# design 1

Fig. 1: design 1, met4 routing
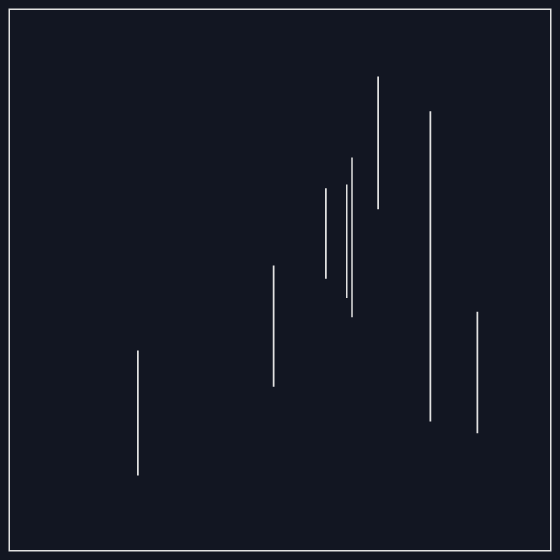

[src/rtl/sprite_fetch.sv]
// Sprite pixel fetch: maps beam position to frame-RAM address, realigns the
// RAM's registered read with the hit test and steps the animation frame in vblank.
module sprite_fetch #(
    parameter int unsigned SPR_W       = 16,
    parameter int unsigned SPR_H       = 16,
    parameter int unsigned NUM_FRAMES  = 4,
    parameter int unsigned SHEET_BASE  = 0,
    parameter int unsigned ANIM_DIV    = 8,
    parameter logic [7:0]  TRANSPARENT = 8'h00,
    parameter int unsigned ADDR_W      = 20,
    localparam int unsigned AF_W       = (NUM_FRAMES > 1) ? $clog2(NUM_FRAMES) : 1
) (
    input  logic              Clk,
    input  logic              Reset_n,
    input  logic [9:0]        DrawX,
    input  logic [9:0]        DrawY,
    input  logic              pix_valid,
    input  logic              frame_start,
    input  logic [9:0]        sprite_x,
    input  logic [9:0]        sprite_y,
    input  logic              flip_h,
    input  logic              anim_en,
    input  logic [7:0]        ram_data,
    output logic [ADDR_W-1:0] read_address,
    output logic [7:0]        pix_index,
    output logic              pix_opaque,
    output logic              pix_out_valid,
    output logic [AF_W-1:0]   anim_frame
);

    localparam int unsigned DIV_W = (ANIM_DIV > 1) ? $clog2(ANIM_DIV) : 1;

    logic [ADDR_W-1:0] read_address_q, read_address_d;
    logic              hit_d1_q, hit_d1_d, valid_d1_q, valid_d1_d;
    logic              hit_d2_q, hit_d2_d, valid_d2_q, valid_d2_d;
    logic [7:0]        pix_index_q, pix_index_d;
    logic              pix_opaque_q, pix_opaque_d;
    logic              pix_out_valid_q, pix_out_valid_d;
    logic [AF_W-1:0]   anim_frame_q, anim_frame_d;
    logic [DIV_W-1:0]  div_q, div_d;

    logic [10:0]       dx_c, dy_c, col_c, x_end_c, y_end_c;
    logic              hit_c;
    logic [ADDR_W-1:0] addr_c;

    // Stage 0: 11-bit bounds so a sprite near the right/bottom edge never wraps.
    always_comb begin
        dx_c    = {1'b0, DrawX} - {1'b0, sprite_x};
        dy_c    = {1'b0, DrawY} - {1'b0, sprite_y};
        x_end_c = {1'b0, sprite_x} + 11'(SPR_W);
        y_end_c = {1'b0, sprite_y} + 11'(SPR_H);
        hit_c   = pix_valid
                  && (DrawX >= sprite_x) && ({1'b0, DrawX} < x_end_c)
                  && (DrawY >= sprite_y) && ({1'b0, DrawY} < y_end_c);
        col_c   = flip_h ? (11'(SPR_W - 1) - dx_c) : dx_c;
        addr_c  = ADDR_W'(SHEET_BASE)
                  + ADDR_W'(anim_frame_q) * ADDR_W'(SPR_W * SPR_H)
                  + ADDR_W'(dy_c) * ADDR_W'(SPR_W)
                  + ADDR_W'(col_c);
    end

    // Pipeline next-state and animation divider.
    always_comb begin
        read_address_d  = hit_c ? addr_c : ADDR_W'(SHEET_BASE);
        hit_d1_d        = hit_c;
        valid_d1_d      = pix_valid;
        hit_d2_d        = hit_d1_q;
        valid_d2_d      = valid_d1_q;
        pix_opaque_d    = hit_d2_q && (ram_data != TRANSPARENT);
        pix_index_d     = pix_opaque_d ? ram_data : 8'h00;
        pix_out_valid_d = valid_d2_q;
        div_d           = div_q;
        anim_frame_d    = anim_frame_q;
        if (frame_start) begin
            if (!anim_en) begin
                div_d = '0;
            end else if (div_q == DIV_W'(ANIM_DIV - 1)) begin
                div_d        = '0;
                anim_frame_d = (anim_frame_q == AF_W'(NUM_FRAMES - 1))
                               ? '0 : anim_frame_q + AF_W'(1);
            end else begin
                div_d = div_q + DIV_W'(1);
            end
        end
    end

    always_ff @(posedge Clk or negedge Reset_n) begin
        if (!Reset_n) begin
            read_address_q  <= ADDR_W'(SHEET_BASE);
            hit_d1_q        <= 1'b0;
            valid_d1_q      <= 1'b0;
            hit_d2_q        <= 1'b0;
            valid_d2_q      <= 1'b0;
            pix_index_q     <= 8'h00;
            pix_opaque_q    <= 1'b0;
            pix_out_valid_q <= 1'b0;
            anim_frame_q    <= '0;
            div_q           <= '0;
        end else begin
            read_address_q  <= read_address_d;
            hit_d1_q        <= hit_d1_d;
            valid_d1_q      <= valid_d1_d;
            hit_d2_q        <= hit_d2_d;
            valid_d2_q      <= valid_d2_d;
            pix_index_q     <= pix_index_d;
            pix_opaque_q    <= pix_opaque_d;
            pix_out_valid_q <= pix_out_valid_d;
            anim_frame_q    <= anim_frame_d;
            div_q           <= div_d;
        end
    end

    assign read_address  = read_address_q;
    assign pix_index     = pix_index_q;
    assign pix_opaque    = pix_opaque_q;
    assign pix_out_valid = pix_out_valid_q;
    assign anim_frame    = anim_frame_q;

endmodule

[config.mk]
export PLATFORM = sky130hd
export DESIGN_NAME = sprite_fetch
export DESIGN_NICKNAME = d
export VERILOG_FILES = /design/src/rtl/sprite_fetch.sv
export SDC_FILE = /design/constraint.sdc
export NUM_CORES = 1
export LEC_CHECK = 0
export ABC_CLOCK_PERIOD_IN_PS = 3000
export CAP_MARGIN = 5
export CORE_MARGIN = 3
export CORE_UTILIZATION = 40
export CTS_CLUSTER_DIAMETER = 150
export DETAILED_ROUTE_END_ITERATION = 10
export PLACE_DENSITY = 0.68
export SYNTH_ARGS = -nofsm -noshare
export SYNTH_HDL_FRONTEND = slang
export SYNTH_SLANG_ARGS = --single-unit
[constraint.sdc]
create_clock -name Clk -period 3 [get_ports Clk]
set_input_delay 0.6 -clock Clk [delete_from_list [all_inputs] [get_ports Clk]]
set_output_delay 0.6 -clock Clk [all_outputs]
set_load 0.1 [all_outputs]
# design 2

<file path="config.mk">
export PLATFORM = sky130hd
export DESIGN_NAME = alu_exec_unit_flat
export DESIGN_NICKNAME = d
export VERILOG_FILES = /design/src/rtl/alu_exec_unit_if.sv /design/src/rtl/alu_exec_unit.sv /design/src/flat_wrapper.sv
export SDC_FILE = /design/constraint.sdc
export NUM_CORES = 1
export LEC_CHECK = 0
export ABC_AREA = 1
export ABC_CLOCK_PERIOD_IN_PS = 2800
export CORE_MARGIN = 8
export CORE_UTILIZATION = 40
export CTS_CLUSTER_SIZE = 24
export DETAILED_ROUTE_END_ITERATION = 8
export GPL_ROUTABILITY_DRIVEN = 0
export SLEW_MARGIN = 20
export SYNTH_ARGS = -nofsm -noshare
export SYNTH_HDL_FRONTEND = slang
export SYNTH_SLANG_ARGS = --single-unit
export TNS_END_PERCENT = 30
</file>
<file path="constraint.sdc">
create_clock -name clk -period 2.8 [get_ports clk]
set_input_delay 0.56 -clock clk [delete_from_list [all_inputs] [get_ports clk]]
set_output_delay 0.56 -clock clk [all_outputs]
set_load 0.02 [all_outputs]
</file>
<file path="src/rtl/alu_exec_unit_if.sv">
// Handshake bundle between the ID/EX operand source, the execute ALU and the EX/MEM consumer.
interface alu_exec_unit_if #(
  parameter int DATA_WIDTH = 32
);
  logic                  in_valid;
  logic                  in_ready;
  logic [3:0]            operation;
  logic [DATA_WIDTH-1:0] src_a;
  logic [DATA_WIDTH-1:0] src_b;
  logic                  out_valid;
  logic                  out_ready;
  logic [DATA_WIDTH-1:0] result;
  logic                  branch_taken;
  logic                  illegal_op;

  modport master (
    output in_valid, operation, src_a, src_b, out_ready,
    input  in_ready, out_valid, result, branch_taken, illegal_op
  );

  modport slave (
    input  in_valid, operation, src_a, src_b, out_ready,
    output in_ready, out_valid, result, branch_taken, illegal_op
  );
endinterface

</file>
<file path="src/rtl/alu_exec_unit.sv">
// Execute-stage ALU: single-cycle logic/arith/compare ops, iterative shifter that stalls
// the input side, and a registered valid/ready result slot.
module alu_exec_unit #(
  parameter int DATA_WIDTH = 32,
  parameter int SHIFT_STEP = 1
) (
  input logic            clk,
  input logic            rst_n,
  input logic            flush,
  alu_exec_unit_if.slave bus
);
  localparam int SHW = $clog2(DATA_WIDTH);
  localparam int CW  = SHW + 1;
  localparam logic [CW-1:0] STEP_C = CW'(SHIFT_STEP);

  typedef enum logic {IDLE, SHIFT} state_t;
  typedef enum logic [1:0] {K_SLL, K_SRL, K_SRA} kind_t;

  state_t                state, next_state;
  kind_t                 kind;
  logic [DATA_WIDTH-1:0] acc;
  logic [CW-1:0]         count;
  logic                  out_valid;
  logic [DATA_WIDTH-1:0] result;
  logic                  branch_taken;
  logic                  illegal_op;

  logic                  in_ready;
  logic                  accept;
  logic [SHW-1:0]        shamt;
  logic                  is_shift;
  logic [DATA_WIDTH-1:0] alu_res;
  logic                  cond;
  logic                  bad_op;
  logic [CW-1:0]         step;
  logic [DATA_WIDTH-1:0] shifted;

  assign shamt    = bus.src_b[SHW-1:0];
  assign is_shift = (bus.operation inside {4'd6, 4'd7, 4'd8});
  assign accept   = bus.in_valid && in_ready;

  // Single-cycle result; a zero-distance shift degenerates to a pass-through of src_a
  always_comb begin
    alu_res = '0;
    cond    = 1'b0;
    bad_op  = 1'b0;
    case (bus.operation)
      4'd1:  alu_res = bus.src_a + bus.src_b;
      4'd2:  alu_res = bus.src_a - bus.src_b;
      4'd3:  alu_res = bus.src_a ^ bus.src_b;
      4'd4:  alu_res = bus.src_a | bus.src_b;
      4'd5:  alu_res = bus.src_a & bus.src_b;
      4'd6, 4'd7, 4'd8: alu_res = bus.src_a;
      4'd9:  cond = (bus.src_a == bus.src_b);
      4'd10: cond = (bus.src_a != bus.src_b);
      4'd11: cond = ($signed(bus.src_a) <  $signed(bus.src_b));
      4'd12: cond = ($signed(bus.src_a) >= $signed(bus.src_b));
      default: bad_op = 1'b1;
    endcase
    if (cond) alu_res = DATA_WIDTH'(1);
  end

  always_comb begin
    step    = (count < STEP_C) ? count : STEP_C;
    shifted = acc;
    case (kind)
      K_SLL:   shifted = acc << step;
      K_SRL:   shifted = acc >> step;
      K_SRA:   shifted = DATA_WIDTH'($signed(acc) >>> step);
      default: shifted = acc;
    endcase
  end

  always_ff @(posedge clk or negedge rst_n) begin
    if (!rst_n) state <= IDLE;
    else        state <= next_state;
  end

  always_comb begin
    next_state = state;
    if (flush) begin
      next_state = IDLE;
    end else begin
      case (state)
        IDLE:    if (accept && is_shift && shamt != '0) next_state = SHIFT;
        SHIFT:   if (count == step) next_state = IDLE;
        default: next_state = IDLE;
      endcase
    end
  end

  always_comb begin
    in_ready = (state == IDLE) && !flush && (!out_valid || bus.out_ready);
  end

  // Output slot and shifter datapath; a finishing shift never collides with a held result
  always_ff @(posedge clk or negedge rst_n) begin
    if (!rst_n) begin
      kind         <= K_SLL;
      acc          <= '0;
      count        <= '0;
      out_valid    <= 1'b0;
      result       <= '0;
      branch_taken <= 1'b0;
      illegal_op   <= 1'b0;
    end else if (flush) begin
      out_valid <= 1'b0;
      count     <= '0;
    end else begin
      if (out_valid && bus.out_ready) out_valid <= 1'b0;
      if (state == IDLE && accept) begin
        if (is_shift && shamt != '0) begin
          acc   <= bus.src_a;
          count <= CW'(shamt);
          kind  <= (bus.operation == 4'd6) ? K_SLL :
                   (bus.operation == 4'd7) ? K_SRL : K_SRA;
        end else begin
          result       <= alu_res;
          branch_taken <= cond;
          illegal_op   <= bad_op;
          out_valid    <= 1'b1;
        end
      end else if (state == SHIFT) begin
        acc   <= shifted;
        count <= count - step;
        if (count == step) begin
          result       <= shifted;
          branch_taken <= 1'b0;
          illegal_op   <= 1'b0;
          out_valid    <= 1'b1;
        end
      end
    end
  end

  assign bus.in_ready     = in_ready;
  assign bus.out_valid    = out_valid;
  assign bus.result       = result;
  assign bus.branch_taken = branch_taken;
  assign bus.illegal_op   = illegal_op;
endmodule

</file>
<file path="src/flat_wrapper.sv">
// flat-port wrapper written by rule: the top's interface ports become plain ports
module alu_exec_unit_flat 
#(
  parameter int DATA_WIDTH = 32,
  parameter int SHIFT_STEP = 1
)
  (clk, rst_n, flush, bus_in_valid, bus_operation, bus_src_a, bus_src_b, bus_out_ready, bus_in_ready, bus_out_valid, bus_result, bus_branch_taken, bus_illegal_op);
  alu_exec_unit_if #(.DATA_WIDTH(DATA_WIDTH)) bus_i ();
  input logic clk;
  input logic rst_n;
  input logic flush;
  input wire logic [$bits(bus_i.in_valid)-1:0] bus_in_valid;
  input wire logic [$bits(bus_i.operation)-1:0] bus_operation;
  input wire logic [$bits(bus_i.src_a)-1:0] bus_src_a;
  input wire logic [$bits(bus_i.src_b)-1:0] bus_src_b;
  input wire logic [$bits(bus_i.out_ready)-1:0] bus_out_ready;
  output wire logic [$bits(bus_i.in_ready)-1:0] bus_in_ready;
  output wire logic [$bits(bus_i.out_valid)-1:0] bus_out_valid;
  output wire logic [$bits(bus_i.result)-1:0] bus_result;
  output wire logic [$bits(bus_i.branch_taken)-1:0] bus_branch_taken;
  output wire logic [$bits(bus_i.illegal_op)-1:0] bus_illegal_op;
  assign bus_i.in_valid = bus_in_valid;
  assign bus_i.operation = bus_operation;
  assign bus_i.src_a = bus_src_a;
  assign bus_i.src_b = bus_src_b;
  assign bus_i.out_ready = bus_out_ready;
  assign bus_in_ready = bus_i.in_ready;
  assign bus_out_valid = bus_i.out_valid;
  assign bus_result = bus_i.result;
  assign bus_branch_taken = bus_i.branch_taken;
  assign bus_illegal_op = bus_i.illegal_op;
  alu_exec_unit #(.DATA_WIDTH(DATA_WIDTH), .SHIFT_STEP(SHIFT_STEP)) u_core (.clk(clk), .rst_n(rst_n), .flush(flush), .bus(bus_i));
endmodule
</file>
# design 3

File: src/rtl/iq_detector_pkg.sv
// Shared definitions for the I/Q detector: FSM encoding, ADC offset removal
// and the accumulator width rule.
package iq_detector_pkg;

  typedef enum logic [2:0] {
    ST_IDLE   = 3'd0,
    ST_SETTLE = 3'd1,
    ST_ACCUM  = 3'd2,
    ST_DRAIN  = 3'd3,
    ST_DONE   = 3'd4
  } state_t;

  // XOR into the sample MSB turns offset binary into two's complement.
  localparam logic ADC_OFFSET_FLIP = 1'b1;

  // Headroom above a single product so that 2^32 products can never overflow.
  localparam int ACC_GUARD_BITS = 32;

  function automatic bit acc_width_ok(input int dac_w, input int adc_w, input int acc_w);
    return acc_w >= (dac_w + adc_w + ACC_GUARD_BITS);
  endfunction

endpackage

File: src/rtl/iq_mac.sv
// Three-stage multiply-accumulate: offset removal and reference capture,
// signed I/Q products, then accumulation into clearable sums.
module iq_mac
  import iq_detector_pkg::*;
#(
  parameter int DAC_WIDTH = 14,
  parameter int ADC_WIDTH = 12,
  parameter int ACC_WIDTH = 64
) (
  input  logic                        clk,
  input  logic                        rstn,
  input  logic                        clear,
  input  logic                        in_valid,
  input  logic        [ADC_WIDTH-1:0] sample,
  input  logic signed [DAC_WIDTH-1:0] ref_cos,
  input  logic signed [DAC_WIDTH-1:0] ref_sin,
  output logic                        s1_busy,
  output logic signed [ACC_WIDTH-1:0] i_total,
  output logic signed [ACC_WIDTH-1:0] q_total
);

  localparam int PW = DAC_WIDTH + ADC_WIDTH;

  logic                        s1_valid_r;
  logic signed [ADC_WIDTH-1:0] s1_sample_r;
  logic signed [DAC_WIDTH-1:0] s1_cos_r;
  logic signed [DAC_WIDTH-1:0] s1_sin_r;
  logic                        s2_valid_r;
  logic signed [PW-1:0]        s2_i_r;
  logic signed [PW-1:0]        s2_q_r;
  logic signed [ACC_WIDTH-1:0] i_acc_r;
  logic signed [ACC_WIDTH-1:0] q_acc_r;

  assign s1_busy = s1_valid_r;

  // S1: signed sample and matching references
  always_ff @(posedge clk) begin
    if (!rstn) begin
      s1_valid_r  <= 1'b0;
      s1_sample_r <= '0;
      s1_cos_r    <= '0;
      s1_sin_r    <= '0;
    end else if (clear) begin
      s1_valid_r  <= 1'b0;
    end else begin
      s1_valid_r <= in_valid;
      if (in_valid) begin
        s1_sample_r <= {sample[ADC_WIDTH-1] ^ ADC_OFFSET_FLIP, sample[ADC_WIDTH-2:0]};
        s1_cos_r    <= ref_cos;
        s1_sin_r    <= ref_sin;
      end
    end
  end

  // S2: full-precision signed products
  always_ff @(posedge clk) begin
    if (!rstn) begin
      s2_valid_r <= 1'b0;
      s2_i_r     <= '0;
      s2_q_r     <= '0;
    end else if (clear) begin
      s2_valid_r <= 1'b0;
    end else begin
      s2_valid_r <= s1_valid_r;
      if (s1_valid_r) begin
        s2_i_r <= PW'(s1_sample_r) * PW'(s1_cos_r);
        s2_q_r <= PW'(s1_sample_r) * PW'(s1_sin_r);
      end
    end
  end

  // S3 adder: totals already include the product sitting in S2, so the
  // caller can capture a complete result one cycle before the pipe empties.
  always_comb begin
    if (s2_valid_r) begin
      i_total = i_acc_r + ACC_WIDTH'(s2_i_r);
      q_total = q_acc_r + ACC_WIDTH'(s2_q_r);
    end else begin
      i_total = i_acc_r;
      q_total = q_acc_r;
    end
  end

  // S3 accumulator registers
  always_ff @(posedge clk) begin
    if (!rstn) begin
      i_acc_r <= '0;
      q_acc_r <= '0;
    end else if (clear) begin
      i_acc_r <= '0;
      q_acc_r <= '0;
    end else begin
      i_acc_r <= i_total;
      q_acc_r <= q_total;
    end
  end

endmodule

File: src/rtl/iq_detector.sv
// I/Q detector top: parameter latching, measurement FSM and counters around
// the iq_mac pipeline, with a valid/ready result interface.
module iq_detector
  import iq_detector_pkg::*;
#(
  parameter int DAC_WIDTH = 14,
  parameter int ADC_WIDTH = 12,
  parameter int ACC_WIDTH = 64
) (
  input  logic                        clk,
  input  logic                        rstn,
  input  logic                        ref_rdy,
  input  logic signed [DAC_WIDTH-1:0] ref_cos,
  input  logic signed [DAC_WIDTH-1:0] ref_sin,
  input  logic        [ADC_WIDTH-1:0] adc_data_1,
  input  logic        [ADC_WIDTH-1:0] adc_data_2,
  input  logic                        param_wen,
  input  logic        [31:0]          acc_len,
  input  logic        [31:0]          settle_len,
  input  logic        [31:0]          ch_sel,
  input  logic                        start,
  output logic                        busy,
  output logic                        result_valid,
  input  logic                        result_ready,
  output logic signed [ACC_WIDTH-1:0] i_sum,
  output logic signed [ACC_WIDTH-1:0] q_sum,
  output logic        [31:0]          sample_cnt
);

  if (!acc_width_ok(DAC_WIDTH, ADC_WIDTH, ACC_WIDTH)) begin : g_acc_width_check
    $error("iq_detector: ACC_WIDTH too small for DAC_WIDTH+ADC_WIDTH+32");
  end

  state_t                      state_r;
  state_t                      state_nxt_s;
  logic        [31:0]          acc_len_r;
  logic        [31:0]          settle_len_r;
  logic                        ch_sel_r;
  logic        [31:0]          settle_cnt_r;
  logic        [31:0]          issue_cnt_r;
  logic        [31:0]          acc_target_s;
  logic                        settle_done_s;
  logic                        issue_s;
  logic                        issue_last_s;
  logic                        clear_s;
  logic                        s1_busy_s;
  logic        [ADC_WIDTH-1:0] sample_s;
  logic signed [ACC_WIDTH-1:0] i_total_s;
  logic signed [ACC_WIDTH-1:0] q_total_s;
  logic                        unused_ch_sel_s;

  assign unused_ch_sel_s = ^ch_sel[31:1];

  assign acc_target_s = (acc_len_r == 32'd0) ? 32'd1 : acc_len_r;
  assign issue_s      = (state_r == ST_ACCUM) && ref_rdy;
  assign issue_last_s = ((issue_cnt_r + 32'd1) == acc_target_s);
  assign clear_s      = (state_r == ST_IDLE) && start;
  assign sample_s     = ch_sel_r ? adc_data_2 : adc_data_1;

  // Settle ends after max(settle_len,1) cycles
  always_comb begin
    if (settle_len_r == 32'd0) begin
      settle_done_s = 1'b1;
    end else begin
      settle_done_s = (({1'b0, settle_cnt_r} + 33'd1) >= {1'b0, settle_len_r});
    end
  end

  // Parameter registers, writable only while idle
  always_ff @(posedge clk) begin
    if (!rstn) begin
      acc_len_r    <= 32'd0;
      settle_len_r <= 32'd0;
      ch_sel_r     <= 1'b0;
    end else if ((state_r == ST_IDLE) && param_wen) begin
      acc_len_r    <= acc_len;
      settle_len_r <= settle_len;
      ch_sel_r     <= ch_sel[0];
    end
  end

  // FSM state register
  always_ff @(posedge clk) begin
    if (!rstn) begin
      state_r <= ST_IDLE;
    end else begin
      state_r <= state_nxt_s;
    end
  end

  // FSM next-state logic
  always_comb begin
    state_nxt_s = state_r;
    case (state_r)
      ST_IDLE: begin
        if (start) state_nxt_s = ST_SETTLE;
        else       state_nxt_s = ST_IDLE;
      end
      ST_SETTLE: begin
        if (settle_done_s) state_nxt_s = ST_ACCUM;
        else               state_nxt_s = ST_SETTLE;
      end
      ST_ACCUM: begin
        if (issue_s && issue_last_s) state_nxt_s = ST_DRAIN;
        else                         state_nxt_s = ST_ACCUM;
      end
      // Leave once S1 is empty; the last product is still in S2 but is
      // folded into the captured totals.
      ST_DRAIN: begin
        if (!s1_busy_s) state_nxt_s = ST_DONE;
        else            state_nxt_s = ST_DRAIN;
      end
      ST_DONE: begin
        if (result_ready) state_nxt_s = ST_IDLE;
        else              state_nxt_s = ST_DONE;
      end
      default: state_nxt_s = ST_IDLE;
    endcase
  end

  // Settle and issue counters
  always_ff @(posedge clk) begin
    if (!rstn) begin
      settle_cnt_r <= 32'd0;
      issue_cnt_r  <= 32'd0;
    end else begin
      case (state_r)
        ST_IDLE: begin
          settle_cnt_r <= 32'd0;
          issue_cnt_r  <= 32'd0;
        end
        ST_SETTLE: settle_cnt_r <= settle_cnt_r + 32'd1;
        ST_ACCUM: begin
          if (issue_s) issue_cnt_r <= issue_cnt_r + 32'd1;
        end
        default: begin
          settle_cnt_r <= settle_cnt_r;
          issue_cnt_r  <= issue_cnt_r;
        end
      endcase
    end
  end

  // Registered status and result outputs
  always_ff @(posedge clk) begin
    if (!rstn) begin
      busy         <= 1'b0;
      result_valid <= 1'b0;
      i_sum        <= '0;
      q_sum        <= '0;
      sample_cnt   <= 32'd0;
    end else begin
      busy         <= (state_nxt_s != ST_IDLE);
      result_valid <= (state_nxt_s == ST_DONE);
      if ((state_r == ST_DRAIN) && (state_nxt_s == ST_DONE)) begin
        i_sum      <= i_total_s;
        q_sum      <= q_total_s;
        sample_cnt <= issue_cnt_r;
      end
    end
  end

  iq_mac #(
    .DAC_WIDTH (DAC_WIDTH),
    .ADC_WIDTH (ADC_WIDTH),
    .ACC_WIDTH (ACC_WIDTH)
  ) u_mac (
    .clk      (clk),
    .rstn     (rstn),
    .clear    (clear_s),
    .in_valid (issue_s),
    .sample   (sample_s),
    .ref_cos  (ref_cos),
    .ref_sin  (ref_sin),
    .s1_busy  (s1_busy_s),
    .i_total  (i_total_s),
    .q_total  (q_total_s)
  );

endmodule

File: config.mk
export PLATFORM = sky130hd
export DESIGN_NAME = iq_detector
export DESIGN_NICKNAME = d
export VERILOG_FILES = /design/src/rtl/iq_detector_pkg.sv /design/src/rtl/iq_mac.sv /design/src/rtl/iq_detector.sv
export SDC_FILE = /design/constraint.sdc
export NUM_CORES = 2
export LEC_CHECK = 0
export CORE_MARGIN = 2
export CORE_UTILIZATION = 55
export DETAILED_ROUTE_END_ITERATION = 16
export HOLD_SLACK_MARGIN = 0.1
export PLACE_DENSITY = 0.79
export SLEW_MARGIN = 25
export SYNTH_ARGS = -nofsm -noshare
export SYNTH_HDL_FRONTEND = slang
export SYNTH_HIERARCHICAL = 1
export SYNTH_SLANG_ARGS = --single-unit
File: constraint.sdc
create_clock -name clk -period 6.1 [get_ports clk]
set_input_delay 1.22 -clock clk [delete_from_list [all_inputs] [get_ports clk]]
set_output_delay 1.22 -clock clk [all_outputs]
set_load 0.02 [all_outputs]
Fig. 2: design 3, signal wires on met2
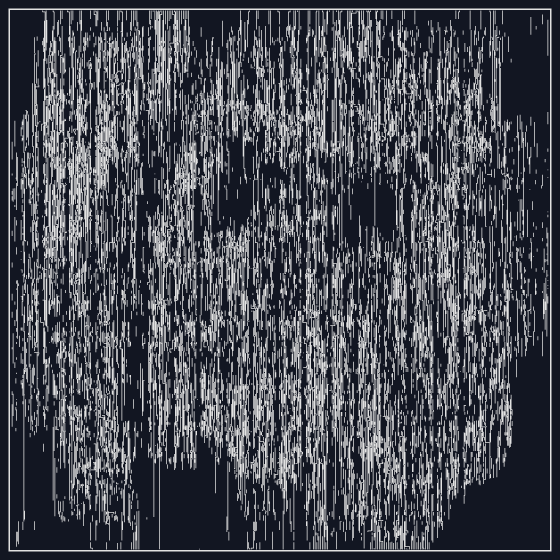
wire length on this layer: 52.1 mm
share of all routed wire: 50%
nets with wire on the layer: 5128
main direction: vertical

==> flow_results.xml, design 3 <==
<?xml version="1.0" encoding="UTF-8"?>
<metrics>
  <group name="place">
    <metric name="post_dp_cell_area" unit="um2">45200</metric>
  </group>
  <group name="setup_path">
    <metric name="worst_path_cell_with_the_longest_stage_delay" unit="">sky130_fd_sc_hd__fa_1</metric>
    <metric name="path_delay_family" unit="">adder cells</metric>
    <metric name="end_kind" unit="">register</metric>
    <metric name="worstSetupPathDepth" unit="">20</metric>
    <metric name="rr_endpoint" unit="">u_mac/s2_q_r[25]</metric>
  </group>
  <group name="finish">
    <metric name="p_r_area_growth_vs_syn" unit="%">13.7</metric>
    <metric name="multi_input_comb_area" unit="um2">28300</metric>
    <metric name="design.final.nets" unit="">6038</metric>
    <metric name="n_antenna_cell" unit="">1</metric>
  </group>
  <group name="detailed_routing">
    <metric name="dr_total_vias" unit="">35847</metric>
    <metric name="first_iter_violations" unit="">2332</metric>
    <metric name="vias_per_cell" unit="">5.68</metric>
  </group>
  <group name="synthesis">
    <metric name="postSynthAreaPerCell" unit="um2">8.05</metric>
    <metric name="ys_async_sr_fraction" unit="%">0</metric>
    <metric name="post_synth_instance_area" unit="um2">41500</metric>
  </group>
  <group name="global_routing">
    <metric name="via_count_of_the_first_global_routing_pass" unit="">36065</metric>
  </group>
  <group name="power_and_ir_drop">
    <metric name="power.internal" unit="mW">5.63</metric>
    <metric name="power_density" unit="nW/um2">158</metric>
    <metric name="power_switching" unit="mW">1.81</metric>
  </group>
  <group name="clocking">
    <metric name="post-cts-setup-buffers" unit="">0</metric>
  </group>
  <group name="timing">
    <metric name="maxSlewViolCount" unit="">0</metric>
  </group>
  <group name="outcome">
    <metric name="run_status" unit="">finished clean</metric>
  </group>
</metrics>
[design 3: how the worst min path moves through the flow]
stage / end / cells past startpoint
floorplan: u_mac/s2_q_r[9] / 2
global placement: i_sum[14] / 2
detailed placement: i_sum[61] / 2
CTS: i_sum[22] / 2
global route: q_sum[33] / 2
finish: i_sum[61] / 2
[design 3: routing by layer]
layer,vias to the layer above,part of all wire (%),wire length [um]
met4,4,3.5,3730
met3,234,5.1,5340
met1,17230,42,43900
met2,908,50,52100
met5,-,0.017,18
li1,17471,-,-
[design 3: repair_timing]
action                     CTS  global route
resized                      0            14
setup endpoints to repair    0             6
hold buffers                 0             0
Fig. 3: design 2, signal wires on met1
The bar under the picture is 50 um long.
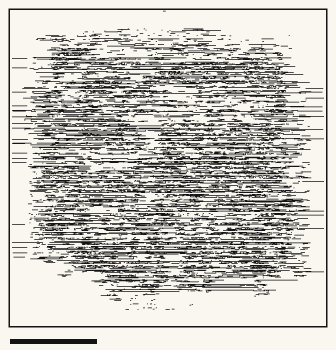
nets with wire on the layer: 2239
share of all routed wire: 40%
longest straight run: 64.4 um
main direction: horizontal

Fig. 4: design 2, signal wires on met2
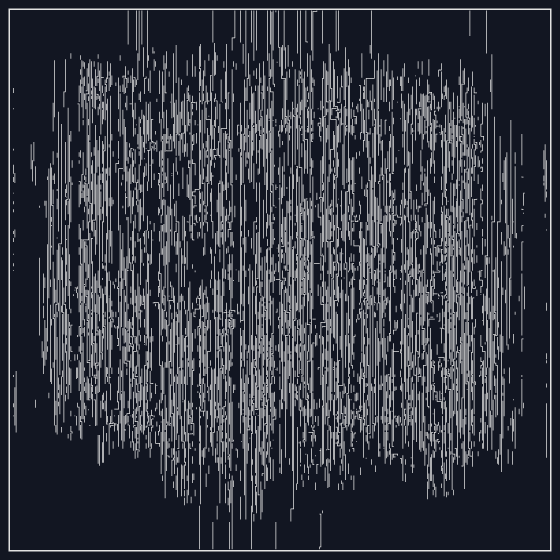
nets with wire on the layer: 1953
wire length on this layer: 22.3 mm
share of all routed wire: 45%
longest straight run: 70.7 um
main direction: vertical

==> flow_results.xml, design 2 <==
<?xml version="1.0" encoding="UTF-8"?>
<metrics>
  <group name="place">
    <metric name="io_port_bufs" unit="">108</metric>
  </group>
  <group name="setup_path">
    <metric name="end_kind" unit="">register</metric>
    <metric name="critical_path_required" unit="ns">3.07</metric>
  </group>
  <group name="clocking">
    <metric name="ctsHoldBuffers" unit="">0</metric>
    <metric name="cts.sink_count" unit="">76</metric>
  </group>
  <group name="synthesis">
    <metric name="edf_count" unit="">0</metric>
    <metric name="synth.yosys.num_cells" unit="">1875</metric>
    <metric name="area_leaders" unit="">sky130_fd_sc_hd__nand2_1, sky130_fd_sc_hd__dfrtp_1, sky130_fd_sc_hd__inv_1</metric>
    <metric name="yosys.area_share.xor_xnor" unit="%">0.558</metric>
    <metric name="postSynthAreaPerCell" unit="um2">5.86</metric>
    <metric name="synth.area.mux_share" unit="%">0</metric>
  </group>
  <group name="floorplanning">
    <metric name="fp_util" unit="%">40.8</metric>
    <metric name="chipArea" unit="um2">33000</metric>
    <metric name="die_w" unit="um">182</metric>
  </group>
  <group name="power_and_ir_drop">
    <metric name="vdd_drop_max" unit="uV">577</metric>
  </group>
  <group name="worst_hold_path">
    <metric name="holdCritPathClass" unit="">in -&gt; async</metric>
  </group>
  <group name="detailed_routing">
    <metric name="wirelength_met1" unit="um">19700</metric>
    <metric name="route.detailed.wl_per_inst" unit="um">18.8</metric>
    <metric name="first_iter_violations" unit="">1518</metric>
  </group>
  <group name="job">
    <metric name="tool_warnings" unit="">99</metric>
    <metric name="max-cap-violations" unit="">0</metric>
  </group>
  <group name="timing">
    <metric name="setup_slack" unit="ns">0.0889</metric>
    <metric name="finalClockSkew" unit="ns">0.00663</metric>
    <metric name="timing_hold_violations_final" unit="">0</metric>
  </group>
  <group name="global_routing">
    <metric name="grt_use_met2" unit="%">47.8</metric>
    <metric name="most_crowded_layer_after_global_routing" unit="">met2</metric>
    <metric name="pin_count_of_the_biggest_net_entering_global_routing" unit="">67</metric>
  </group>
  <group name="outcome">
    <metric name="run_status" unit="">finished clean</metric>
  </group>
</metrics>
[design 2: flip-flops by register name, indices dropped and copies added, names as in the netlist]
signal,cells
u_core.acc,32
u_core.kind,2
u_core.bus.branch_taken,1
u_core.bus.out_valid,1
u_core.state,1
u_core.bus.illegal_op,1
u_core.count,6
u_core.bus.result,32
[design 2: layout make-up]
class,count,share of cell area [%]
multi-input combinational,1361,49.8
clock inverter,6,0.569
clock buffer,10,1.47
timing repair buffer,453,24.4
sequential,76,12.2
tap,341,2.73
inverter,369,8.91
Fig. 5: design 1, signal wires on met1
The bar under the picture is 20 um long.
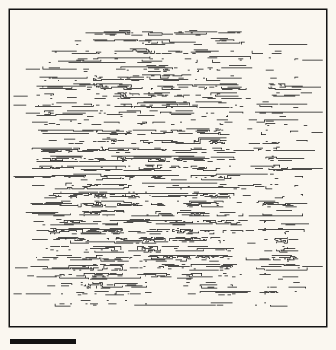
main direction: horizontal
share of all routed wire: 41%
nets with wire on the layer: 580
longest straight run: 29.4 um
total via count in the routed design: 3252
GR met1 Demand/Resource: 22.6%
Detailed Route WL: 9580 um

About Fig. 1:
main direction: vertical
wire length on this layer: 205 um

==> flow_results.xml, design 1 <==
<?xml version="1.0" encoding="UTF-8"?>
<metrics>
  <group name="timing">
    <metric name="totalNegativeSetupSlack" unit="ns">-7.79</metric>
    <metric name="setup_viol" unit="">12</metric>
    <metric name="setup_slack" unit="ns">-1.05</metric>
  </group>
  <group name="worst_hold_path">
    <metric name="capture_endpoint_of_the_worst_hold_path" unit="">pix_out_valid_d</metric>
  </group>
  <group name="outcome">
    <metric name="violated_checks" unit="">negative setup slack</metric>
    <metric name="run_status" unit="">complete, but fails checks</metric>
  </group>
  <group name="finish">
    <metric name="lay_top_count" unit="">sky130_fd_sc_hd__buf_4</metric>
    <metric name="post_layout_nonfiller_instances" unit="">641</metric>
  </group>
  <group name="setup_path">
    <metric name="path_class" unit="">in -&gt; reg</metric>
    <metric name="crit_end" unit="">read_address[15]</metric>
  </group>
  <group name="power_and_ir_drop">
    <metric name="power_density" unit="nW/um2">480</metric>
  </group>
  <group name="synthesis">
    <metric name="postSynthAreaPerCell" unit="um2">9.03</metric>
    <metric name="post_synth_instance_area" unit="um2">3180</metric>
    <metric name="top_cells_by_instance_count_after_synthesis" unit="">sky130_fd_sc_hd__ha_1, sky130_fd_sc_hd__inv_1, sky130_fd_sc_hd__dfrtp_1</metric>
    <metric name="yosys_warnings" unit="">0</metric>
    <metric name="synth-compound-area-share" unit="%">17.7</metric>
  </group>
  <group name="place">
    <metric name="dp.cells" unit="">604</metric>
  </group>
  <group name="global_routing">
    <metric name="grt_pass1_wl" unit="um">13400</metric>
    <metric name="most_crowded_layer_after_global_routing" unit="">met2</metric>
    <metric name="grtUsageMet3" unit="%">1.82</metric>
  </group>
  <group name="clocking">
    <metric name="ctsRootBufferMaster" unit="">sky130_fd_sc_hd__clkbuf_8</metric>
    <metric name="clockBufferDepth" unit="">2</metric>
    <metric name="tritoncts_clock_tree" unit="">done</metric>
  </group>
  <group name="detailed_routing">
    <metric name="route.detailed.wl_per_inst" unit="um">14.9</metric>
  </group>
</metrics>
design 1: state kept, by name (all words and copies together), names as in the netlist, 2 cells and up:
signal / count
read_address: 16
pix_index: 8
div_q: 3
anim_frame: 2
design 1: report_power, final:
part           internal (mW)  total [mW]  leakage [nW]  switching, mW
registers              0.494       0.506         0.478         0.0129
logic                  0.929        1.86          2.23          0.928
clock network          0.180       0.330        0.0470          0.151
total                   1.60        2.69          2.76           1.09
design 1: layout make-up:
type	count	area [um2]
multi-input combinational	268	2750
clock inverter	1	5.00
inverter	44	178
tap	99	124
fill	516	1880
sequential	35	876
clock buffer	6	82.6
timing repair buffer	188	1590

# design 4

Fig. 6: design 4, signal wires on met2
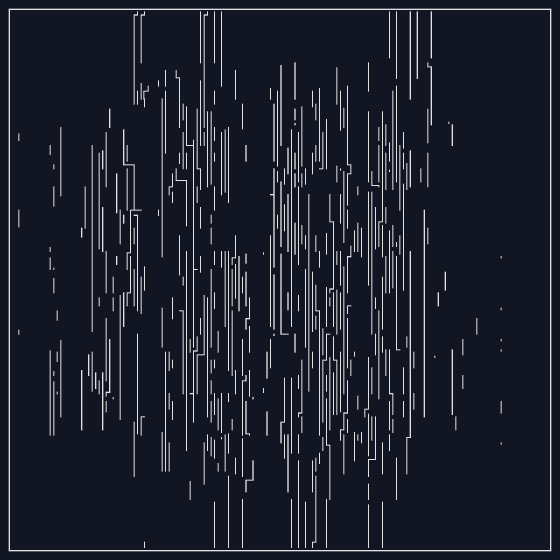

## src/rtl/counter8_sched.sv

```systemverilog
// counter8_sched: two-requester round-robin scheduler driving an 8-bit LOAD/INC/DEC counter sequencer
module counter8_sched (
    input  logic       clk,
    input  logic       reset,
    input  logic       req0,
    input  logic       req1,
    input  logic [1:0] op0,
    input  logic [1:0] op1,
    input  logic [7:0] data0,
    input  logic [7:0] data1,
    input  logic [3:0] cnt0,
    input  logic [3:0] cnt1,
    output logic       ack0,
    output logic       ack1,
    output logic [2:0] state,
    output logic [7:0] count,
    output logic       busy,
    output logic       done
);
    typedef enum logic [2:0] {
        IDLE = 3'b000,
        LOAD = 3'b001,
        INC  = 3'b010,
        INC2 = 3'b011,
        DEC  = 3'b100,
        DEC2 = 3'b101
    } st_t;

    st_t        cur, nxt;
    logic       ptr;
    logic [4:0] rem, nxt_rem;
    logic [7:0] data_l, nxt_count;
    logic       nxt_done, grant, last;
    logic [1:0] g_op;
    logic [7:0] g_data;
    logic [3:0] g_cnt;

    assign state = cur;
    assign busy  = cur != IDLE;

    always_comb begin
        ack0      = !reset && cur == IDLE && req0 && (!req1 || !ptr);
        ack1      = !reset && cur == IDLE && req1 && (!req0 || ptr);
        grant     = ack0 || ack1;
        g_op      = ack1 ? op1 : op0;
        g_data    = ack1 ? data1 : data0;
        g_cnt     = ack1 ? cnt1 : cnt0;
        last      = rem == 5'd1;
        nxt       = cur;
        nxt_count = count;
        nxt_rem   = rem;
        nxt_done  = 1'b0;
        case (cur)
            IDLE: if (grant) begin
                nxt      = g_op == 2'b00 ? LOAD : g_op == 2'b01 ? INC : g_op == 2'b10 ? DEC : IDLE;
                nxt_rem  = {g_cnt == 4'd0, g_cnt};
                nxt_done = g_op == 2'b11;
            end
            LOAD: begin
                nxt       = IDLE;
                nxt_count = data_l;
                nxt_done  = 1'b1;
            end
            INC, INC2: begin
                nxt       = last ? IDLE : cur == INC ? INC2 : INC;
                nxt_count = count + 8'd1;
                nxt_rem   = rem - 5'd1;
                nxt_done  = last;
            end
            DEC, DEC2: begin
                nxt       = last ? IDLE : cur == DEC ? DEC2 : DEC;
                nxt_count = count - 8'd1;
                nxt_rem   = rem - 5'd1;
                nxt_done  = last;
            end
            default: nxt = IDLE;
        endcase
    end

    always_ff @(posedge clk) begin
        if (reset) begin
            cur    <= IDLE;
            count  <= 8'h00;
            ptr    <= 1'b0;
            rem    <= 5'd0;
            data_l <= 8'h00;
            done   <= 1'b0;
        end else begin
            cur   <= nxt;
            count <= nxt_count;
            rem   <= nxt_rem;
            done  <= nxt_done;
            if (grant) begin
                ptr    <= ack0;
                data_l <= g_data;
            end
        end
    end
endmodule

```

## config.mk

```make
export PLATFORM = sky130hd
export DESIGN_NAME = counter8_sched
export DESIGN_NICKNAME = d
export VERILOG_FILES = /design/src/rtl/counter8_sched.sv
export SDC_FILE = /design/constraint.sdc
export NUM_CORES = 1
export LEC_CHECK = 0
export ABC_AREA = 0
export CAP_MARGIN = 20
export CORE_MARGIN = 5
export CORE_UTILIZATION = 45
export CTS_BUF_LIST = sky130_fd_sc_hd__clkbuf_8
export DETAILED_ROUTE_END_ITERATION = 10
export GPL_TIMING_DRIVEN = 0
export PLACE_DENSITY = 0.8
export SYNTH_ARGS = -nofsm -noshare
export SYNTH_HDL_FRONTEND = slang
export SYNTH_SLANG_ARGS = --single-unit
```

## constraint.sdc

```tcl
create_clock -name clk -period 2.2 [get_ports clk]
set_input_delay 0.44 -clock clk [delete_from_list [all_inputs] [get_ports clk]]
set_output_delay 0.44 -clock clk [all_outputs]
set_load 0.02 [all_outputs]
```

# design 5

$ cat src/rtl/hazard_unit.sv
// rtl/hazard_unit.sv - load-use stall, branch/jump flush control; HAZARD_PERF_CNT_EN adds stall/flush counters
module hazard_unit #(
    parameter int LOAD_LAT = 1,
    parameter int CNT_W    = 16
) (
    input  logic             clk,
    input  logic             rst_n,
    input  logic [5:0]       ifid_opcode,
    input  logic [4:0]       ifid_rs,
    input  logic [4:0]       ifid_rt,
    input  logic [1:0]       idex_memread,
    input  logic [4:0]       idex_rt,
    input  logic             branch_taken,
    input  logic             jump_id,
    output logic             hazard_detected,
    output logic             pc_write,
    output logic             ifid_write,
    output logic             ifid_flush,
    output logic             idex_flush,
    output logic             exmem_flush,
    output logic [CNT_W-1:0] stall_cnt,
    output logic [CNT_W-1:0] flush_cnt
);

    typedef enum logic {RUN, STALL} state_t;

    state_t     state_q, state_d;
    logic [1:0] rem_q, rem_d;
    logic       uses_rs, uses_rt, lu;

    always_comb begin
        uses_rt = 1'b0;
        uses_rs = 1'b1;
        case (ifid_opcode)
            6'b000000, 6'b101011, 6'b101000,
            6'b101001, 6'b000100, 6'b000101: uses_rt = 1'b1;
            default:                         uses_rt = 1'b0;
        endcase
        case (ifid_opcode)
            6'b000010, 6'b000011, 6'b001111: uses_rs = 1'b0;
            default:                         uses_rs = 1'b1;
        endcase
    end

    assign lu = (idex_memread != 2'b00) && (idex_rt != 5'd0) &&
                ((uses_rs && (ifid_rs == idex_rt)) || (uses_rt && (ifid_rt == idex_rt)));

    always_ff @(posedge clk or negedge rst_n) begin
        if (!rst_n) begin
            state_q <= RUN;
            rem_q   <= 2'd0;
        end else begin
            state_q <= state_d;
            rem_q   <= rem_d;
        end
    end

    always_comb begin
        state_d         = state_q;
        rem_d           = rem_q;
        hazard_detected = 1'b0;
        pc_write        = 1'b1;
        ifid_write      = 1'b1;
        ifid_flush      = 1'b0;
        idex_flush      = 1'b0;
        exmem_flush     = 1'b0;
        if (!rst_n) begin
            // Reset holds the front end and drains every stage register.
            state_d     = RUN;
            rem_d       = 2'd0;
            pc_write    = 1'b0;
            ifid_write  = 1'b0;
            ifid_flush  = 1'b1;
            idex_flush  = 1'b1;
            exmem_flush = 1'b1;
        end else if (branch_taken) begin
            state_d     = RUN;
            rem_d       = 2'd0;
            ifid_flush  = 1'b1;
            idex_flush  = 1'b1;
            exmem_flush = 1'b1;
        end else if ((state_q == STALL) || lu) begin
            hazard_detected = 1'b1;
            pc_write        = 1'b0;
            ifid_write      = 1'b0;
            idex_flush      = 1'b1;
            if (state_q == STALL) begin
                rem_d = rem_q - 2'd1;
                if (rem_q == 2'd1) begin
                    state_d = RUN;
                end
            end else if (LOAD_LAT > 1) begin
                state_d = STALL;
                rem_d   = 2'(LOAD_LAT - 1);
            end
        end else if (jump_id) begin
            ifid_flush = 1'b1;
        end
    end

`ifdef HAZARD_PERF_CNT_EN
    logic [CNT_W-1:0] stall_cnt_q, flush_cnt_q;

    // hazard_detected is only raised by a load-use stall; ifid_flush outside reset marks a branch or jump.
    always_ff @(posedge clk or negedge rst_n) begin
        if (!rst_n) begin
            stall_cnt_q <= '0;
            flush_cnt_q <= '0;
        end else begin
            if (hazard_detected && !(&stall_cnt_q)) begin
                stall_cnt_q <= stall_cnt_q + 1'b1;
            end
            if (ifid_flush && !(&flush_cnt_q)) begin
                flush_cnt_q <= flush_cnt_q + 1'b1;
            end
        end
    end

    assign stall_cnt = stall_cnt_q;
    assign flush_cnt = flush_cnt_q;
`else
    assign stall_cnt = '0;
    assign flush_cnt = '0;
`endif

endmodule

$ cat config.mk
export PLATFORM = sky130hd
export DESIGN_NAME = hazard_unit
export DESIGN_NICKNAME = d
export VERILOG_FILES = /design/src/rtl/hazard_unit.sv
export SDC_FILE = /design/constraint.sdc
export NUM_CORES = 1
export LEC_CHECK = 0
export CORE_ASPECT_RATIO = 0.7
export CORE_UTILIZATION = 31
export CTS_BUF_LIST = sky130_fd_sc_hd__clkbuf_16
export DETAILED_ROUTE_END_ITERATION = 12
export PLACE_DENSITY = 0.86
export SETUP_SLACK_MARGIN = 0.02
export SLEW_MARGIN = 15
export SYNTH_ARGS = -nofsm -noshare
export SYNTH_HDL_FRONTEND = slang
export SYNTH_SLANG_ARGS = --single-unit
$ cat constraint.sdc
create_clock -name clk -period 5.5 [get_ports clk]
set_input_delay 1.1 -clock clk [delete_from_list [all_inputs] [get_ports clk]]
set_output_delay 1.1 -clock clk [all_outputs]
set_load 0.02 [all_outputs]
# design 6

<file path="config.mk">
export PLATFORM = sky130hd
export DESIGN_NAME = mult32u_mac_sequencer_flat
export DESIGN_NICKNAME = d
export VERILOG_FILES = /design/src/rtl/mult32u_mac_sequencer_if.sv /design/src/rtl/mult32u_mac_sequencer.sv /design/src/flat_wrapper.sv
export SDC_FILE = /design/constraint.sdc
export NUM_CORES = 1
export LEC_CHECK = 0
export CORE_MARGIN = 5
export CORE_UTILIZATION = 50
export CTS_CLUSTER_DIAMETER = 200
export DETAILED_ROUTE_END_ITERATION = 6
export GPL_TIMING_DRIVEN = 1
export PLACE_DENSITY = 0.88
export SETUP_SLACK_MARGIN = 0.05
export SYNTH_ARGS = -nofsm -noshare
export SYNTH_HDL_FRONTEND = slang
export SYNTH_SLANG_ARGS = --single-unit
</file>
<file path="constraint.sdc">
create_clock -name clk -period 6.62 [get_ports clk]
set_clock_uncertainty 0.1 [all_clocks]
set_input_delay 0.662 -clock clk [delete_from_list [all_inputs] [get_ports clk]]
set_output_delay 0.662 -clock clk [all_outputs]
set_load 0.1 [all_outputs]
</file>
<file path="src/rtl/mult32u_mac_sequencer_if.sv">
// Signal bundle for the MAC sequencer: burst control, operand stream,
// multiplier wrapper connection and burst result.
interface mult32u_mac_sequencer_if #(
    parameter int ACC_W = 80,
    parameter int LEN_W = 16
);
    logic             start;
    logic [LEN_W-1:0] burst_len;
    logic             busy;
    logic             in_valid;
    logic             in_ready;
    logic [31:0]      in_a;
    logic [31:0]      in_b;
    logic [31:0]      mul_a;
    logic [31:0]      mul_b;
    logic [63:0]      mul_product;
    logic             out_valid;
    logic             out_ready;
    logic [ACC_W-1:0] out_acc;
    logic             out_overflow;

    modport slave (
        input  start, burst_len, in_valid, in_a, in_b, mul_product, out_ready,
        output busy, in_ready, mul_a, mul_b, out_valid, out_acc, out_overflow
    );

    modport master (
        output start, burst_len, in_valid, in_a, in_b, mul_product, out_ready,
        input  busy, in_ready, mul_a, mul_b, out_valid, out_acc, out_overflow
    );
endinterface

</file>
<file path="src/rtl/mult32u_mac_sequencer.sv">
// Burst multiply-accumulate controller around a registered 32x32 multiplier.
// Define MULT32U_MAC_SATURATE_EN to clamp the accumulator instead of wrapping.
module mult32u_mac_sequencer #(
    parameter int MUL_LATENCY = 2,
    parameter int ACC_W       = 80,
    parameter int LEN_W       = 16
) (
    input  logic                    clk,
    input  logic                    rst,
    mult32u_mac_sequencer_if.slave  bus
);
    typedef enum logic [1:0] {
        S_IDLE,
        S_ISSUE,
        S_DRAIN,
        S_DONE
    } state_t;

    state_t                 r_state;
    state_t                 w_stateNext;
    logic [LEN_W-1:0]       r_remaining;
    logic [LEN_W-1:0]       w_remainingNext;
    logic [ACC_W-1:0]       r_acc;
    logic [ACC_W-1:0]       w_accNext;
    logic                   r_ovf;
    logic                   w_ovfNext;
    logic [MUL_LATENCY-1:0] r_tag;
    logic [MUL_LATENCY-1:0] w_tagNext;
    logic                   w_inReady;
    logic                   w_fire;
    logic [ACC_W:0]         w_sum;

    assign w_inReady = (r_state == S_ISSUE);
    assign w_fire    = bus.in_valid && w_inReady;
    assign w_sum     = {1'b0, r_acc} + {{(ACC_W + 1 - 64){1'b0}}, bus.mul_product};

    assign bus.mul_a        = bus.in_a;
    assign bus.mul_b        = bus.in_b;
    assign bus.in_ready     = w_inReady;
    assign bus.busy         = (r_state != S_IDLE);
    assign bus.out_valid    = (r_state == S_DONE);
    assign bus.out_acc      = r_acc;
    assign bus.out_overflow = r_ovf;

    always_comb begin
        w_stateNext     = r_state;
        w_remainingNext = r_remaining;
        w_accNext       = r_acc;
        w_ovfNext       = r_ovf;
        w_tagNext       = '0;

        // Each tag marks an accepted pair; when it leaves the last stage the
        // wrapper output holds that pair's product.
        w_tagNext[0] = w_fire;
        for (int i = 1; i < MUL_LATENCY; i++) begin
            w_tagNext[i] = r_tag[i-1];
        end

        if (r_tag[MUL_LATENCY-1]) begin
`ifdef MULT32U_MAC_SATURATE_EN
            if (w_sum[ACC_W]) begin
                w_accNext = '1;
                w_ovfNext = 1'b1;
            end else begin
                w_accNext = w_sum[ACC_W-1:0];
            end
`else
            w_accNext = w_sum[ACC_W-1:0];
            if (w_sum[ACC_W]) begin
                w_ovfNext = 1'b1;
            end
`endif
        end

        case (r_state)
            S_IDLE: begin
                if (bus.start) begin
                    w_accNext = '0;
                    w_ovfNext = 1'b0;
                    if (bus.burst_len != '0) begin
                        w_remainingNext = bus.burst_len;
                        w_stateNext     = S_ISSUE;
                    end else begin
                        w_stateNext     = S_DONE;
                    end
                end
            end
            S_ISSUE: begin
                if (w_fire) begin
                    w_remainingNext = r_remaining - LEN_W'(1);
                    if (r_remaining == LEN_W'(1)) begin
                        w_stateNext = S_DRAIN;
                    end
                end
            end
            S_DRAIN: begin
                if (r_tag == '0) begin
                    w_stateNext = S_DONE;
                end
            end
            S_DONE: begin
                if (bus.out_ready) begin
                    w_stateNext = S_IDLE;
                end
            end
            default: begin
                w_stateNext = S_IDLE;
            end
        endcase
    end

    // Clearing the tags on reset is what discards products still in flight.
    always_ff @(posedge clk) begin
        if (rst) begin
            r_state     <= S_IDLE;
            r_remaining <= '0;
            r_acc       <= '0;
            r_ovf       <= 1'b0;
            r_tag       <= '0;
        end else begin
            r_state     <= w_stateNext;
            r_remaining <= w_remainingNext;
            r_acc       <= w_accNext;
            r_ovf       <= w_ovfNext;
            r_tag       <= w_tagNext;
        end
    end
endmodule
</file>
<file path="src/flat_wrapper.sv">
// flat-port wrapper written by rule: the top's interface ports become plain ports
module mult32u_mac_sequencer_flat 
#(
    parameter int MUL_LATENCY = 2,
    parameter int ACC_W       = 80,
    parameter int LEN_W       = 16
)
  (clk, rst, bus_start, bus_burst_len, bus_in_valid, bus_in_a, bus_in_b, bus_mul_product, bus_out_ready, bus_busy, bus_in_ready, bus_mul_a, bus_mul_b, bus_out_valid, bus_out_acc, bus_out_overflow);
  mult32u_mac_sequencer_if #(.ACC_W(ACC_W), .LEN_W(LEN_W)) bus_i ();
  input  logic clk;
  input  logic rst;
  input wire logic [$bits(bus_i.start)-1:0] bus_start;
  input wire logic [$bits(bus_i.burst_len)-1:0] bus_burst_len;
  input wire logic [$bits(bus_i.in_valid)-1:0] bus_in_valid;
  input wire logic [$bits(bus_i.in_a)-1:0] bus_in_a;
  input wire logic [$bits(bus_i.in_b)-1:0] bus_in_b;
  input wire logic [$bits(bus_i.mul_product)-1:0] bus_mul_product;
  input wire logic [$bits(bus_i.out_ready)-1:0] bus_out_ready;
  output wire logic [$bits(bus_i.busy)-1:0] bus_busy;
  output wire logic [$bits(bus_i.in_ready)-1:0] bus_in_ready;
  output wire logic [$bits(bus_i.mul_a)-1:0] bus_mul_a;
  output wire logic [$bits(bus_i.mul_b)-1:0] bus_mul_b;
  output wire logic [$bits(bus_i.out_valid)-1:0] bus_out_valid;
  output wire logic [$bits(bus_i.out_acc)-1:0] bus_out_acc;
  output wire logic [$bits(bus_i.out_overflow)-1:0] bus_out_overflow;
  assign bus_i.start = bus_start;
  assign bus_i.burst_len = bus_burst_len;
  assign bus_i.in_valid = bus_in_valid;
  assign bus_i.in_a = bus_in_a;
  assign bus_i.in_b = bus_in_b;
  assign bus_i.mul_product = bus_mul_product;
  assign bus_i.out_ready = bus_out_ready;
  assign bus_busy = bus_i.busy;
  assign bus_in_ready = bus_i.in_ready;
  assign bus_mul_a = bus_i.mul_a;
  assign bus_mul_b = bus_i.mul_b;
  assign bus_out_valid = bus_i.out_valid;
  assign bus_out_acc = bus_i.out_acc;
  assign bus_out_overflow = bus_i.out_overflow;
  mult32u_mac_sequencer #(.MUL_LATENCY(MUL_LATENCY), .ACC_W(ACC_W), .LEN_W(LEN_W)) u_core (.clk(clk), .rst(rst), .bus(bus_i));
endmodule
</file>
# design 7

File: src/rtl/led_breath_pwm_pkg.sv
// ============================================================================
// led_breath_pwm_pkg : mode codes and breathing FSM state encoding
// Rev 1.0
// ============================================================================
`default_nettype none

package led_breath_pwm_pkg;

    localparam logic [1:0] MODE_PASS    = 2'b00;
    localparam logic [1:0] MODE_FIXED   = 2'b01;
    localparam logic [1:0] MODE_BREATHE = 2'b10;

    typedef enum logic [2:0] {
        ST_STATIC  = 3'd0,
        ST_RISE    = 3'd1,
        ST_HOLD_HI = 3'd2,
        ST_FALL    = 3'd3,
        ST_HOLD_LO = 3'd4
    } breath_state_t;

endpackage

`default_nettype wire

File: src/rtl/led_breath_pwm_pwm_core.sv
// ============================================================================
// led_breath_pwm_pwm_core : PWM counter, duty compare, period-aligned duty reg
// Rev 1.0
// ============================================================================
`default_nettype none

module led_breath_pwm_pwm_core
    import led_breath_pwm_pkg::*;
#(
    parameter int PWM_BITS = 8
) (
    input  logic                clk,
    input  logic                rst,
    input  logic [PWM_BITS-1:0] duty_nxt,
    input  logic                duty_we,
    output logic                period_end,
    output logic                pwm_on,
    output logic [PWM_BITS-1:0] duty_cur
);

    localparam logic [PWM_BITS-1:0] c_max  = '1;
    localparam logic [PWM_BITS-1:0] c_last = c_max - 1'b1;

    logic [PWM_BITS-1:0] r_cnt;

    // Period is MAX cycles so that duty MAX means on for every cycle.
    always_ff @(posedge clk or posedge rst) begin
        if (rst) begin
            r_cnt <= '0;
        end else if (period_end) begin
            r_cnt <= '0;
        end else begin
            r_cnt <= r_cnt + 1'b1;
        end
    end

    always_ff @(posedge clk or posedge rst) begin
        if (rst) begin
            duty_cur <= '0;
        end else if (period_end && duty_we) begin
            duty_cur <= duty_nxt;
        end
    end

    assign period_end = (r_cnt == c_last);
    assign pwm_on     = (r_cnt < duty_cur);

endmodule

`default_nettype wire

File: src/rtl/led_breath_pwm.sv
// ============================================================================
// led_breath_pwm : LED PWM dimmer with pass-through, fixed and breathing modes
// Rev 1.0
// ============================================================================
`default_nettype none

module led_breath_pwm
    import led_breath_pwm_pkg::*;
#(
    parameter int LED_W        = 4,
    parameter int PWM_BITS     = 8,
    parameter int STEP_PERIODS = 4,
    parameter int HOLD_STEPS   = 16
) (
    input  logic                clk,
    input  logic                rst,
    input  logic [LED_W-1:0]    led_in,
    input  logic [1:0]          mode,
    input  logic [PWM_BITS-1:0] duty_in,
    input  logic                duty_load,
    output logic [LED_W-1:0]    led_out,
    output logic [PWM_BITS-1:0] duty_cur,
    output logic                breathing
);

    localparam int c_step_w = (STEP_PERIODS > 1) ? $clog2(STEP_PERIODS) : 1;
    localparam int c_hold_w = (HOLD_STEPS > 1) ? $clog2(HOLD_STEPS) : 1;
    localparam logic [c_step_w-1:0] c_step_last = c_step_w'(STEP_PERIODS - 1);
    localparam logic [c_hold_w-1:0] c_hold_last = c_hold_w'(HOLD_STEPS - 1);
    localparam logic [PWM_BITS-1:0] c_max       = '1;
    localparam logic [PWM_BITS-1:0] c_max_m1    = c_max - 1'b1;

    breath_state_t       r_state;
    logic [c_step_w-1:0] r_step_cnt;
    logic [c_hold_w-1:0] r_hold_cnt;
    logic [PWM_BITS-1:0] r_duty_pend;
    logic                r_pend_vld;

    logic                w_period_end;
    logic                w_pwm_on;
    logic                w_in_breathe;
    logic                w_step_tick;
    logic [PWM_BITS-1:0] w_duty_nxt;
    logic                w_duty_we;

    assign w_in_breathe = (r_state != ST_STATIC) && (mode == MODE_BREATHE);
    assign w_step_tick  = w_period_end && (r_step_cnt == c_step_last) && w_in_breathe;

    always_comb begin
        w_duty_nxt = r_duty_pend;
        w_duty_we  = 1'b0;
        if (w_in_breathe) begin
            if (w_step_tick && r_state == ST_RISE && duty_cur != c_max) begin
                w_duty_nxt = duty_cur + 1'b1;
                w_duty_we  = 1'b1;
            end else if (w_step_tick && r_state == ST_FALL && duty_cur != '0) begin
                w_duty_nxt = duty_cur - 1'b1;
                w_duty_we  = 1'b1;
            end
        end else if (r_state == ST_STATIC && mode == MODE_FIXED && r_pend_vld) begin
            w_duty_we = 1'b1;
        end
    end

    led_breath_pwm_pwm_core #(
        .PWM_BITS (PWM_BITS)
    ) u_pwm_core (
        .clk        (clk),
        .rst        (rst),
        .duty_nxt   (w_duty_nxt),
        .duty_we    (w_duty_we),
        .period_end (w_period_end),
        .pwm_on     (w_pwm_on),
        .duty_cur   (duty_cur)
    );

    // A load coinciding with period_end wins over clearing, so it lands one period later.
    always_ff @(posedge clk or posedge rst) begin
        if (rst) begin
            r_duty_pend <= '0;
            r_pend_vld  <= 1'b0;
        end else if (mode == MODE_FIXED && duty_load) begin
            r_duty_pend <= duty_in;
            r_pend_vld  <= 1'b1;
        end else if (w_period_end && w_duty_we && r_state == ST_STATIC) begin
            r_pend_vld  <= 1'b0;
        end
    end

    always_ff @(posedge clk or posedge rst) begin
        if (rst) begin
            r_state    <= ST_STATIC;
            breathing  <= 1'b0;
            r_step_cnt <= '0;
            r_hold_cnt <= '0;
        end else if (r_state == ST_STATIC) begin
            if (mode == MODE_BREATHE) begin
                r_state    <= ST_RISE;
                breathing  <= 1'b1;
                r_step_cnt <= '0;
                r_hold_cnt <= '0;
            end
        end else if (mode != MODE_BREATHE) begin
            r_state   <= ST_STATIC;
            breathing <= 1'b0;
        end else begin
            if (w_period_end) begin
                r_step_cnt <= (r_step_cnt == c_step_last) ? '0 : r_step_cnt + 1'b1;
            end
            if (w_step_tick) begin
                case (r_state)
                    ST_RISE: begin
                        if (duty_cur == c_max || duty_cur == c_max_m1) begin
                            r_state    <= ST_HOLD_HI;
                            r_hold_cnt <= '0;
                        end
                    end
                    ST_HOLD_HI: begin
                        if (r_hold_cnt == c_hold_last) begin
                            r_state    <= ST_FALL;
                            r_hold_cnt <= '0;
                        end else begin
                            r_hold_cnt <= r_hold_cnt + 1'b1;
                        end
                    end
                    ST_FALL: begin
                        if (duty_cur <= {{(PWM_BITS-1){1'b0}}, 1'b1}) begin
                            r_state    <= ST_HOLD_LO;
                            r_hold_cnt <= '0;
                        end
                    end
                    ST_HOLD_LO: begin
                        if (r_hold_cnt == c_hold_last) begin
                            r_state    <= ST_RISE;
                            r_hold_cnt <= '0;
                        end else begin
                            r_hold_cnt <= r_hold_cnt + 1'b1;
                        end
                    end
                    default: begin
                        r_state   <= ST_STATIC;
                        breathing <= 1'b0;
                    end
                endcase
            end
        end
    end

    always_ff @(posedge clk or posedge rst) begin
        if (rst) begin
            led_out <= '0;
        end else if (mode == MODE_FIXED || mode == MODE_BREATHE) begin
            led_out <= led_in & {LED_W{w_pwm_on}};
        end else begin
            led_out <= led_in;
        end
    end

endmodule

`default_nettype wire

File: config.mk
export PLATFORM = sky130hd
export DESIGN_NAME = led_breath_pwm
export DESIGN_NICKNAME = d
export VERILOG_FILES = /design/src/rtl/led_breath_pwm_pkg.sv /design/src/rtl/led_breath_pwm_pwm_core.sv /design/src/rtl/led_breath_pwm.sv
export SDC_FILE = /design/constraint.sdc
export NUM_CORES = 1
export LEC_CHECK = 0
export ABC_CLOCK_PERIOD_IN_PS = 5500
export CORE_UTILIZATION = 61
export DETAILED_ROUTE_END_ITERATION = 10
export PLACE_DENSITY = 0.86
export SLEW_MARGIN = 20
export SYNTH_ARGS = -nofsm -noshare
export SYNTH_HDL_FRONTEND = slang
export SYNTH_SLANG_ARGS = --single-unit
File: constraint.sdc
create_clock -name clk -period 5.5 [get_ports clk]
set_input_delay 1.65 -clock clk [delete_from_list [all_inputs] [get_ports clk]]
set_output_delay 1.65 -clock clk [all_outputs]
set_load 0.01 [all_outputs]
# design 8

===== config.mk =====
export PLATFORM = sky130hd
export DESIGN_NAME = wb_arbiter
export DESIGN_NICKNAME = d
export VERILOG_FILES = /design/src/rtl/wb_arbiter.sv
export SDC_FILE = /design/constraint.sdc
export NUM_CORES = 1
export LEC_CHECK = 0
export CORE_MARGIN = 10
export CORE_UTILIZATION = 35
export DETAILED_ROUTE_END_ITERATION = 10
export GPL_TIMING_DRIVEN = 0
export PLACE_DENSITY = 0.7
export SLEW_MARGIN = 20
export SYNTH_ARGS = -nofsm -noshare
export SYNTH_HDL_FRONTEND = slang
export SYNTH_SLANG_ARGS = --single-unit
export TNS_END_PERCENT = 20

===== constraint.sdc =====
create_clock -name clk_sys -period 4.71 [get_ports clk_sys]
set_clock_uncertainty 0.2 [all_clocks]
set_input_delay 1.1775 -clock clk_sys [delete_from_list [all_inputs] [get_ports clk_sys]]
set_output_delay 1.1775 -clock clk_sys [all_outputs]
set_load 0.01 [all_outputs]

===== src/rtl/wb_arbiter.sv =====
// Writeback arbiter: merges in-order EX results and long-latency results onto the single regfile write port.
// Latency: 1 cycle (result accepted in N drives o_rd_* in N+1); LSU throttled by o_lsu_ready, EX by o_ex_stall.
module wb_arbiter #(
    parameter int WAIT_MAX = 4,
    parameter int CNT_W    = 4
) (
    input  logic        clk_sys,
    input  logic        rst_sys,

    input  logic        i_pip_flush,

    input  logic        i_ex_valid,
    input  logic        i_ex_rd_we,
    input  logic [4:0]  i_ex_rd_idx,
    input  logic [31:0] i_ex_rd_data,
    output logic        o_ex_stall,

    input  logic        i_lsu_valid,
    output logic        o_lsu_ready,
    input  logic [4:0]  i_lsu_rd_idx,
    input  logic [31:0] i_lsu_rd_data,

    input  logic        i_lsu_issue,
    input  logic [4:0]  i_lsu_issue_idx,
    output logic [31:0] o_busy_mask,

    output logic        o_rd_we,
    output logic [4:0]  o_rd_idx,
    output logic [31:0] o_rd_data
);

    localparam logic [CNT_W-1:0] WAIT_LIM = CNT_W'(WAIT_MAX);

    logic             ex_req;
    logic             grant_lsu;
    logic             issue_set;

    logic [CNT_W-1:0] wait_cnt_q, wait_cnt_d;
    logic [31:0]      busy_q,     busy_d;
    logic             rd_we_q,    rd_we_d;
    logic [4:0]       rd_idx_q,   rd_idx_d;
    logic [31:0]      rd_data_q,  rd_data_d;

    // Writes to x0 or without a destination never compete for the port.
    assign ex_req    = i_ex_valid & i_ex_rd_we & (i_ex_rd_idx != 5'd0) & ~i_pip_flush;
    assign grant_lsu = i_lsu_valid & (~ex_req | (wait_cnt_q >= WAIT_LIM));
    assign issue_set = i_lsu_issue & ~i_pip_flush & (i_lsu_issue_idx != 5'd0);

    assign o_lsu_ready = grant_lsu;
    assign o_ex_stall  = ex_req & grant_lsu;

    always_comb begin
        rd_we_d   = 1'b0;
        rd_idx_d  = rd_idx_q;
        rd_data_d = rd_data_q;
        if (grant_lsu) begin
            rd_we_d   = (i_lsu_rd_idx != 5'd0);
            rd_idx_d  = i_lsu_rd_idx;
            rd_data_d = i_lsu_rd_data;
        end else if (ex_req) begin
            rd_we_d   = 1'b1;
            rd_idx_d  = i_ex_rd_idx;
            rd_data_d = i_ex_rd_data;
        end
    end

    // Counts only while the LSU is actually being held off; any gap or accept restarts it.
    always_comb begin
        wait_cnt_d = '0;
        if (i_lsu_valid && !grant_lsu) begin
            wait_cnt_d = (wait_cnt_q >= WAIT_LIM) ? WAIT_LIM : wait_cnt_q + 1'b1;
        end
    end

    // Set is applied after clear so a same-index issue/retire leaves the bit pending.
    always_comb begin
        busy_d = busy_q;
        if (grant_lsu) begin
            busy_d[i_lsu_rd_idx] = 1'b0;
        end
        if (issue_set) begin
            busy_d[i_lsu_issue_idx] = 1'b1;
        end
        busy_d[0] = 1'b0;
    end

    always_ff @(posedge clk_sys or posedge rst_sys) begin
        if (rst_sys) begin
            wait_cnt_q <= '0;
            busy_q     <= '0;
            rd_we_q    <= 1'b0;
            rd_idx_q   <= 5'd0;
            rd_data_q  <= 32'd0;
        end else begin
            wait_cnt_q <= wait_cnt_d;
            busy_q     <= busy_d;
            rd_we_q    <= rd_we_d;
            rd_idx_q   <= rd_idx_d;
            rd_data_q  <= rd_data_d;
        end
    end

    assign o_busy_mask = busy_q;
    assign o_rd_we     = rd_we_q;
    assign o_rd_idx    = rd_idx_q;
    assign o_rd_data   = rd_data_q;

endmodule


Fig. 7: design 8, signal wires on met3
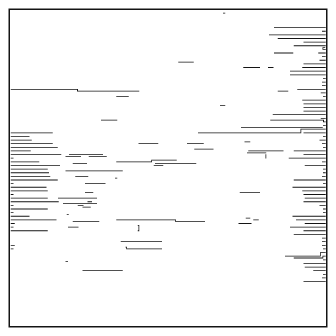
wire length on this layer: 1210 um
longest straight run: 38.4 um
share of all routed wire: 9.5%
Detailed Route WL: 12800 um
total via count in the routed design: 3423

==> flow_results.xml, design 8 <==
<?xml version="1.0" encoding="UTF-8"?>
<metrics>
  <group name="synthesis">
    <metric name="post_synthesis_cells" unit="">327</metric>
    <metric name="synth-seq-area-share" unit="%">53.8</metric>
    <metric name="ys_async_sr_fraction" unit="%">100</metric>
    <metric name="topCombFamilyByArea" unit="">simple AND/OR/NAND/NOR gates</metric>
    <metric name="yosys_warnings" unit="">0</metric>
  </group>
  <group name="outcome">
    <metric name="run_status" unit="">finished clean</metric>
  </group>
  <group name="setup_path">
    <metric name="path_delay_family" unit="">buffers and inverters</metric>
    <metric name="critical_path_arrival" unit="ns">3.23</metric>
  </group>
  <group name="timing">
    <metric name="max_freq" unit="MHz">217</metric>
    <metric name="timing_hold_violations_final" unit="">0</metric>
  </group>
  <group name="detailed_routing">
    <metric name="highest-signal-layer" unit="">met4</metric>
    <metric name="drc_errors" unit="">0</metric>
    <metric name="drt_first_pass_iters" unit="">5</metric>
  </group>
  <group name="place">
    <metric name="routabilityCongestion" unit="">0.897</metric>
    <metric name="dp.cells" unit="">608</metric>
  </group>
  <group name="finish">
    <metric name="share_of_final_layout_cell_area_taken_by_non_clock_buffers" unit="%">31.7</metric>
    <metric name="p_r_area_growth_vs_syn" unit="%">56.6</metric>
  </group>
  <group name="floorplanning">
    <metric name="die_w" unit="um">118</metric>
  </group>
</metrics>
design 8: stage by stage:
step | utilization [%] | hold slack, ns | setup TNS [ns] | instance area (um2)
finish | 57.0 | 0.232 | 0 | 5310
global route | 57.0 | 0.260 | 0 | 5310
CTS | 56.9 | 0.238 | 0 | 5310
detailed placement | 54.6 | 0.226 | -0.194 | 5090
global placement | 54.2 | 0.217 | -0.170 | 5060
floorplan | - | 0.207 | 0 | 3400
design 8: flip-flops by register name, summed over array words and instances, names as in the netlist:
signal,flops
o_rd_idx,5
o_rd_data,32
o_rd_we,1
wait_cnt_q,4
o_busy_mask,31
Fig. 8: design 5, signal wires on met3
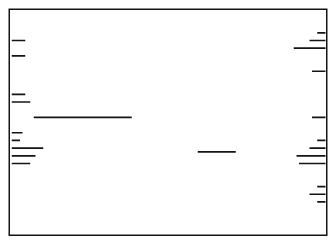
share of all routed wire: 6.4%
longest straight run: 17.0 um
main direction: horizontal
nets with wire on the layer: 23
wire length on this layer: 78.4 um
Detailed Route WL: 1230 um
total via count in the routed design: 520

Fig. 9: design 5, signal wires on met1
The bar under the picture is 20 um long.
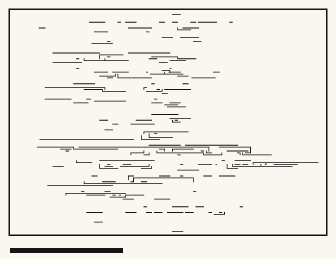
share of all routed wire: 41%
nets with wire on the layer: 103
longest straight run: 23.0 um
wire length on this layer: 499 um
main direction: horizontal
GR met1 Demand/Resource: 13.7%

==> flow_results.xml, design 5 <==
<?xml version="1.0" encoding="UTF-8"?>
<metrics>
  <group name="detailed_routing">
    <metric name="wirelength_met1" unit="um">498</metric>
    <metric name="first_iter_violations" unit="">9</metric>
    <metric name="drt_first_pass_iters" unit="">4</metric>
  </group>
  <group name="setup_path">
    <metric name="setup.reg_to_reg.worst_slack" unit="ns">4.52</metric>
    <metric name="path_cells" unit="">clkdlybuf4s50_1 -&gt; or4_4 -&gt; o22ai_2 -&gt; nor4_2 -&gt; o41ai_1 -&gt; clkdlybuf4s50_1</metric>
  </group>
  <group name="outcome">
    <metric name="run_status" unit="">finished clean</metric>
  </group>
  <group name="power_and_ir_drop">
    <metric name="seq-power" unit="uW">22.2</metric>
    <metric name="power.sequential.fraction" unit="%">11.3</metric>
    <metric name="power.share.combinational" unit="%">31.9</metric>
  </group>
  <group name="floorplanning">
    <metric name="die.size.y" unit="um">39.7</metric>
  </group>
  <group name="global_routing">
    <metric name="groute.usage.overall" unit="%">11.9</metric>
    <metric name="grt_pass1_wl" unit="um">1960</metric>
    <metric name="grtUsageMet3" unit="%">3.96</metric>
  </group>
  <group name="synthesis">
    <metric name="yosys_warnings" unit="">0</metric>
    <metric name="topCombFamilyByArea" unit="">buffers and inverters</metric>
    <metric name="synth.yosys.num_cells" unit="">79</metric>
    <metric name="post_synth_instance_area" unit="um2">631</metric>
  </group>
  <group name="timing">
    <metric name="timing_hold_violations_final" unit="">0</metric>
    <metric name="setup_viol" unit="">0</metric>
  </group>
  <group name="worst_hold_path">
    <metric name="capture_endpoint_of_the_worst_hold_path" unit="">rem_q[1]</metric>
  </group>
  <group name="clocking">
    <metric name="tritoncts_clock_tree" unit="">done</metric>
  </group>
  <group name="finish">
    <metric name="nFlopsAndLatches" unit="">3</metric>
  </group>
</metrics>
[design 5: how the worst max path moves through the flow]
| stage | cells after the start | start | endpoint | slack [ns] |
|---|---|---|---|---|
| detailed placement | 6 | idex_rt[1] | ifid_write | 0.89 |
| floorplan | 5 | idex_rt[1] | pc_write | 1.43 |
| CTS | 6 | idex_rt[1] | ifid_write | 0.89 |
| global route | 6 | ifid_opcode[3] | pc_write | 0.69 |
| finish | 6 | idex_rt[1] | ifid_write | 0.88 |
| global placement | 6 | idex_rt[3] | hazard_detected | 0.97 |
[design 5: sequential cells by signal, indices dropped and copies added (netlist names)]
register  cells
rem_q         2
state_q       1
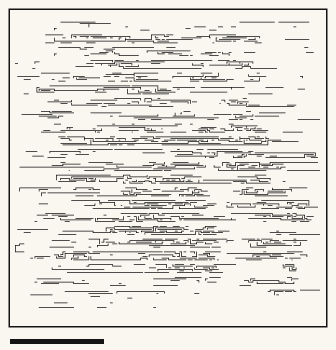
Fig. 10. Signal wires on met1 (design 7).
The bar under the picture is 20 um long.
share of all routed wire: 44%
nets with wire on the layer: 299
wire length on this layer: 2560 um
GR met1 Demand/Resource: 36.2%
Detailed Route WL: 5810 um
total via count in the routed design: 2242

==> flow_results.xml, design 7 <==
<?xml version="1.0" encoding="UTF-8"?>
<metrics>
  <group name="outcome">
    <metric name="run_status" unit="">finished clean</metric>
  </group>
  <group name="worst_hold_path">
    <metric name="min_path_cells" unit="">1</metric>
  </group>
  <group name="synthesis">
    <metric name="synthMostInstantiatedCell" unit="">sky130_fd_sc_hd__dfrtp_1</metric>
    <metric name="yosys.area_share.xor_xnor" unit="%">2.02</metric>
    <metric name="post-synth-top-area-fraction" unit="%">37.5</metric>
    <metric name="synth-simple-area-share" unit="%">20.1</metric>
    <metric name="synth.yosys.num_cells" unit="">281</metric>
    <metric name="synth-seq-area-share" unit="%">37.5</metric>
    <metric name="ys_async_sr_fraction" unit="%">100</metric>
  </group>
  <group name="power_and_ir_drop">
    <metric name="seq-power" unit="uW">315</metric>
    <metric name="power_density" unit="nW/um2">207</metric>
    <metric name="comb_cell_power" unit="uW">87.5</metric>
  </group>
  <group name="clocking">
    <metric name="worstSkewPairLatency" unit="ns">0.30</metric>
    <metric name="post-cts-setup-buffers" unit="">0</metric>
    <metric name="path_clk_slew" unit="ns">0.07</metric>
  </group>
  <group name="floorplanning">
    <metric name="die.size.y" unit="um">67.3</metric>
    <metric name="die_w" unit="um">67.3</metric>
    <metric name="core-area" unit="um2">4060</metric>
  </group>
  <group name="detailed_routing">
    <metric name="route.antenna.remaining_nets" unit="">0</metric>
  </group>
  <group name="timing">
    <metric name="cycle_use_final" unit="%">68.1</metric>
    <metric name="timing.hold.ws" unit="ns">0.496</metric>
  </group>
  <group name="finish">
    <metric name="multi_input_comb_area" unit="um2">1470</metric>
    <metric name="non_clock_inverter_count" unit="">21</metric>
    <metric name="share_of_final_layout_cell_area_taken_by_non_clock_buffers" unit="%">9.95</metric>
    <metric name="clock_area_share" unit="%">3.47</metric>
  </group>
  <group name="global_routing">
    <metric name="groute.usage.overall" unit="%">27.4</metric>
  </group>
  <group name="place">
    <metric name="routabilityCongestion" unit="">0.933</metric>
    <metric name="post_dp_cell_area" unit="um2">2890</metric>
  </group>
</metrics>
design 7: per-layer routing:
layer / global-route usage [%] / part of all wire (%) / up-vias
met1: 36.2 / 44 / 1065
met2: 45.3 / 49 / 99
met5: 0 / 0 / -
li1: - / - / 1071
met4: 9.57 / 1.3 / 0
met3: 4.22 / 6.1 / 7
design 7: logic make-up (layout without fill, tap and decap cells):
kind of cell	count (synthesis)	count (layout)
fa+ha+maj	18	18
mux	9	9
xor+xnor	6	6
simple gates	97	97
buf+inv	32	59
compound gates	80	80
flops	39	39
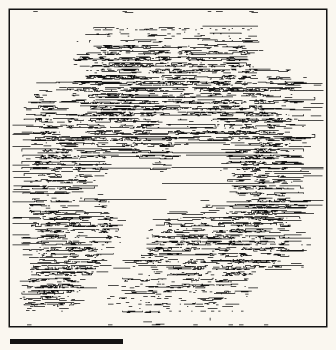
Fig. 11. Signal wires on met1 (design 6).
The bar under the picture is 50 um long.
wire length on this layer: 10200 um
nets with wire on the layer: 1232
main direction: horizontal

==> flow_results.xml, design 6 <==
<?xml version="1.0" encoding="UTF-8"?>
<metrics>
  <group name="setup_path">
    <metric name="crit_end" unit="">u_core.bus.out_acc[60]</metric>
    <metric name="timing.critical_path.slowest_cell_delay" unit="ns">0.48</metric>
    <metric name="setup.worst_path.start" unit="">bus_mul_product[0]</metric>
    <metric name="worstSetupPathDepth" unit="">14</metric>
    <metric name="path_cells" unit="">clkdlybuf4s50_1 -&gt; ha_1 -&gt; fa_1 -&gt; a211oi_1 -&gt; o21ai_0 -&gt; a311oi_1 -&gt; o21ai_2 -&gt; nand2_2 -&gt; o41ai_4 -&gt; a211oi_2 -&gt; nor4_1 -&gt; o211ai_1 -&gt; nor4_2 -&gt; a211o_1</metric>
  </group>
  <group name="synthesis">
    <metric name="synthMostInstantiatedCell" unit="">sky130_fd_sc_hd__nor2_1</metric>
    <metric name="synth.area.mux_share" unit="%">5.34</metric>
  </group>
  <group name="global_routing">
    <metric name="antenna_found_initial" unit="">0</metric>
  </group>
  <group name="timing">
    <metric name="setup_slack" unit="ns">2.55</metric>
  </group>
  <group name="detailed_routing">
    <metric name="wl_met2" unit="um">11100</metric>
    <metric name="totalWireLength" unit="um">23900</metric>
  </group>
  <group name="outcome">
    <metric name="run_status" unit="">finished clean</metric>
  </group>
  <group name="power_and_ir_drop">
    <metric name="switching_share_of_power" unit="%">41.6</metric>
    <metric name="leakage" unit="nW">4.00</metric>
    <metric name="power.sequential.fraction" unit="%">33.1</metric>
  </group>
  <group name="finish">
    <metric name="lay_top_count" unit="">sky130_fd_sc_hd__clkdlybuf4s50_1</metric>
    <metric name="design.final.nets" unit="">1384</metric>
  </group>
  <group name="worst_hold_path">
    <metric name="holdCritPathClass" unit="">reg -&gt; reg</metric>
  </group>
  <group name="floorplanning">
    <metric name="die_w" unit="um">140</metric>
  </group>
  <group name="place">
    <metric name="post_dp_cell_area" unit="um2">9740</metric>
  </group>
</metrics>
-- design 6: sequential cells by signal, summed over array words and instances (netlist names) --
| register | flops |
|---|---|
| u_core.r_state | 2 |
| u_core.bus.out_acc | 80 |
| u_core.r_tag | 2 |
| u_core.bus.out_overflow | 1 |
| u_core.r_remaining | 16 |
-- design 6: area by class of cell --
type,count,area [um2],area share [%]
Inverter,21,78.8,0.784
Timing Repair Buffer,172,1710,17.0
Multi-Input combinational cell,859,5650,56.2
Clock buffer,9,225,2.24
Sequential cell,101,2030,20.1
Clock inverter,7,90.1,0.896
Tap cell,220,275,2.74
Fig. 12: design 4, I/O nets highlighted
The bar under the picture is 20 um long.
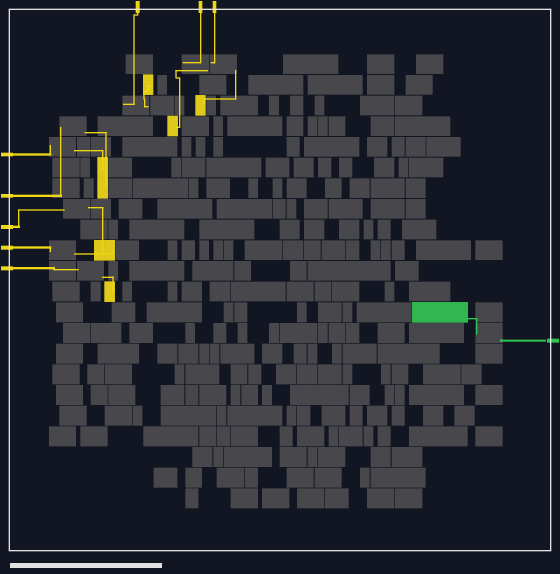
| colour | port | direction | edge | end cells | buffers | wire |
|---|---|---|---|---|---|---|
| yellow | `data0` | input | 5 left, 3 top | 8 | 8 | 133 um |
| green | `done` | output | right | 1 | 1 | 9.30 um |

Notes on Fig. 6 above:
longest straight run: 27.2 um
nets with wire on the layer: 254
share of all routed wire: 47%
Detailed Route WL: 4080 um
total via count in the routed design: 1695
met2 GRT Util: 27.2%

==> flow_results.xml, design 4 <==
<?xml version="1.0" encoding="UTF-8"?>
<metrics>
  <group name="clocking">
    <metric name="clockBufferDepth" unit="">2</metric>
    <metric name="cts.htree.levels" unit="">1</metric>
    <metric name="cts-resized-gates" unit="">9</metric>
    <metric name="worstSkewPairLatency" unit="ns">0.27</metric>
    <metric name="ctsRootBufferMaster" unit="">sky130_fd_sc_hd__clkbuf_8</metric>
  </group>
  <group name="synthesis">
    <metric name="synthDistinctLibCells" unit="">48</metric>
    <metric name="ys.flop_type" unit="">sky130_fd_sc_hd__dfxtp_1</metric>
    <metric name="adder_share" unit="%">7.91</metric>
    <metric name="synth.area.mux_share" unit="%">8.28</metric>
    <metric name="netlist.top_cell.by_area" unit="">sky130_fd_sc_hd__dfxtp_1</metric>
  </group>
  <group name="finish">
    <metric name="final_core_utilization" unit="%">64.5</metric>
    <metric name="number_of_inserted_filler_cells_in_the_final_layout" unit="">349</metric>
    <metric name="n_antenna_cell" unit="">0</metric>
    <metric name="p_r_area_growth_vs_syn" unit="%">39.7</metric>
  </group>
  <group name="power_and_ir_drop">
    <metric name="power.internal" unit="mW">1.01</metric>
  </group>
  <group name="place">
    <metric name="preCtsSetupSlack" unit="ns">-0.536</metric>
  </group>
  <group name="timing">
    <metric name="setup_slack" unit="ns">0.00658</metric>
  </group>
  <group name="job">
    <metric name="tool_warnings" unit="">29</metric>
  </group>
  <group name="setup_path">
    <metric name="timing.critical_path.slowest_cell_delay" unit="ns">0.55</metric>
    <metric name="path_cells" unit="">buf_4 -&gt; nor3_1 -&gt; inv_1 -&gt; clkdlybuf4s50_1</metric>
  </group>
  <group name="global_routing">
    <metric name="grt.overflow.total" unit="">0</metric>
    <metric name="pin_count_of_the_biggest_net_entering_global_routing" unit="">16</metric>
  </group>
  <group name="outcome">
    <metric name="run_status" unit="">finished clean</metric>
  </group>
  <group name="detailed_routing">
    <metric name="first_iter_violations" unit="">93</metric>
  </group>
</metrics>
[design 4: layout make-up]
type                    count  area, um2  area share [%]
plain buffers              10       57.6            2.46
clock buffers               3       41.3            1.76
clock inverters             1       30.0            1.28
inverters                   5       23.8            1.01
multi-input cells         161       1110            47.2
flip-flops and latches     26        522            22.3
well taps                  48       60.1            2.56
repair buffers             53        502            21.4
[design 4: worst paths after layout]
path / start / endpoint / slack [ns] / depth (start not counted)
hold reg to reg: ptr / ptr / 0.49 / 1
setup reg to reg: state[2] / count[6] / 0.07 / 9
setup / recovery: state[1] / busy / 0.007 / 4
hold / removal: ptr / ptr / 0.49 / 1

# design 9

Fig. 13: design 9, routing congestion
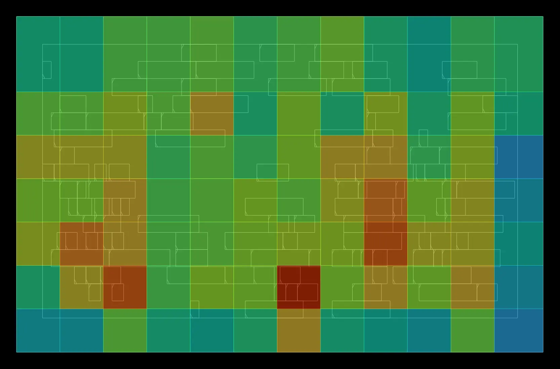

### src/rtl/tx_logic_pkg.sv
// tx_logic_pkg: shared NoC sizes and port-index encoding, plus the FSM state type.
`ifndef NOC_DEFINES
`define NOC_DEFINES
`define ADDR_SZ 4
`define PAYLOAD_SIZE 8
`define PORT_N 0
`define PORT_S 1
`define PORT_E 2
`define PORT_W 3
`define PORT_L 4
`endif

package tx_logic_pkg;
    localparam int ADDR_SZ = `ADDR_SZ;
    localparam int HALF = `ADDR_SZ / 2;
    localparam int ITEM_W = `PAYLOAD_SIZE + `ADDR_SZ;
    localparam int NPORT = 5;
    localparam int P_N = `PORT_N;
    localparam int P_S = `PORT_S;
    localparam int P_E = `PORT_E;
    localparam int P_W = `PORT_W;
    localparam int P_L = `PORT_L;
    typedef logic [ITEM_W-1:0] item_t;
    typedef enum logic {IDLE, HOLD} state_t;
endpackage

### src/rtl/tx_logic_if.sv
// tx_logic_if: source-buffer handshake and the five destination ports of the router.
interface tx_logic_if;
    import tx_logic_pkg::*;
    logic empty, read, busy;
    item_t item_in;
    logic n_full, s_full, e_full, w_full, l_full;
    logic n_write, s_write, e_write, w_write, l_write;
    item_t n_item, s_item, e_item, w_item, l_item;
    logic [15:0] sent_count;
    modport master (
        output empty, item_in, n_full, s_full, e_full, w_full, l_full,
        input  read, busy, sent_count, n_write, s_write, e_write, w_write, l_write,
        input  n_item, s_item, e_item, w_item, l_item
    );
    modport slave (
        input  empty, item_in, n_full, s_full, e_full, w_full, l_full,
        output read, busy, sent_count, n_write, s_write, e_write, w_write, l_write,
        output n_item, s_item, e_item, w_item, l_item
    );
endinterface

### src/rtl/tx_logic_xy_route.sv
// xy_route: dimension-ordered (X first, then Y) route to a one-hot output port.
module xy_route
    import tx_logic_pkg::*;
#(
    parameter logic [HALF-1:0] MY_X = '0,
    parameter logic [HALF-1:0] MY_Y = '0
) (
    input  logic [ADDR_SZ-1:0] addr_i,
    output logic [NPORT-1:0]   port_o
);
    logic [HALF-1:0] dx, dy;
    assign dx = addr_i[ADDR_SZ-1:HALF];
    assign dy = addr_i[HALF-1:0];
    assign port_o = NPORT'(1) << (dx > MY_X ? P_E : dx < MY_X ? P_W :
                                  dy > MY_Y ? P_N : dy < MY_Y ? P_S : P_L);
endmodule

### src/rtl/tx_logic.sv
// tx_logic: single-entry holding stage that pops a FWFT source buffer and pushes
// each item to its XY-routed output port, counting deliveries.
module tx_logic
    import tx_logic_pkg::*;
#(
    parameter logic [HALF-1:0] MY_X = '0,
    parameter logic [HALF-1:0] MY_Y = '0
) (
    input logic     clk,
    input logic     rst,
    tx_logic_if.slave bus
);
    state_t state_q, state_d;
    item_t item_q, item_d;
    logic [15:0] cnt_q, cnt_d;
    logic [NPORT-1:0] route, full, wr;
    logic deliver, rd;

    xy_route #(.MY_X(MY_X), .MY_Y(MY_Y)) u_route (
        .addr_i(item_q[ADDR_SZ-1:0]),
        .port_o(route)
    );

    assign full = {bus.l_full, bus.w_full, bus.e_full, bus.s_full, bus.n_full};

    // read is gated by rst so the source is never popped while reset is held
    always_comb begin
        wr = (state_q == HOLD) ? route & ~full : '0;
        deliver = |wr;
        rd = !rst && !bus.empty && (state_q == IDLE || deliver);
        item_d = rd ? bus.item_in : item_q;
        state_d = rd ? HOLD : deliver ? IDLE : state_q;
        cnt_d = cnt_q + 16'(deliver);
    end

    always_ff @(posedge clk or posedge rst) begin
        if (rst) begin
            state_q <= IDLE;
            item_q <= '0;
            cnt_q <= '0;
        end else begin
            state_q <= state_d;
            item_q <= item_d;
            cnt_q <= cnt_d;
        end
    end

    assign bus.read = rd;
    assign {bus.l_write, bus.w_write, bus.e_write, bus.s_write, bus.n_write} = wr;
    assign bus.n_item = item_q;
    assign bus.s_item = item_q;
    assign bus.e_item = item_q;
    assign bus.w_item = item_q;
    assign bus.l_item = item_q;
    assign bus.busy = state_q == HOLD;
    assign bus.sent_count = cnt_q;
endmodule

### src/flat_wrapper.sv
// flat-port wrapper written by rule: the top's interface ports become plain ports
module tx_logic_flat import tx_logic_pkg::*;
#(
    parameter logic [HALF-1:0] MY_X = '0,
    parameter logic [HALF-1:0] MY_Y = '0
)
  (clk, rst, bus_empty, bus_item_in, bus_n_full, bus_s_full, bus_e_full, bus_w_full, bus_l_full, bus_read, bus_busy, bus_sent_count, bus_n_write, bus_s_write, bus_e_write, bus_w_write, bus_l_write, bus_n_item, bus_s_item, bus_e_item, bus_w_item, bus_l_item);
  tx_logic_if bus_i ();
  input logic clk;
  input logic rst;
  input wire logic [$bits(bus_i.empty)-1:0] bus_empty;
  input wire logic [$bits(bus_i.item_in)-1:0] bus_item_in;
  input wire logic [$bits(bus_i.n_full)-1:0] bus_n_full;
  input wire logic [$bits(bus_i.s_full)-1:0] bus_s_full;
  input wire logic [$bits(bus_i.e_full)-1:0] bus_e_full;
  input wire logic [$bits(bus_i.w_full)-1:0] bus_w_full;
  input wire logic [$bits(bus_i.l_full)-1:0] bus_l_full;
  output wire logic [$bits(bus_i.read)-1:0] bus_read;
  output wire logic [$bits(bus_i.busy)-1:0] bus_busy;
  output wire logic [$bits(bus_i.sent_count)-1:0] bus_sent_count;
  output wire logic [$bits(bus_i.n_write)-1:0] bus_n_write;
  output wire logic [$bits(bus_i.s_write)-1:0] bus_s_write;
  output wire logic [$bits(bus_i.e_write)-1:0] bus_e_write;
  output wire logic [$bits(bus_i.w_write)-1:0] bus_w_write;
  output wire logic [$bits(bus_i.l_write)-1:0] bus_l_write;
  output wire logic [$bits(bus_i.n_item)-1:0] bus_n_item;
  output wire logic [$bits(bus_i.s_item)-1:0] bus_s_item;
  output wire logic [$bits(bus_i.e_item)-1:0] bus_e_item;
  output wire logic [$bits(bus_i.w_item)-1:0] bus_w_item;
  output wire logic [$bits(bus_i.l_item)-1:0] bus_l_item;
  assign bus_i.empty = bus_empty;
  assign bus_i.item_in = bus_item_in;
  assign bus_i.n_full = bus_n_full;
  assign bus_i.s_full = bus_s_full;
  assign bus_i.e_full = bus_e_full;
  assign bus_i.w_full = bus_w_full;
  assign bus_i.l_full = bus_l_full;
  assign bus_read = bus_i.read;
  assign bus_busy = bus_i.busy;
  assign bus_sent_count = bus_i.sent_count;
  assign bus_n_write = bus_i.n_write;
  assign bus_s_write = bus_i.s_write;
  assign bus_e_write = bus_i.e_write;
  assign bus_w_write = bus_i.w_write;
  assign bus_l_write = bus_i.l_write;
  assign bus_n_item = bus_i.n_item;
  assign bus_s_item = bus_i.s_item;
  assign bus_e_item = bus_i.e_item;
  assign bus_w_item = bus_i.w_item;
  assign bus_l_item = bus_i.l_item;
  tx_logic #(.MY_X(MY_X), .MY_Y(MY_Y)) u_core (.clk(clk), .rst(rst), .bus(bus_i));
endmodule
### config.mk
export PLATFORM = sky130hd
export DESIGN_NAME = tx_logic_flat
export DESIGN_NICKNAME = d
export VERILOG_FILES = /design/src/rtl/tx_logic_pkg.sv /design/src/rtl/tx_logic_if.sv /design/src/rtl/tx_logic_xy_route.sv /design/src/rtl/tx_logic.sv /design/src/flat_wrapper.sv
export SDC_FILE = /design/constraint.sdc
export NUM_CORES = 1
export LEC_CHECK = 0
export CAP_MARGIN = 30
export CORE_ASPECT_RATIO = 0.6
export CORE_MARGIN = 4
export CORE_UTILIZATION = 50
export DETAILED_ROUTE_END_ITERATION = 10
export DONT_BUFFER_PORTS = 1
export HOLD_SLACK_MARGIN = 0.1
export PLACE_DENSITY = 0.65
export SETUP_SLACK_MARGIN = 0.15
export SYNTH_ARGS = -nofsm -noshare
export SYNTH_HDL_FRONTEND = slang
export SYNTH_SLANG_ARGS = --single-unit
### constraint.sdc
create_clock -name clk -period 2.6 [get_ports clk]
set_input_delay 0.52 -clock clk [delete_from_list [all_inputs] [get_ports clk]]
set_output_delay 0.52 -clock clk [all_outputs]
set_load 0.005 [all_outputs]
# design 10

--- src/rtl/filter_row_packer.sv ---
// Packs three consecutive filter weights into one row packet tagged with a 0/1/2 row select.
// Up to two rows are buffered: one in the output register and one held in the assembly lanes.
module filter_row_packer #(
  parameter int FILTER_WIDTH = 8,
  parameter int CNT_WIDTH    = 16
) (
  input  logic                      clk,
  input  logic                      rst,
  input  logic [FILTER_WIDTH-1:0]   in_data,
  input  logic                      in_valid,
  output logic                      in_ready,
  output logic [3*FILTER_WIDTH-1:0] out_packet,
  output logic [1:0]                out_sel,
  output logic                      out_valid,
  input  logic                      out_ready,
  output logic                      filter_done,
  output logic [CNT_WIDTH-1:0]      filter_count
);

  logic [FILTER_WIDTH-1:0] lane0;
  logic [FILTER_WIDTH-1:0] lane1;
  logic [FILTER_WIDTH-1:0] lane2;
  logic [1:0]              byte_cnt;
  logic [1:0]              row_cnt;
  logic [1:0]              row_next;
  logic                    asm_full;
  logic                    in_fire;
  logic                    out_fire;
  logic                    out_free;

  // in_ready comes straight from a register so out_ready never reaches it combinationally.
  assign in_ready = !asm_full;
  assign in_fire  = in_valid && !asm_full;
  assign out_fire = out_valid && out_ready;
  assign out_free = !out_valid || out_ready;
  assign row_next = (row_cnt == 2'd2) ? 2'd0 : row_cnt + 2'd1;

  always_ff @(posedge clk) begin
    if (rst) begin
      lane0      <= '0;
      lane1      <= '0;
      lane2      <= '0;
      byte_cnt   <= 2'd0;
      row_cnt    <= 2'd0;
      asm_full   <= 1'b0;
      out_packet <= '0;
      out_sel    <= 2'd0;
      out_valid  <= 1'b0;
    end else begin
      if (out_fire) begin
        out_valid <= 1'b0;
      end
      // A held row has priority; no weight can arrive while it is held.
      if (asm_full) begin
        if (out_free) begin
          out_packet <= {lane2, lane1, lane0};
          out_sel    <= row_cnt;
          out_valid  <= 1'b1;
          row_cnt    <= row_next;
          asm_full   <= 1'b0;
          byte_cnt   <= 2'd0;
        end
      end else if (in_fire) begin
        case (byte_cnt)
          2'd0: begin
            lane0    <= in_data;
            byte_cnt <= 2'd1;
          end
          2'd1: begin
            lane1    <= in_data;
            byte_cnt <= 2'd2;
          end
          default: begin
            if (out_free) begin
              out_packet <= {in_data, lane1, lane0};
              out_sel    <= row_cnt;
              out_valid  <= 1'b1;
              row_cnt    <= row_next;
              byte_cnt   <= 2'd0;
            end else begin
              lane2    <= in_data;
              asm_full <= 1'b1;
            end
          end
        endcase
      end
    end
  end

  // Completion is signalled the cycle after the row-2 packet leaves.
  always_ff @(posedge clk) begin
    if (rst) begin
      filter_done  <= 1'b0;
      filter_count <= '0;
    end else begin
      filter_done <= out_fire && (out_sel == 2'd2);
      if (out_fire && (out_sel == 2'd2)) begin
        filter_count <= filter_count + 1'b1;
      end
    end
  end

endmodule

--- config.mk ---
export PLATFORM = sky130hd
export DESIGN_NAME = filter_row_packer
export DESIGN_NICKNAME = d
export VERILOG_FILES = /design/src/rtl/filter_row_packer.sv
export SDC_FILE = /design/constraint.sdc
export NUM_CORES = 1
export LEC_CHECK = 0
export CAP_MARGIN = 0
export CORE_UTILIZATION = 45
export CTS_CLUSTER_SIZE = 24
export DETAILED_ROUTE_END_ITERATION = 6
export GPL_TIMING_DRIVEN = 1
export PLACE_DENSITY_LB_ADDON = 0.15
export SLEW_MARGIN = 20
export SYNTH_ARGS = -nofsm -noshare
export SYNTH_HDL_FRONTEND = slang
export SYNTH_SLANG_ARGS = --single-unit
--- constraint.sdc ---
create_clock -name clk -period 1.99 [get_ports clk]
set_clock_uncertainty 0.2 [all_clocks]
set_input_delay 0.398 -clock clk [delete_from_list [all_inputs] [get_ports clk]]
set_output_delay 0.398 -clock clk [all_outputs]
set_load 0.01 [all_outputs]
# design 11

## src/rtl/interrupt_ack_sequencer.sv

```systemverilog
// 8259-style priority resolver, in-service register and 8086-mode INTA sequencer.
// Resolves the highest eligible request, runs the two-pulse acknowledge and executes EOI/rotation.
module interrupt_ack_sequencer #(
  parameter int VECTOR_WIDTH = 5
) (
  input  logic                    clk,
  input  logic                    rst_n,
  input  logic [7:0]              interrupt_req_register,
  input  logic [7:0]              interrupt_mask,
  input  logic                    inta_n,
  input  logic [VECTOR_WIDTH-1:0] vector_base,
  input  logic                    auto_eoi,
  input  logic                    rotate_on_aeoi,
  input  logic                    eoi_req,
  input  logic                    eoi_specific,
  input  logic                    eoi_rotate,
  input  logic [2:0]              eoi_level,
  output logic                    int_out,
  output logic                    freeze,
  output logic [7:0]              clear_interrupt_req,
  output logic [7:0]              in_service_register,
  output logic [2:0]              lowest_priority,
  output logic [7:0]              data_out,
  output logic                    data_out_en
);

  typedef enum logic [1:0] {IDLE, ACK1, WAIT2, ACK2} state_t;

  state_t     state;
  logic       inta_q;
  logic [2:0] sel;
  logic       spurious;

  logic       fall, rise, eligible, idle_next, aeoi_done, eoi_hit;
  logic [3:0] pend_top, isr_top;
  logic [2:0] pend_lvl, isr_lvl, eoi_lvl;
  logic [7:0] isr_set, isr_clr;

  // Rotates v so the highest-priority level lands at bit 0, then returns {found, rank}.
  function automatic logic [3:0] top_rank(input logic [7:0] v, input logic [2:0] lp);
    logic [15:0] dbl;
    logic [7:0]  rot;
    logic [2:0]  start;
    logic [3:0]  res;
    dbl   = {v, v};
    start = lp + 3'd1;
    rot   = dbl[start +: 8];
    res   = 4'd0;
    for (int k = 7; k >= 0; k--)
      if (rot[k]) res = {1'b1, 3'(k)};
    return res;
  endfunction

  always_comb begin
    fall      = inta_q & ~inta_n;
    rise      = ~inta_q & inta_n;
    pend_top  = top_rank(interrupt_req_register & ~interrupt_mask, lowest_priority);
    isr_top   = top_rank(in_service_register, lowest_priority);
    pend_lvl  = pend_top[2:0] + lowest_priority + 3'd1;
    isr_lvl   = isr_top[2:0] + lowest_priority + 3'd1;
    // Fully nested: a request must outrank every level already in service.
    eligible  = pend_top[3] && (!isr_top[3] || (pend_top[2:0] < isr_top[2:0]));
    eoi_hit   = eoi_req && (eoi_specific || isr_top[3]);
    eoi_lvl   = eoi_specific ? eoi_level : isr_lvl;
    idle_next = ((state == IDLE) && !fall) || ((state == ACK2) && rise);
    aeoi_done = (state == ACK2) && rise && auto_eoi && !spurious;
    isr_set   = ((state == IDLE) && fall && eligible) ? (8'd1 << pend_lvl) : 8'd0;
    isr_clr   = (eoi_hit ? (8'd1 << eoi_lvl) : 8'd0) | (aeoi_done ? (8'd1 << sel) : 8'd0);
  end

  always_ff @(posedge clk or negedge rst_n) begin
    if (!rst_n) begin
      state               <= IDLE;
      inta_q              <= 1'b1;
      sel                 <= 3'd7;
      spurious            <= 1'b0;
      int_out             <= 1'b0;
      freeze              <= 1'b0;
      clear_interrupt_req <= 8'd0;
      in_service_register <= 8'd0;
      lowest_priority     <= 3'd7;
      data_out            <= 8'd0;
      data_out_en         <= 1'b0;
    end else begin
      inta_q              <= inta_n;
      int_out             <= idle_next && eligible;
      freeze              <= !idle_next;
      clear_interrupt_req <= isr_set;
      // Set is OR-ed after the clears so an ACK1 set beats a same-cycle EOI on that bit.
      in_service_register <= (in_service_register & ~isr_clr) | isr_set;
      if (eoi_hit && eoi_rotate)
        lowest_priority <= eoi_lvl;
      else if (aeoi_done && rotate_on_aeoi)
        lowest_priority <= sel;
      case (state)
        IDLE: if (fall) begin
          state <= ACK1;
          if (eligible) begin
            sel      <= pend_lvl;
            spurious <= 1'b0;
          end else begin
            sel      <= 3'd7;
            spurious <= 1'b1;
          end
        end
        ACK1: if (rise) state <= WAIT2;
        WAIT2: if (fall) begin
          state       <= ACK2;
          data_out    <= 8'({vector_base, sel});
          data_out_en <= 1'b1;
        end
        ACK2: if (rise) begin
          state       <= IDLE;
          data_out_en <= 1'b0;
        end
        default: state <= IDLE;
      endcase
    end
  end

endmodule
```

## config.mk

```make
export PLATFORM = sky130hd
export DESIGN_NAME = interrupt_ack_sequencer
export DESIGN_NICKNAME = d
export VERILOG_FILES = /design/src/rtl/interrupt_ack_sequencer.sv
export SDC_FILE = /design/constraint.sdc
export NUM_CORES = 1
export LEC_CHECK = 0
export ABC_AREA = 1
export CORE_MARGIN = 2
export CORE_UTILIZATION = 25
export CTS_BUF_LIST = sky130_fd_sc_hd__clkbuf_8
export CTS_CLUSTER_DIAMETER = 60
export DETAILED_ROUTE_END_ITERATION = 10
export PLACE_DENSITY = 0.55
export SLEW_MARGIN = 5
export SYNTH_ARGS = -nofsm -noshare
export SYNTH_HDL_FRONTEND = slang
export SYNTH_SLANG_ARGS = --single-unit
```

## constraint.sdc

```tcl
create_clock -name clk -period 3.82 [get_ports clk]
set_input_delay 0.764 -clock clk [delete_from_list [all_inputs] [get_ports clk]]
set_output_delay 0.764 -clock clk [all_outputs]
set_load 0.02 [all_outputs]
```

Fig. 14: design 10, met4 routing
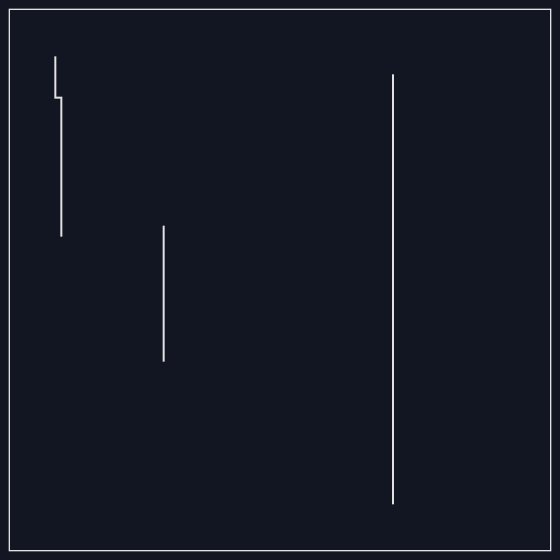
wire length on this layer: 114 um
main direction: vertical
share of all routed wire: 1.9%
nets with wire on the layer: 2

==> flow_results.xml, design 10 <==
<?xml version="1.0" encoding="UTF-8"?>
<metrics>
  <group name="synthesis">
    <metric name="ys.flop_type" unit="">sky130_fd_sc_hd__dfxtp_1</metric>
    <metric name="top_cells_by_instance_count_after_synthesis" unit="">sky130_fd_sc_hd__dfxtp_1, sky130_fd_sc_hd__nand2_1, sky130_fd_sc_hd__a21oi_1</metric>
    <metric name="post_synthesis_cells" unit="">329</metric>
    <metric name="synth.yosys.num_cells" unit="">329</metric>
    <metric name="synthMostInstantiatedCell" unit="">sky130_fd_sc_hd__dfxtp_1</metric>
    <metric name="post-synth-top-area-fraction" unit="%">50.3</metric>
  </group>
  <group name="floorplanning">
    <metric name="tapcell.inserted" unit="">75</metric>
  </group>
  <group name="clocking">
    <metric name="path_clk_slew" unit="ns">0.08</metric>
    <metric name="cts.htree.levels" unit="">3</metric>
    <metric name="ctsHoldBuffers" unit="">0</metric>
    <metric name="tritoncts.num_buffers" unit="">9</metric>
  </group>
  <group name="setup_path">
    <metric name="timing.critical_path.slowest_cell_delay" unit="ns">0.58</metric>
    <metric name="path_delay_family" unit="">buffers and inverters</metric>
    <metric name="setup.worst_path.start" unit="">filter_count[2]</metric>
    <metric name="path_class" unit="">reg -&gt; out</metric>
    <metric name="rr_endpoint" unit="">filter_count[14]</metric>
  </group>
  <group name="detailed_routing">
    <metric name="route.detailed.wl_per_inst" unit="um">12.8</metric>
    <metric name="route.antenna.remaining_nets" unit="">0</metric>
  </group>
  <group name="timing">
    <metric name="tightest_slew_margin_relative_to_the_limit" unit="%">71.9</metric>
    <metric name="totalNegativeSetupSlack" unit="ns">0</metric>
  </group>
  <group name="worst_hold_path">
    <metric name="min-delay-start" unit="">rst</metric>
  </group>
  <group name="outcome">
    <metric name="run_status" unit="">finished clean</metric>
  </group>
</metrics>
design 10: logic make-up after synthesis:
kind of cell    Yosys count  share of synthesized area, %
flops                    73                          50.3
buf+inv                  22                          3.75
fa+ha+maj                 1                         0.430
compound gates           56                          10.5
simple gates            146                          24.6
xor+xnor                 11                          3.31
mux                      20                          7.10
design 10: metal layers:
metal | GRT usage, % | share of wire, %
met5 | 0 | 0
met2 | 27.4 | 43
met3 | 3.96 | 4.7
met4 | 9.47 | 1.9
met1 | 28.5 | 50
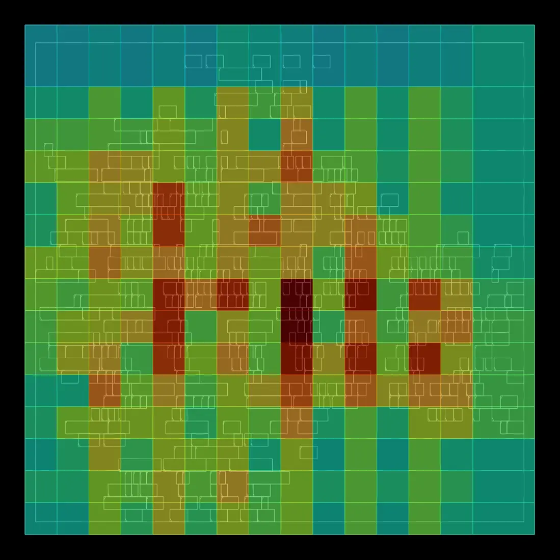
Fig. 15. Routing congestion (design 11).
most crowded layer after global routing: met2
wire per inst: 12.9 um
overall fraction of global-route tracks in use: 14.0%

Fig. 16: design 11, signal wires on met3
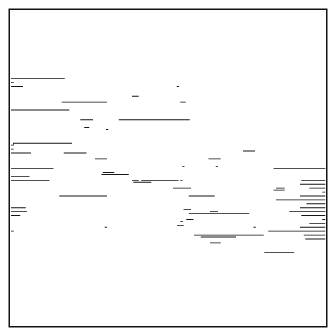
wire length on this layer: 489 um
main direction: horizontal
total via count in the routed design: 2887
Detailed Route WL: 8070 um
M3 GR Usage: 2.13%

==> flow_results.xml, design 11 <==
<?xml version="1.0" encoding="UTF-8"?>
<metrics>
  <group name="finish">
    <metric name="design.final.nets" unit="">527</metric>
    <metric name="n_all_buffers" unit="">66</metric>
    <metric name="final.clkbuf_count" unit="">6</metric>
  </group>
  <group name="synthesis">
    <metric name="edf_count" unit="">0</metric>
    <metric name="yosys.area_share.xor_xnor" unit="%">1.52</metric>
    <metric name="synth-seq-area-share" unit="%">33.3</metric>
  </group>
  <group name="clocking">
    <metric name="worstSkewPairLatency" unit="ns">0.30</metric>
    <metric name="cts.htree.levels" unit="">2</metric>
  </group>
  <group name="outcome">
    <metric name="run_status" unit="">finished clean</metric>
  </group>
  <group name="setup_path">
    <metric name="reg2reg_from" unit="">lowest_priority[1]</metric>
    <metric name="setup.reg_to_reg.worst_slack" unit="ns">0.30</metric>
    <metric name="end_kind" unit="">register</metric>
    <metric name="path_class" unit="">reg -&gt; reg</metric>
    <metric name="crit_end" unit="">in_service_register[5]</metric>
  </group>
  <group name="place">
    <metric name="preCtsSetupSlack" unit="ns">0.0857</metric>
  </group>
  <group name="global_routing">
    <metric name="antenna_found_initial" unit="">0</metric>
  </group>
  <group name="timing">
    <metric name="setup_viol" unit="">0</metric>
  </group>
  <group name="detailed_routing">
    <metric name="highest-signal-layer" unit="">met4</metric>
  </group>
</metrics>
design 11: registers in the layout, summed over array words and instances (netlist names):
signal / cells
in_service_register: 8
inta_q: 1
freeze: 1
state: 2
lowest_priority: 3
spurious: 1
int_out: 1
clear_interrupt_req: 8
data_out: 8
sel: 3
data_out_en: 1
design 11: repair_timing:
item | 4_1_cts | 5_1_grt
gates resized | 0 | 9
hold buffers | 0 | 0
setup endpoints to repair | 0 | 18
Fig. 17: design 9, signal wires on met2
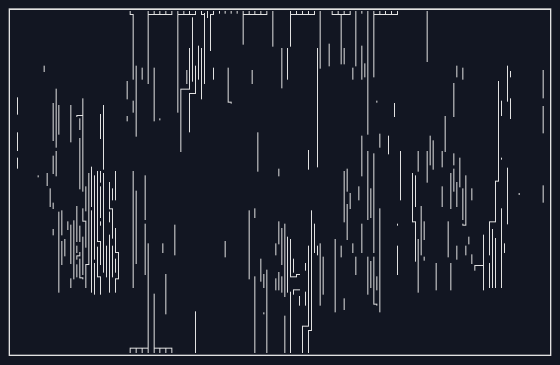
wire length on this layer: 1250 um
nets with wire on the layer: 119
main direction: vertical
longest straight run: 19.0 um
share of all routed wire: 43%

Fig. 18: design 9, I/O nets highlighted
The bar under the picture is 20 um long.
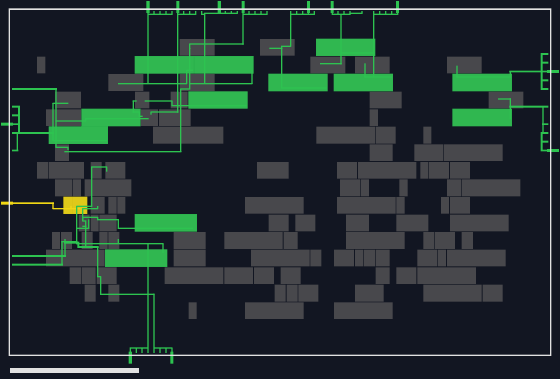
| colour | port | direction | edge | end cells | buffers | wire |
|---|---|---|---|---|---|---|
| green | `bus_l_item` | output | 7 top, 2 bottom, 2 right, 1 left | 12 | 2 | 488 um |
| yellow | `bus_empty` | input | left | 2 | 0 | 11.5 um |

About Fig. 13:
overall fraction of global-route tracks in use: 13.6%
Util after Layout: 46.4%
met2 GRT Util: 18.5%
wire per inst: 17.7 um

==> flow_results.xml, design 9 <==
<?xml version="1.0" encoding="UTF-8"?>
<metrics>
  <group name="outcome">
    <metric name="run_status" unit="">finished clean</metric>
  </group>
  <group name="setup_path">
    <metric name="worstSetupStartpointType" unit="">register</metric>
    <metric name="critical_path_buf_inv_count" unit="">0</metric>
  </group>
  <group name="floorplanning">
    <metric name="io_pins" unit="">103</metric>
    <metric name="chipArea" unit="um2">4470</metric>
  </group>
  <group name="finish">
    <metric name="combAreaFraction" unit="%">38.9</metric>
    <metric name="share_of_final_layout_cell_area_taken_by_non_clock_buffers" unit="%">1.48</metric>
    <metric name="clock_area_share" unit="%">7.64</metric>
  </group>
  <group name="synthesis">
    <metric name="adder_share" unit="%">1.46</metric>
    <metric name="synth.area.mux_share" unit="%">9.40</metric>
    <metric name="top_cells_by_instance_count_after_synthesis" unit="">sky130_fd_sc_hd__buf_4, sky130_fd_sc_hd__dfrtp_1, sky130_fd_sc_hd__mux2_4</metric>
    <metric name="netlist.top_cell.by_area" unit="">sky130_fd_sc_hd__dfrtp_1</metric>
    <metric name="ys_async_sr_fraction" unit="%">100</metric>
    <metric name="post_synth_instance_area" unit="um2">1720</metric>
  </group>
  <group name="detailed_routing">
    <metric name="first_iter_violations" unit="">26</metric>
    <metric name="drc_errors" unit="">0</metric>
    <metric name="dr_total_vias" unit="">897</metric>
    <metric name="wl_met2" unit="um">1250</metric>
  </group>
  <group name="job">
    <metric name="tool_warnings" unit="">28</metric>
  </group>
</metrics>
==> design 9: timing repair <==
| action | 4_1_cts | 5_1_grt |
|---|---|---|
| gates resized | 0 | 2 |
| hold buffers | 0 | 0 |
| hold endpoints to repair | 0 | 0 |
| setup endpoints to repair | 0 | 2 |

# design 12

Fig. 19: design 12, signal wires on met1
The bar under the picture is 20 um long.
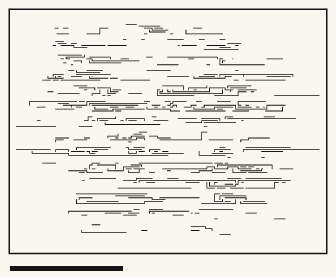
**config.mk**
```make
export PLATFORM = sky130hd
export DESIGN_NAME = universal_shift_reg_flat
export DESIGN_NICKNAME = d
export VERILOG_FILES = /design/src/rtl/usr_pkg.sv /design/src/rtl/universal_shift_reg_if.sv /design/src/rtl/usr_shift_counter.sv /design/src/rtl/universal_shift_reg.sv /design/src/flat_wrapper.sv
export SDC_FILE = /design/constraint.sdc
export NUM_CORES = 1
export LEC_CHECK = 0
export CORE_ASPECT_RATIO = 0.75
export CORE_MARGIN = 2
export CORE_UTILIZATION = 40
export DETAILED_ROUTE_END_ITERATION = 10
export PLACE_DENSITY = 0.9
export SLEW_MARGIN = 40
export SYNTH_ARGS = -nofsm -noshare
export SYNTH_HDL_FRONTEND = slang
export SYNTH_HIERARCHICAL = 1
export SYNTH_SLANG_ARGS = --single-unit
```
**constraint.sdc**
```tcl
create_clock -name clk -period 2.55 [get_ports clk]
set_clock_uncertainty 0.05 [all_clocks]
set_input_delay 0.51 -clock clk [delete_from_list [all_inputs] [get_ports clk]]
set_output_delay 0.51 -clock clk [all_outputs]
set_load 0.005 [all_outputs]
```
**src/rtl/usr_pkg.sv**
```systemverilog
// Shared types and helpers for the universal shift register.
// The optional parity output is enabled with the USR_PARITY_EN macro.
package usr_pkg;

  typedef enum logic [2:0] {
    HOLD = 3'b000,
    LOAD = 3'b001,
    SHL  = 3'b010,
    SHR  = 3'b011,
    ROL  = 3'b100,
    ROR  = 3'b101,
    CLR  = 3'b110,
    RSVD = 3'b111
  } usr_mode_e;

  function automatic int cnt_width(input int width);
    return $clog2(width + 1);
  endfunction

endpackage

```
**src/rtl/universal_shift_reg_if.sv**
```systemverilog
// Port bundle for universal_shift_reg; parity only exists when USR_PARITY_EN is defined.
// master drives set/mode/data/serial inputs; slave (the register) drives Q, serial outputs and counter status.
interface universal_shift_reg_if #(
  parameter int WIDTH = 8
);
  import usr_pkg::*;

  localparam int CW = cnt_width(WIDTH);

  logic             set;
  usr_mode_e        mode;
  logic [WIDTH-1:0] data;
  logic             ser_in_r;
  logic             ser_in_l;
  logic [WIDTH-1:0] Q;
  logic [WIDTH-1:0] Q_bar;
  logic             ser_out_l;
  logic             ser_out_r;
  logic             drained;
  logic [CW-1:0]    shift_cnt;
`ifdef USR_PARITY_EN
  logic             parity;
`endif

  modport master (
    output set, mode, data, ser_in_r, ser_in_l,
    input  Q, Q_bar, ser_out_l, ser_out_r, drained, shift_cnt
`ifdef USR_PARITY_EN
    , input parity
`endif
  );

  modport slave (
    input  set, mode, data, ser_in_r, ser_in_l,
    output Q, Q_bar, ser_out_l, ser_out_r, drained, shift_cnt
`ifdef USR_PARITY_EN
    , output parity
`endif
  );

endinterface

```
**src/rtl/usr_shift_counter.sv**
```systemverilog
// Saturating shift counter: preset-to-max beats clear beats increment; drained flags max.
module usr_shift_counter #(
  parameter int MAX = 8,
  parameter int CW  = usr_pkg::cnt_width(MAX)
) (
  input  logic          clk,
  input  logic          preset,
  input  logic          clear,
  input  logic          inc,
  output logic [CW-1:0] cnt,
  output logic          drained
);

  localparam logic [CW-1:0] CNT_MAX = CW'(MAX);

  always_ff @(posedge clk) begin
    if (preset) begin
      cnt <= CNT_MAX;
    end else if (clear) begin
      cnt <= '0;
    end else if (inc && (cnt != CNT_MAX)) begin
      cnt <= cnt + 1'b1;
    end
  end

  assign drained = (cnt == CNT_MAX);

endmodule

```
**src/rtl/universal_shift_reg.sv**
```systemverilog
// WIDTH-bit universal shift register (load/shift/rotate/clear) with a shifts-since-load counter.
// Define USR_PARITY_EN to add a registered parity output tracking ^Q.
module universal_shift_reg
  import usr_pkg::*;
#(
  parameter int               WIDTH       = 8,
  parameter logic [WIDTH-1:0] RESET_VALUE = {WIDTH{1'b0}},
  parameter logic [WIDTH-1:0] SET_VALUE   = {WIDTH{1'b1}}
) (
  input  logic                   clk,
  input  logic                   reset,
  universal_shift_reg_if.slave   bus
);

  localparam int CW = cnt_width(WIDTH);

  logic [WIDTH-1:0] q;
  logic [WIDTH-1:0] q_next;
  logic             is_shift;
  logic             cnt_preset;
  logic             cnt_clear;
  logic [CW-1:0]    cnt;
  logic             drained;

  // q_next folds in reset/set so the parity register can follow Q exactly.
  always_comb begin
    q_next   = q;
    is_shift = 1'b0;
    if (reset) begin
      q_next = RESET_VALUE;
    end else if (bus.set) begin
      q_next = SET_VALUE;
    end else begin
      case (bus.mode)
        LOAD: q_next = bus.data;
        SHL: begin
          q_next   = {q[WIDTH-2:0], bus.ser_in_r};
          is_shift = 1'b1;
        end
        SHR: begin
          q_next   = {bus.ser_in_l, q[WIDTH-1:1]};
          is_shift = 1'b1;
        end
        ROL: begin
          q_next   = {q[WIDTH-2:0], q[WIDTH-1]};
          is_shift = 1'b1;
        end
        ROR: begin
          q_next   = {q[0], q[WIDTH-1:1]};
          is_shift = 1'b1;
        end
        CLR:     q_next = '0;
        default: q_next = q;
      endcase
    end
  end

  always_ff @(posedge clk) begin
    q <= q_next;
  end

  assign cnt_preset = reset || (!bus.set && (bus.mode == CLR));
  assign cnt_clear  = bus.set || (bus.mode == LOAD);

  usr_shift_counter #(
    .MAX (WIDTH),
    .CW  (CW)
  ) u_cnt (
    .clk     (clk),
    .preset  (cnt_preset),
    .clear   (cnt_clear),
    .inc     (is_shift),
    .cnt     (cnt),
    .drained (drained)
  );

`ifdef USR_PARITY_EN
  logic parity_q;

  always_ff @(posedge clk) begin
    parity_q <= ^q_next;
  end

  assign bus.parity = parity_q;
`endif

  assign bus.Q         = q;
  assign bus.Q_bar     = ~q;
  assign bus.ser_out_l = q[WIDTH-1];
  assign bus.ser_out_r = q[0];
  assign bus.shift_cnt = cnt;
  assign bus.drained   = drained;

endmodule

```
**src/flat_wrapper.sv**
```systemverilog
// flat-port wrapper written by rule: the top's interface ports become plain ports
module universal_shift_reg_flat import usr_pkg::*;
#(
  parameter int               WIDTH       = 8,
  parameter logic [WIDTH-1:0] RESET_VALUE = {WIDTH{1'b0}},
  parameter logic [WIDTH-1:0] SET_VALUE   = {WIDTH{1'b1}}
)
  (clk, reset, bus_set, bus_mode, bus_data, bus_ser_in_r, bus_ser_in_l, bus_Q, bus_Q_bar, bus_ser_out_l, bus_ser_out_r, bus_drained, bus_shift_cnt);
  universal_shift_reg_if #(.WIDTH(WIDTH)) bus_i ();
  input  logic clk;
  input  logic reset;
  input wire logic [$bits(bus_i.set)-1:0] bus_set;
  input wire logic [$bits(bus_i.mode)-1:0] bus_mode;
  input wire logic [$bits(bus_i.data)-1:0] bus_data;
  input wire logic [$bits(bus_i.ser_in_r)-1:0] bus_ser_in_r;
  input wire logic [$bits(bus_i.ser_in_l)-1:0] bus_ser_in_l;
  output wire logic [$bits(bus_i.Q)-1:0] bus_Q;
  output wire logic [$bits(bus_i.Q_bar)-1:0] bus_Q_bar;
  output wire logic [$bits(bus_i.ser_out_l)-1:0] bus_ser_out_l;
  output wire logic [$bits(bus_i.ser_out_r)-1:0] bus_ser_out_r;
  output wire logic [$bits(bus_i.drained)-1:0] bus_drained;
  output wire logic [$bits(bus_i.shift_cnt)-1:0] bus_shift_cnt;
  assign bus_i.set = bus_set;
  assign bus_i.mode = bus_mode;
  assign bus_i.data = bus_data;
  assign bus_i.ser_in_r = bus_ser_in_r;
  assign bus_i.ser_in_l = bus_ser_in_l;
  assign bus_Q = bus_i.Q;
  assign bus_Q_bar = bus_i.Q_bar;
  assign bus_ser_out_l = bus_i.ser_out_l;
  assign bus_ser_out_r = bus_i.ser_out_r;
  assign bus_drained = bus_i.drained;
  assign bus_shift_cnt = bus_i.shift_cnt;
  universal_shift_reg #(.WIDTH(WIDTH), .RESET_VALUE(RESET_VALUE), .SET_VALUE(SET_VALUE)) u_core (.clk(clk), .reset(reset), .bus(bus_i));
endmodule
```
==> flow_results.xml <==
<?xml version="1.0" encoding="UTF-8"?>
<metrics>
  <group name="outcome">
    <metric name="run_status" unit="">finished clean</metric>
  </group>
  <group name="power_and_ir_drop">
    <metric name="comb_cell_power" unit="uW">167</metric>
    <metric name="power.share.combinational" unit="%">30.9</metric>
    <metric name="design_power_total" unit="uW">542</metric>
  </group>
  <group name="synthesis">
    <metric name="synth.yosys.num_cells" unit="">104</metric>
    <metric name="netlist.top_cell.by_area" unit="">sky130_fd_sc_hd__dfxtp_1</metric>
    <metric name="synthDistinctLibCells" unit="">33</metric>
  </group>
  <group name="detailed_routing">
    <metric name="drt_first_pass_iters" unit="">4</metric>
    <metric name="vias_per_cell" unit="">5.39</metric>
  </group>
  <group name="worst_hold_path">
    <metric name="min-delay-start" unit="">u_core/u_cnt/cnt[2]</metric>
    <metric name="holdCritPathClass" unit="">reg -&gt; reg</metric>
  </group>
  <group name="finish">
    <metric name="design.final.nets" unit="">163</metric>
    <metric name="share_of_final_layout_cell_area_taken_by_non_clock_buffers" unit="%">34.4</metric>
    <metric name="final-seq-area" unit="um2">240</metric>
  </group>
  <group name="setup_path">
    <metric name="reg2reg_from" unit="">u_core/u_cnt/cnt[0]</metric>
    <metric name="end_kind" unit="">output port</metric>
    <metric name="reg2reg_depth" unit="">5</metric>
  </group>
  <group name="floorplanning">
    <metric name="io_pins" unit="">39</metric>
    <metric name="fp_util" unit="%">41.3</metric>
  </group>
  <group name="clocking">
    <metric name="post-cts-setup-buffers" unit="">0</metric>
    <metric name="clockBufferDepth" unit="">2</metric>
  </group>
  <group name="timing">
    <metric name="grt_setup_unrepaired" unit="">no</metric>
  </group>
  <group name="global_routing">
    <metric name="antenna_found_initial" unit="">0</metric>
  </group>
  <group name="place">
    <metric name="io_port_bufs" unit="">38</metric>
  </group>
</metrics>
## Picture notes: Fig. 19
nets with wire on the layer: 143
wire length on this layer: 993 um
GR met1 Demand/Resource: 24.5%
Detailed Route WL: 2330 um
total via count in the routed design: 906

[per-layer routing]
| metal | part of all wire (%) | global-route usage [%] | vias to the layer above |
|---|---|---|---|
| met5 | 0 | 0 | - |
| met4 | 0 | 5.85 | 0 |
| met3 | 6.8 | 7.32 | 0 |
| met2 | 51 | 37.1 | 31 |
| met1 | 43 | 24.5 | 427 |
| li1 | - | - | 448 |
[cells by family after synthesis]
family | share of synthesized area, %
and+or+nand+nor | 20.6
adders and majority gates | 3.11
DFF | 29.9
AOI/OAI and AO/OA | 30.4
muxes | 2.49
buffers and inverters | 12.5
xor gates and xnor gates | 1.09


==> gallery <==
Signal wires on met2.
panel A
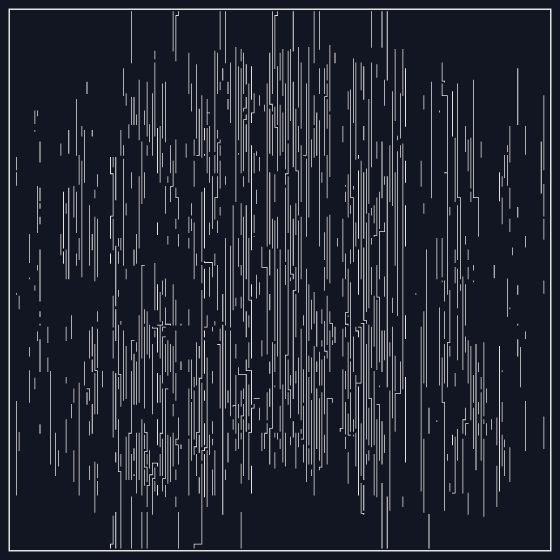
panel B
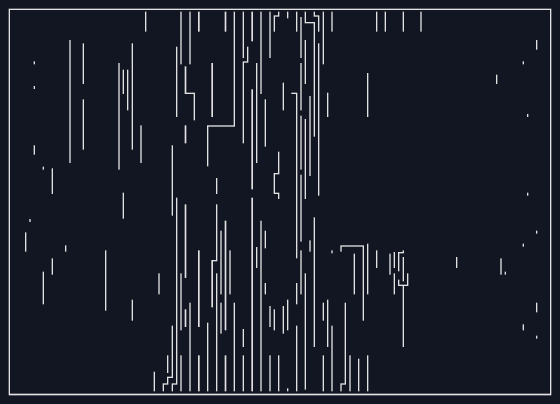
panel C
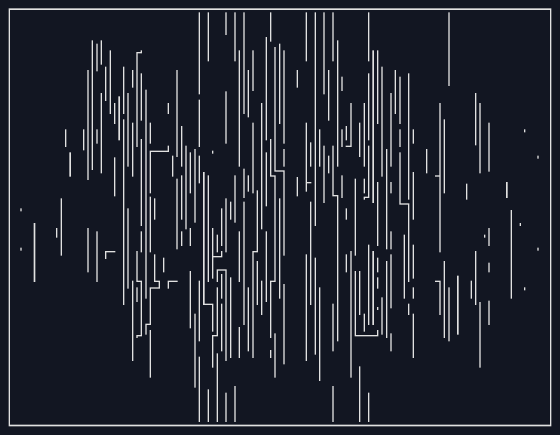
panel D
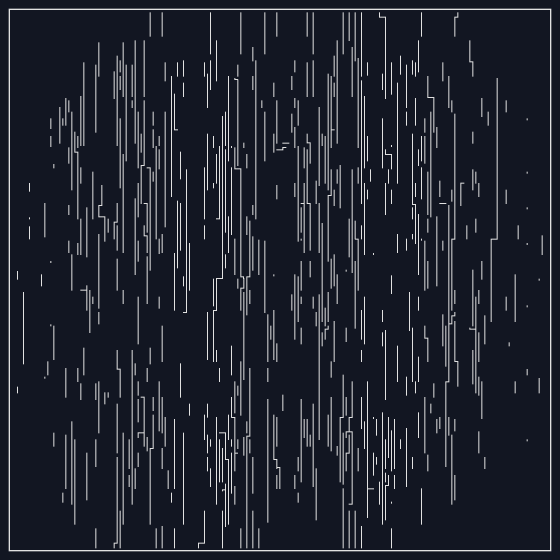
panel E
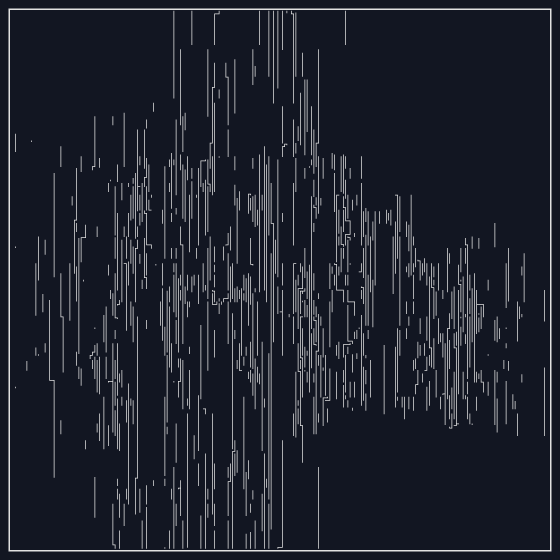
panel F
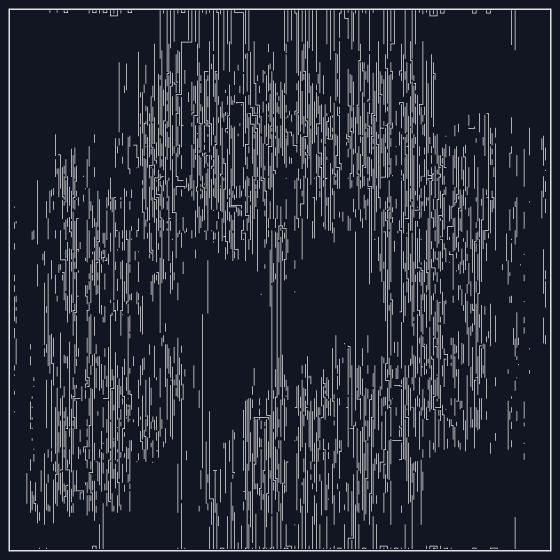
Design 5 is panel B.
Design 10 is panel D.
Design 12 is panel C.
Design 11 is panel E.
Design 6 is panel F.
Design 1 is panel A.


==> gallery <==
I/O nets highlighted.
The bar under the picture is 20 um long.
picture 1
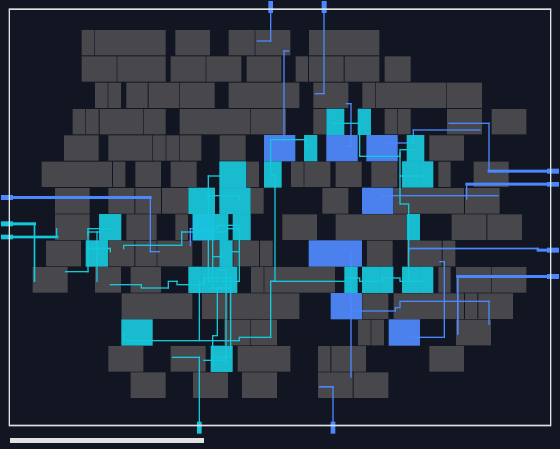
picture 2
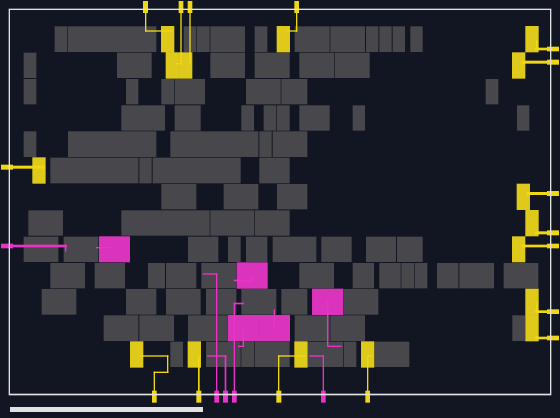
picture 3
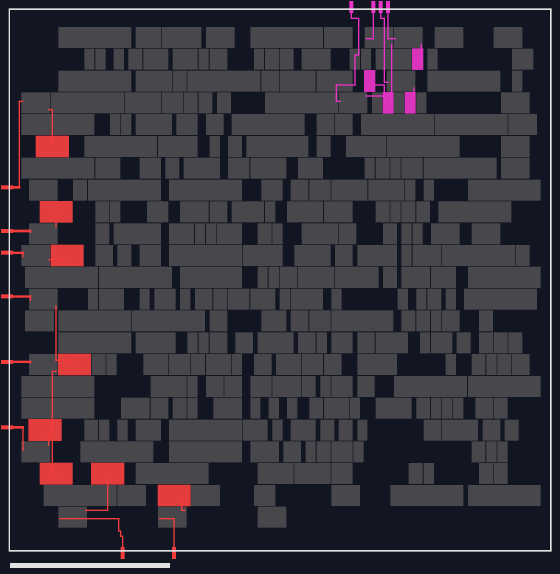
picture 4
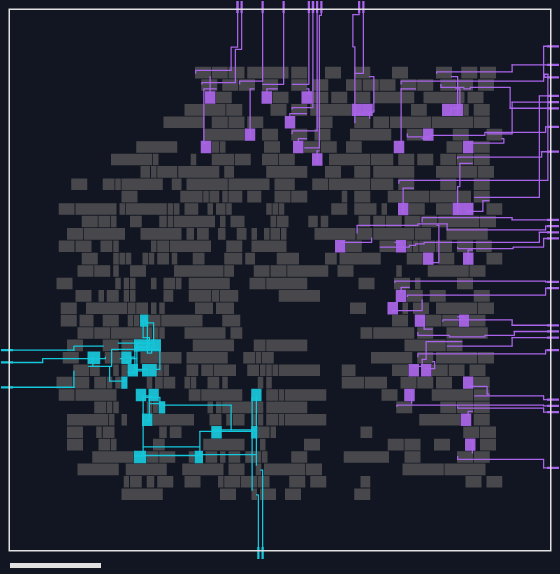
- fewest cells: picture 2
- largest die: picture 4
| from | picture |
|---|---|
| design 5 | picture 2 |
| design 7 | picture 3 |
| design 12 | picture 1 |
| design 8 | picture 4 |

Key to picture 4:
| colour | port | direction | edge | end cells | buffers | wire |
|---|---|---|---|---|---|---|
| purple | `i_lsu_rd_data` | input | 22 right, 10 top | 32 | 32 | 1140 um |
| cyan | `i_lsu_issue_idx` | input | 3 left, 2 bottom | 19 | 5 | 339 um |

Power and IR drop assume default switching activity.
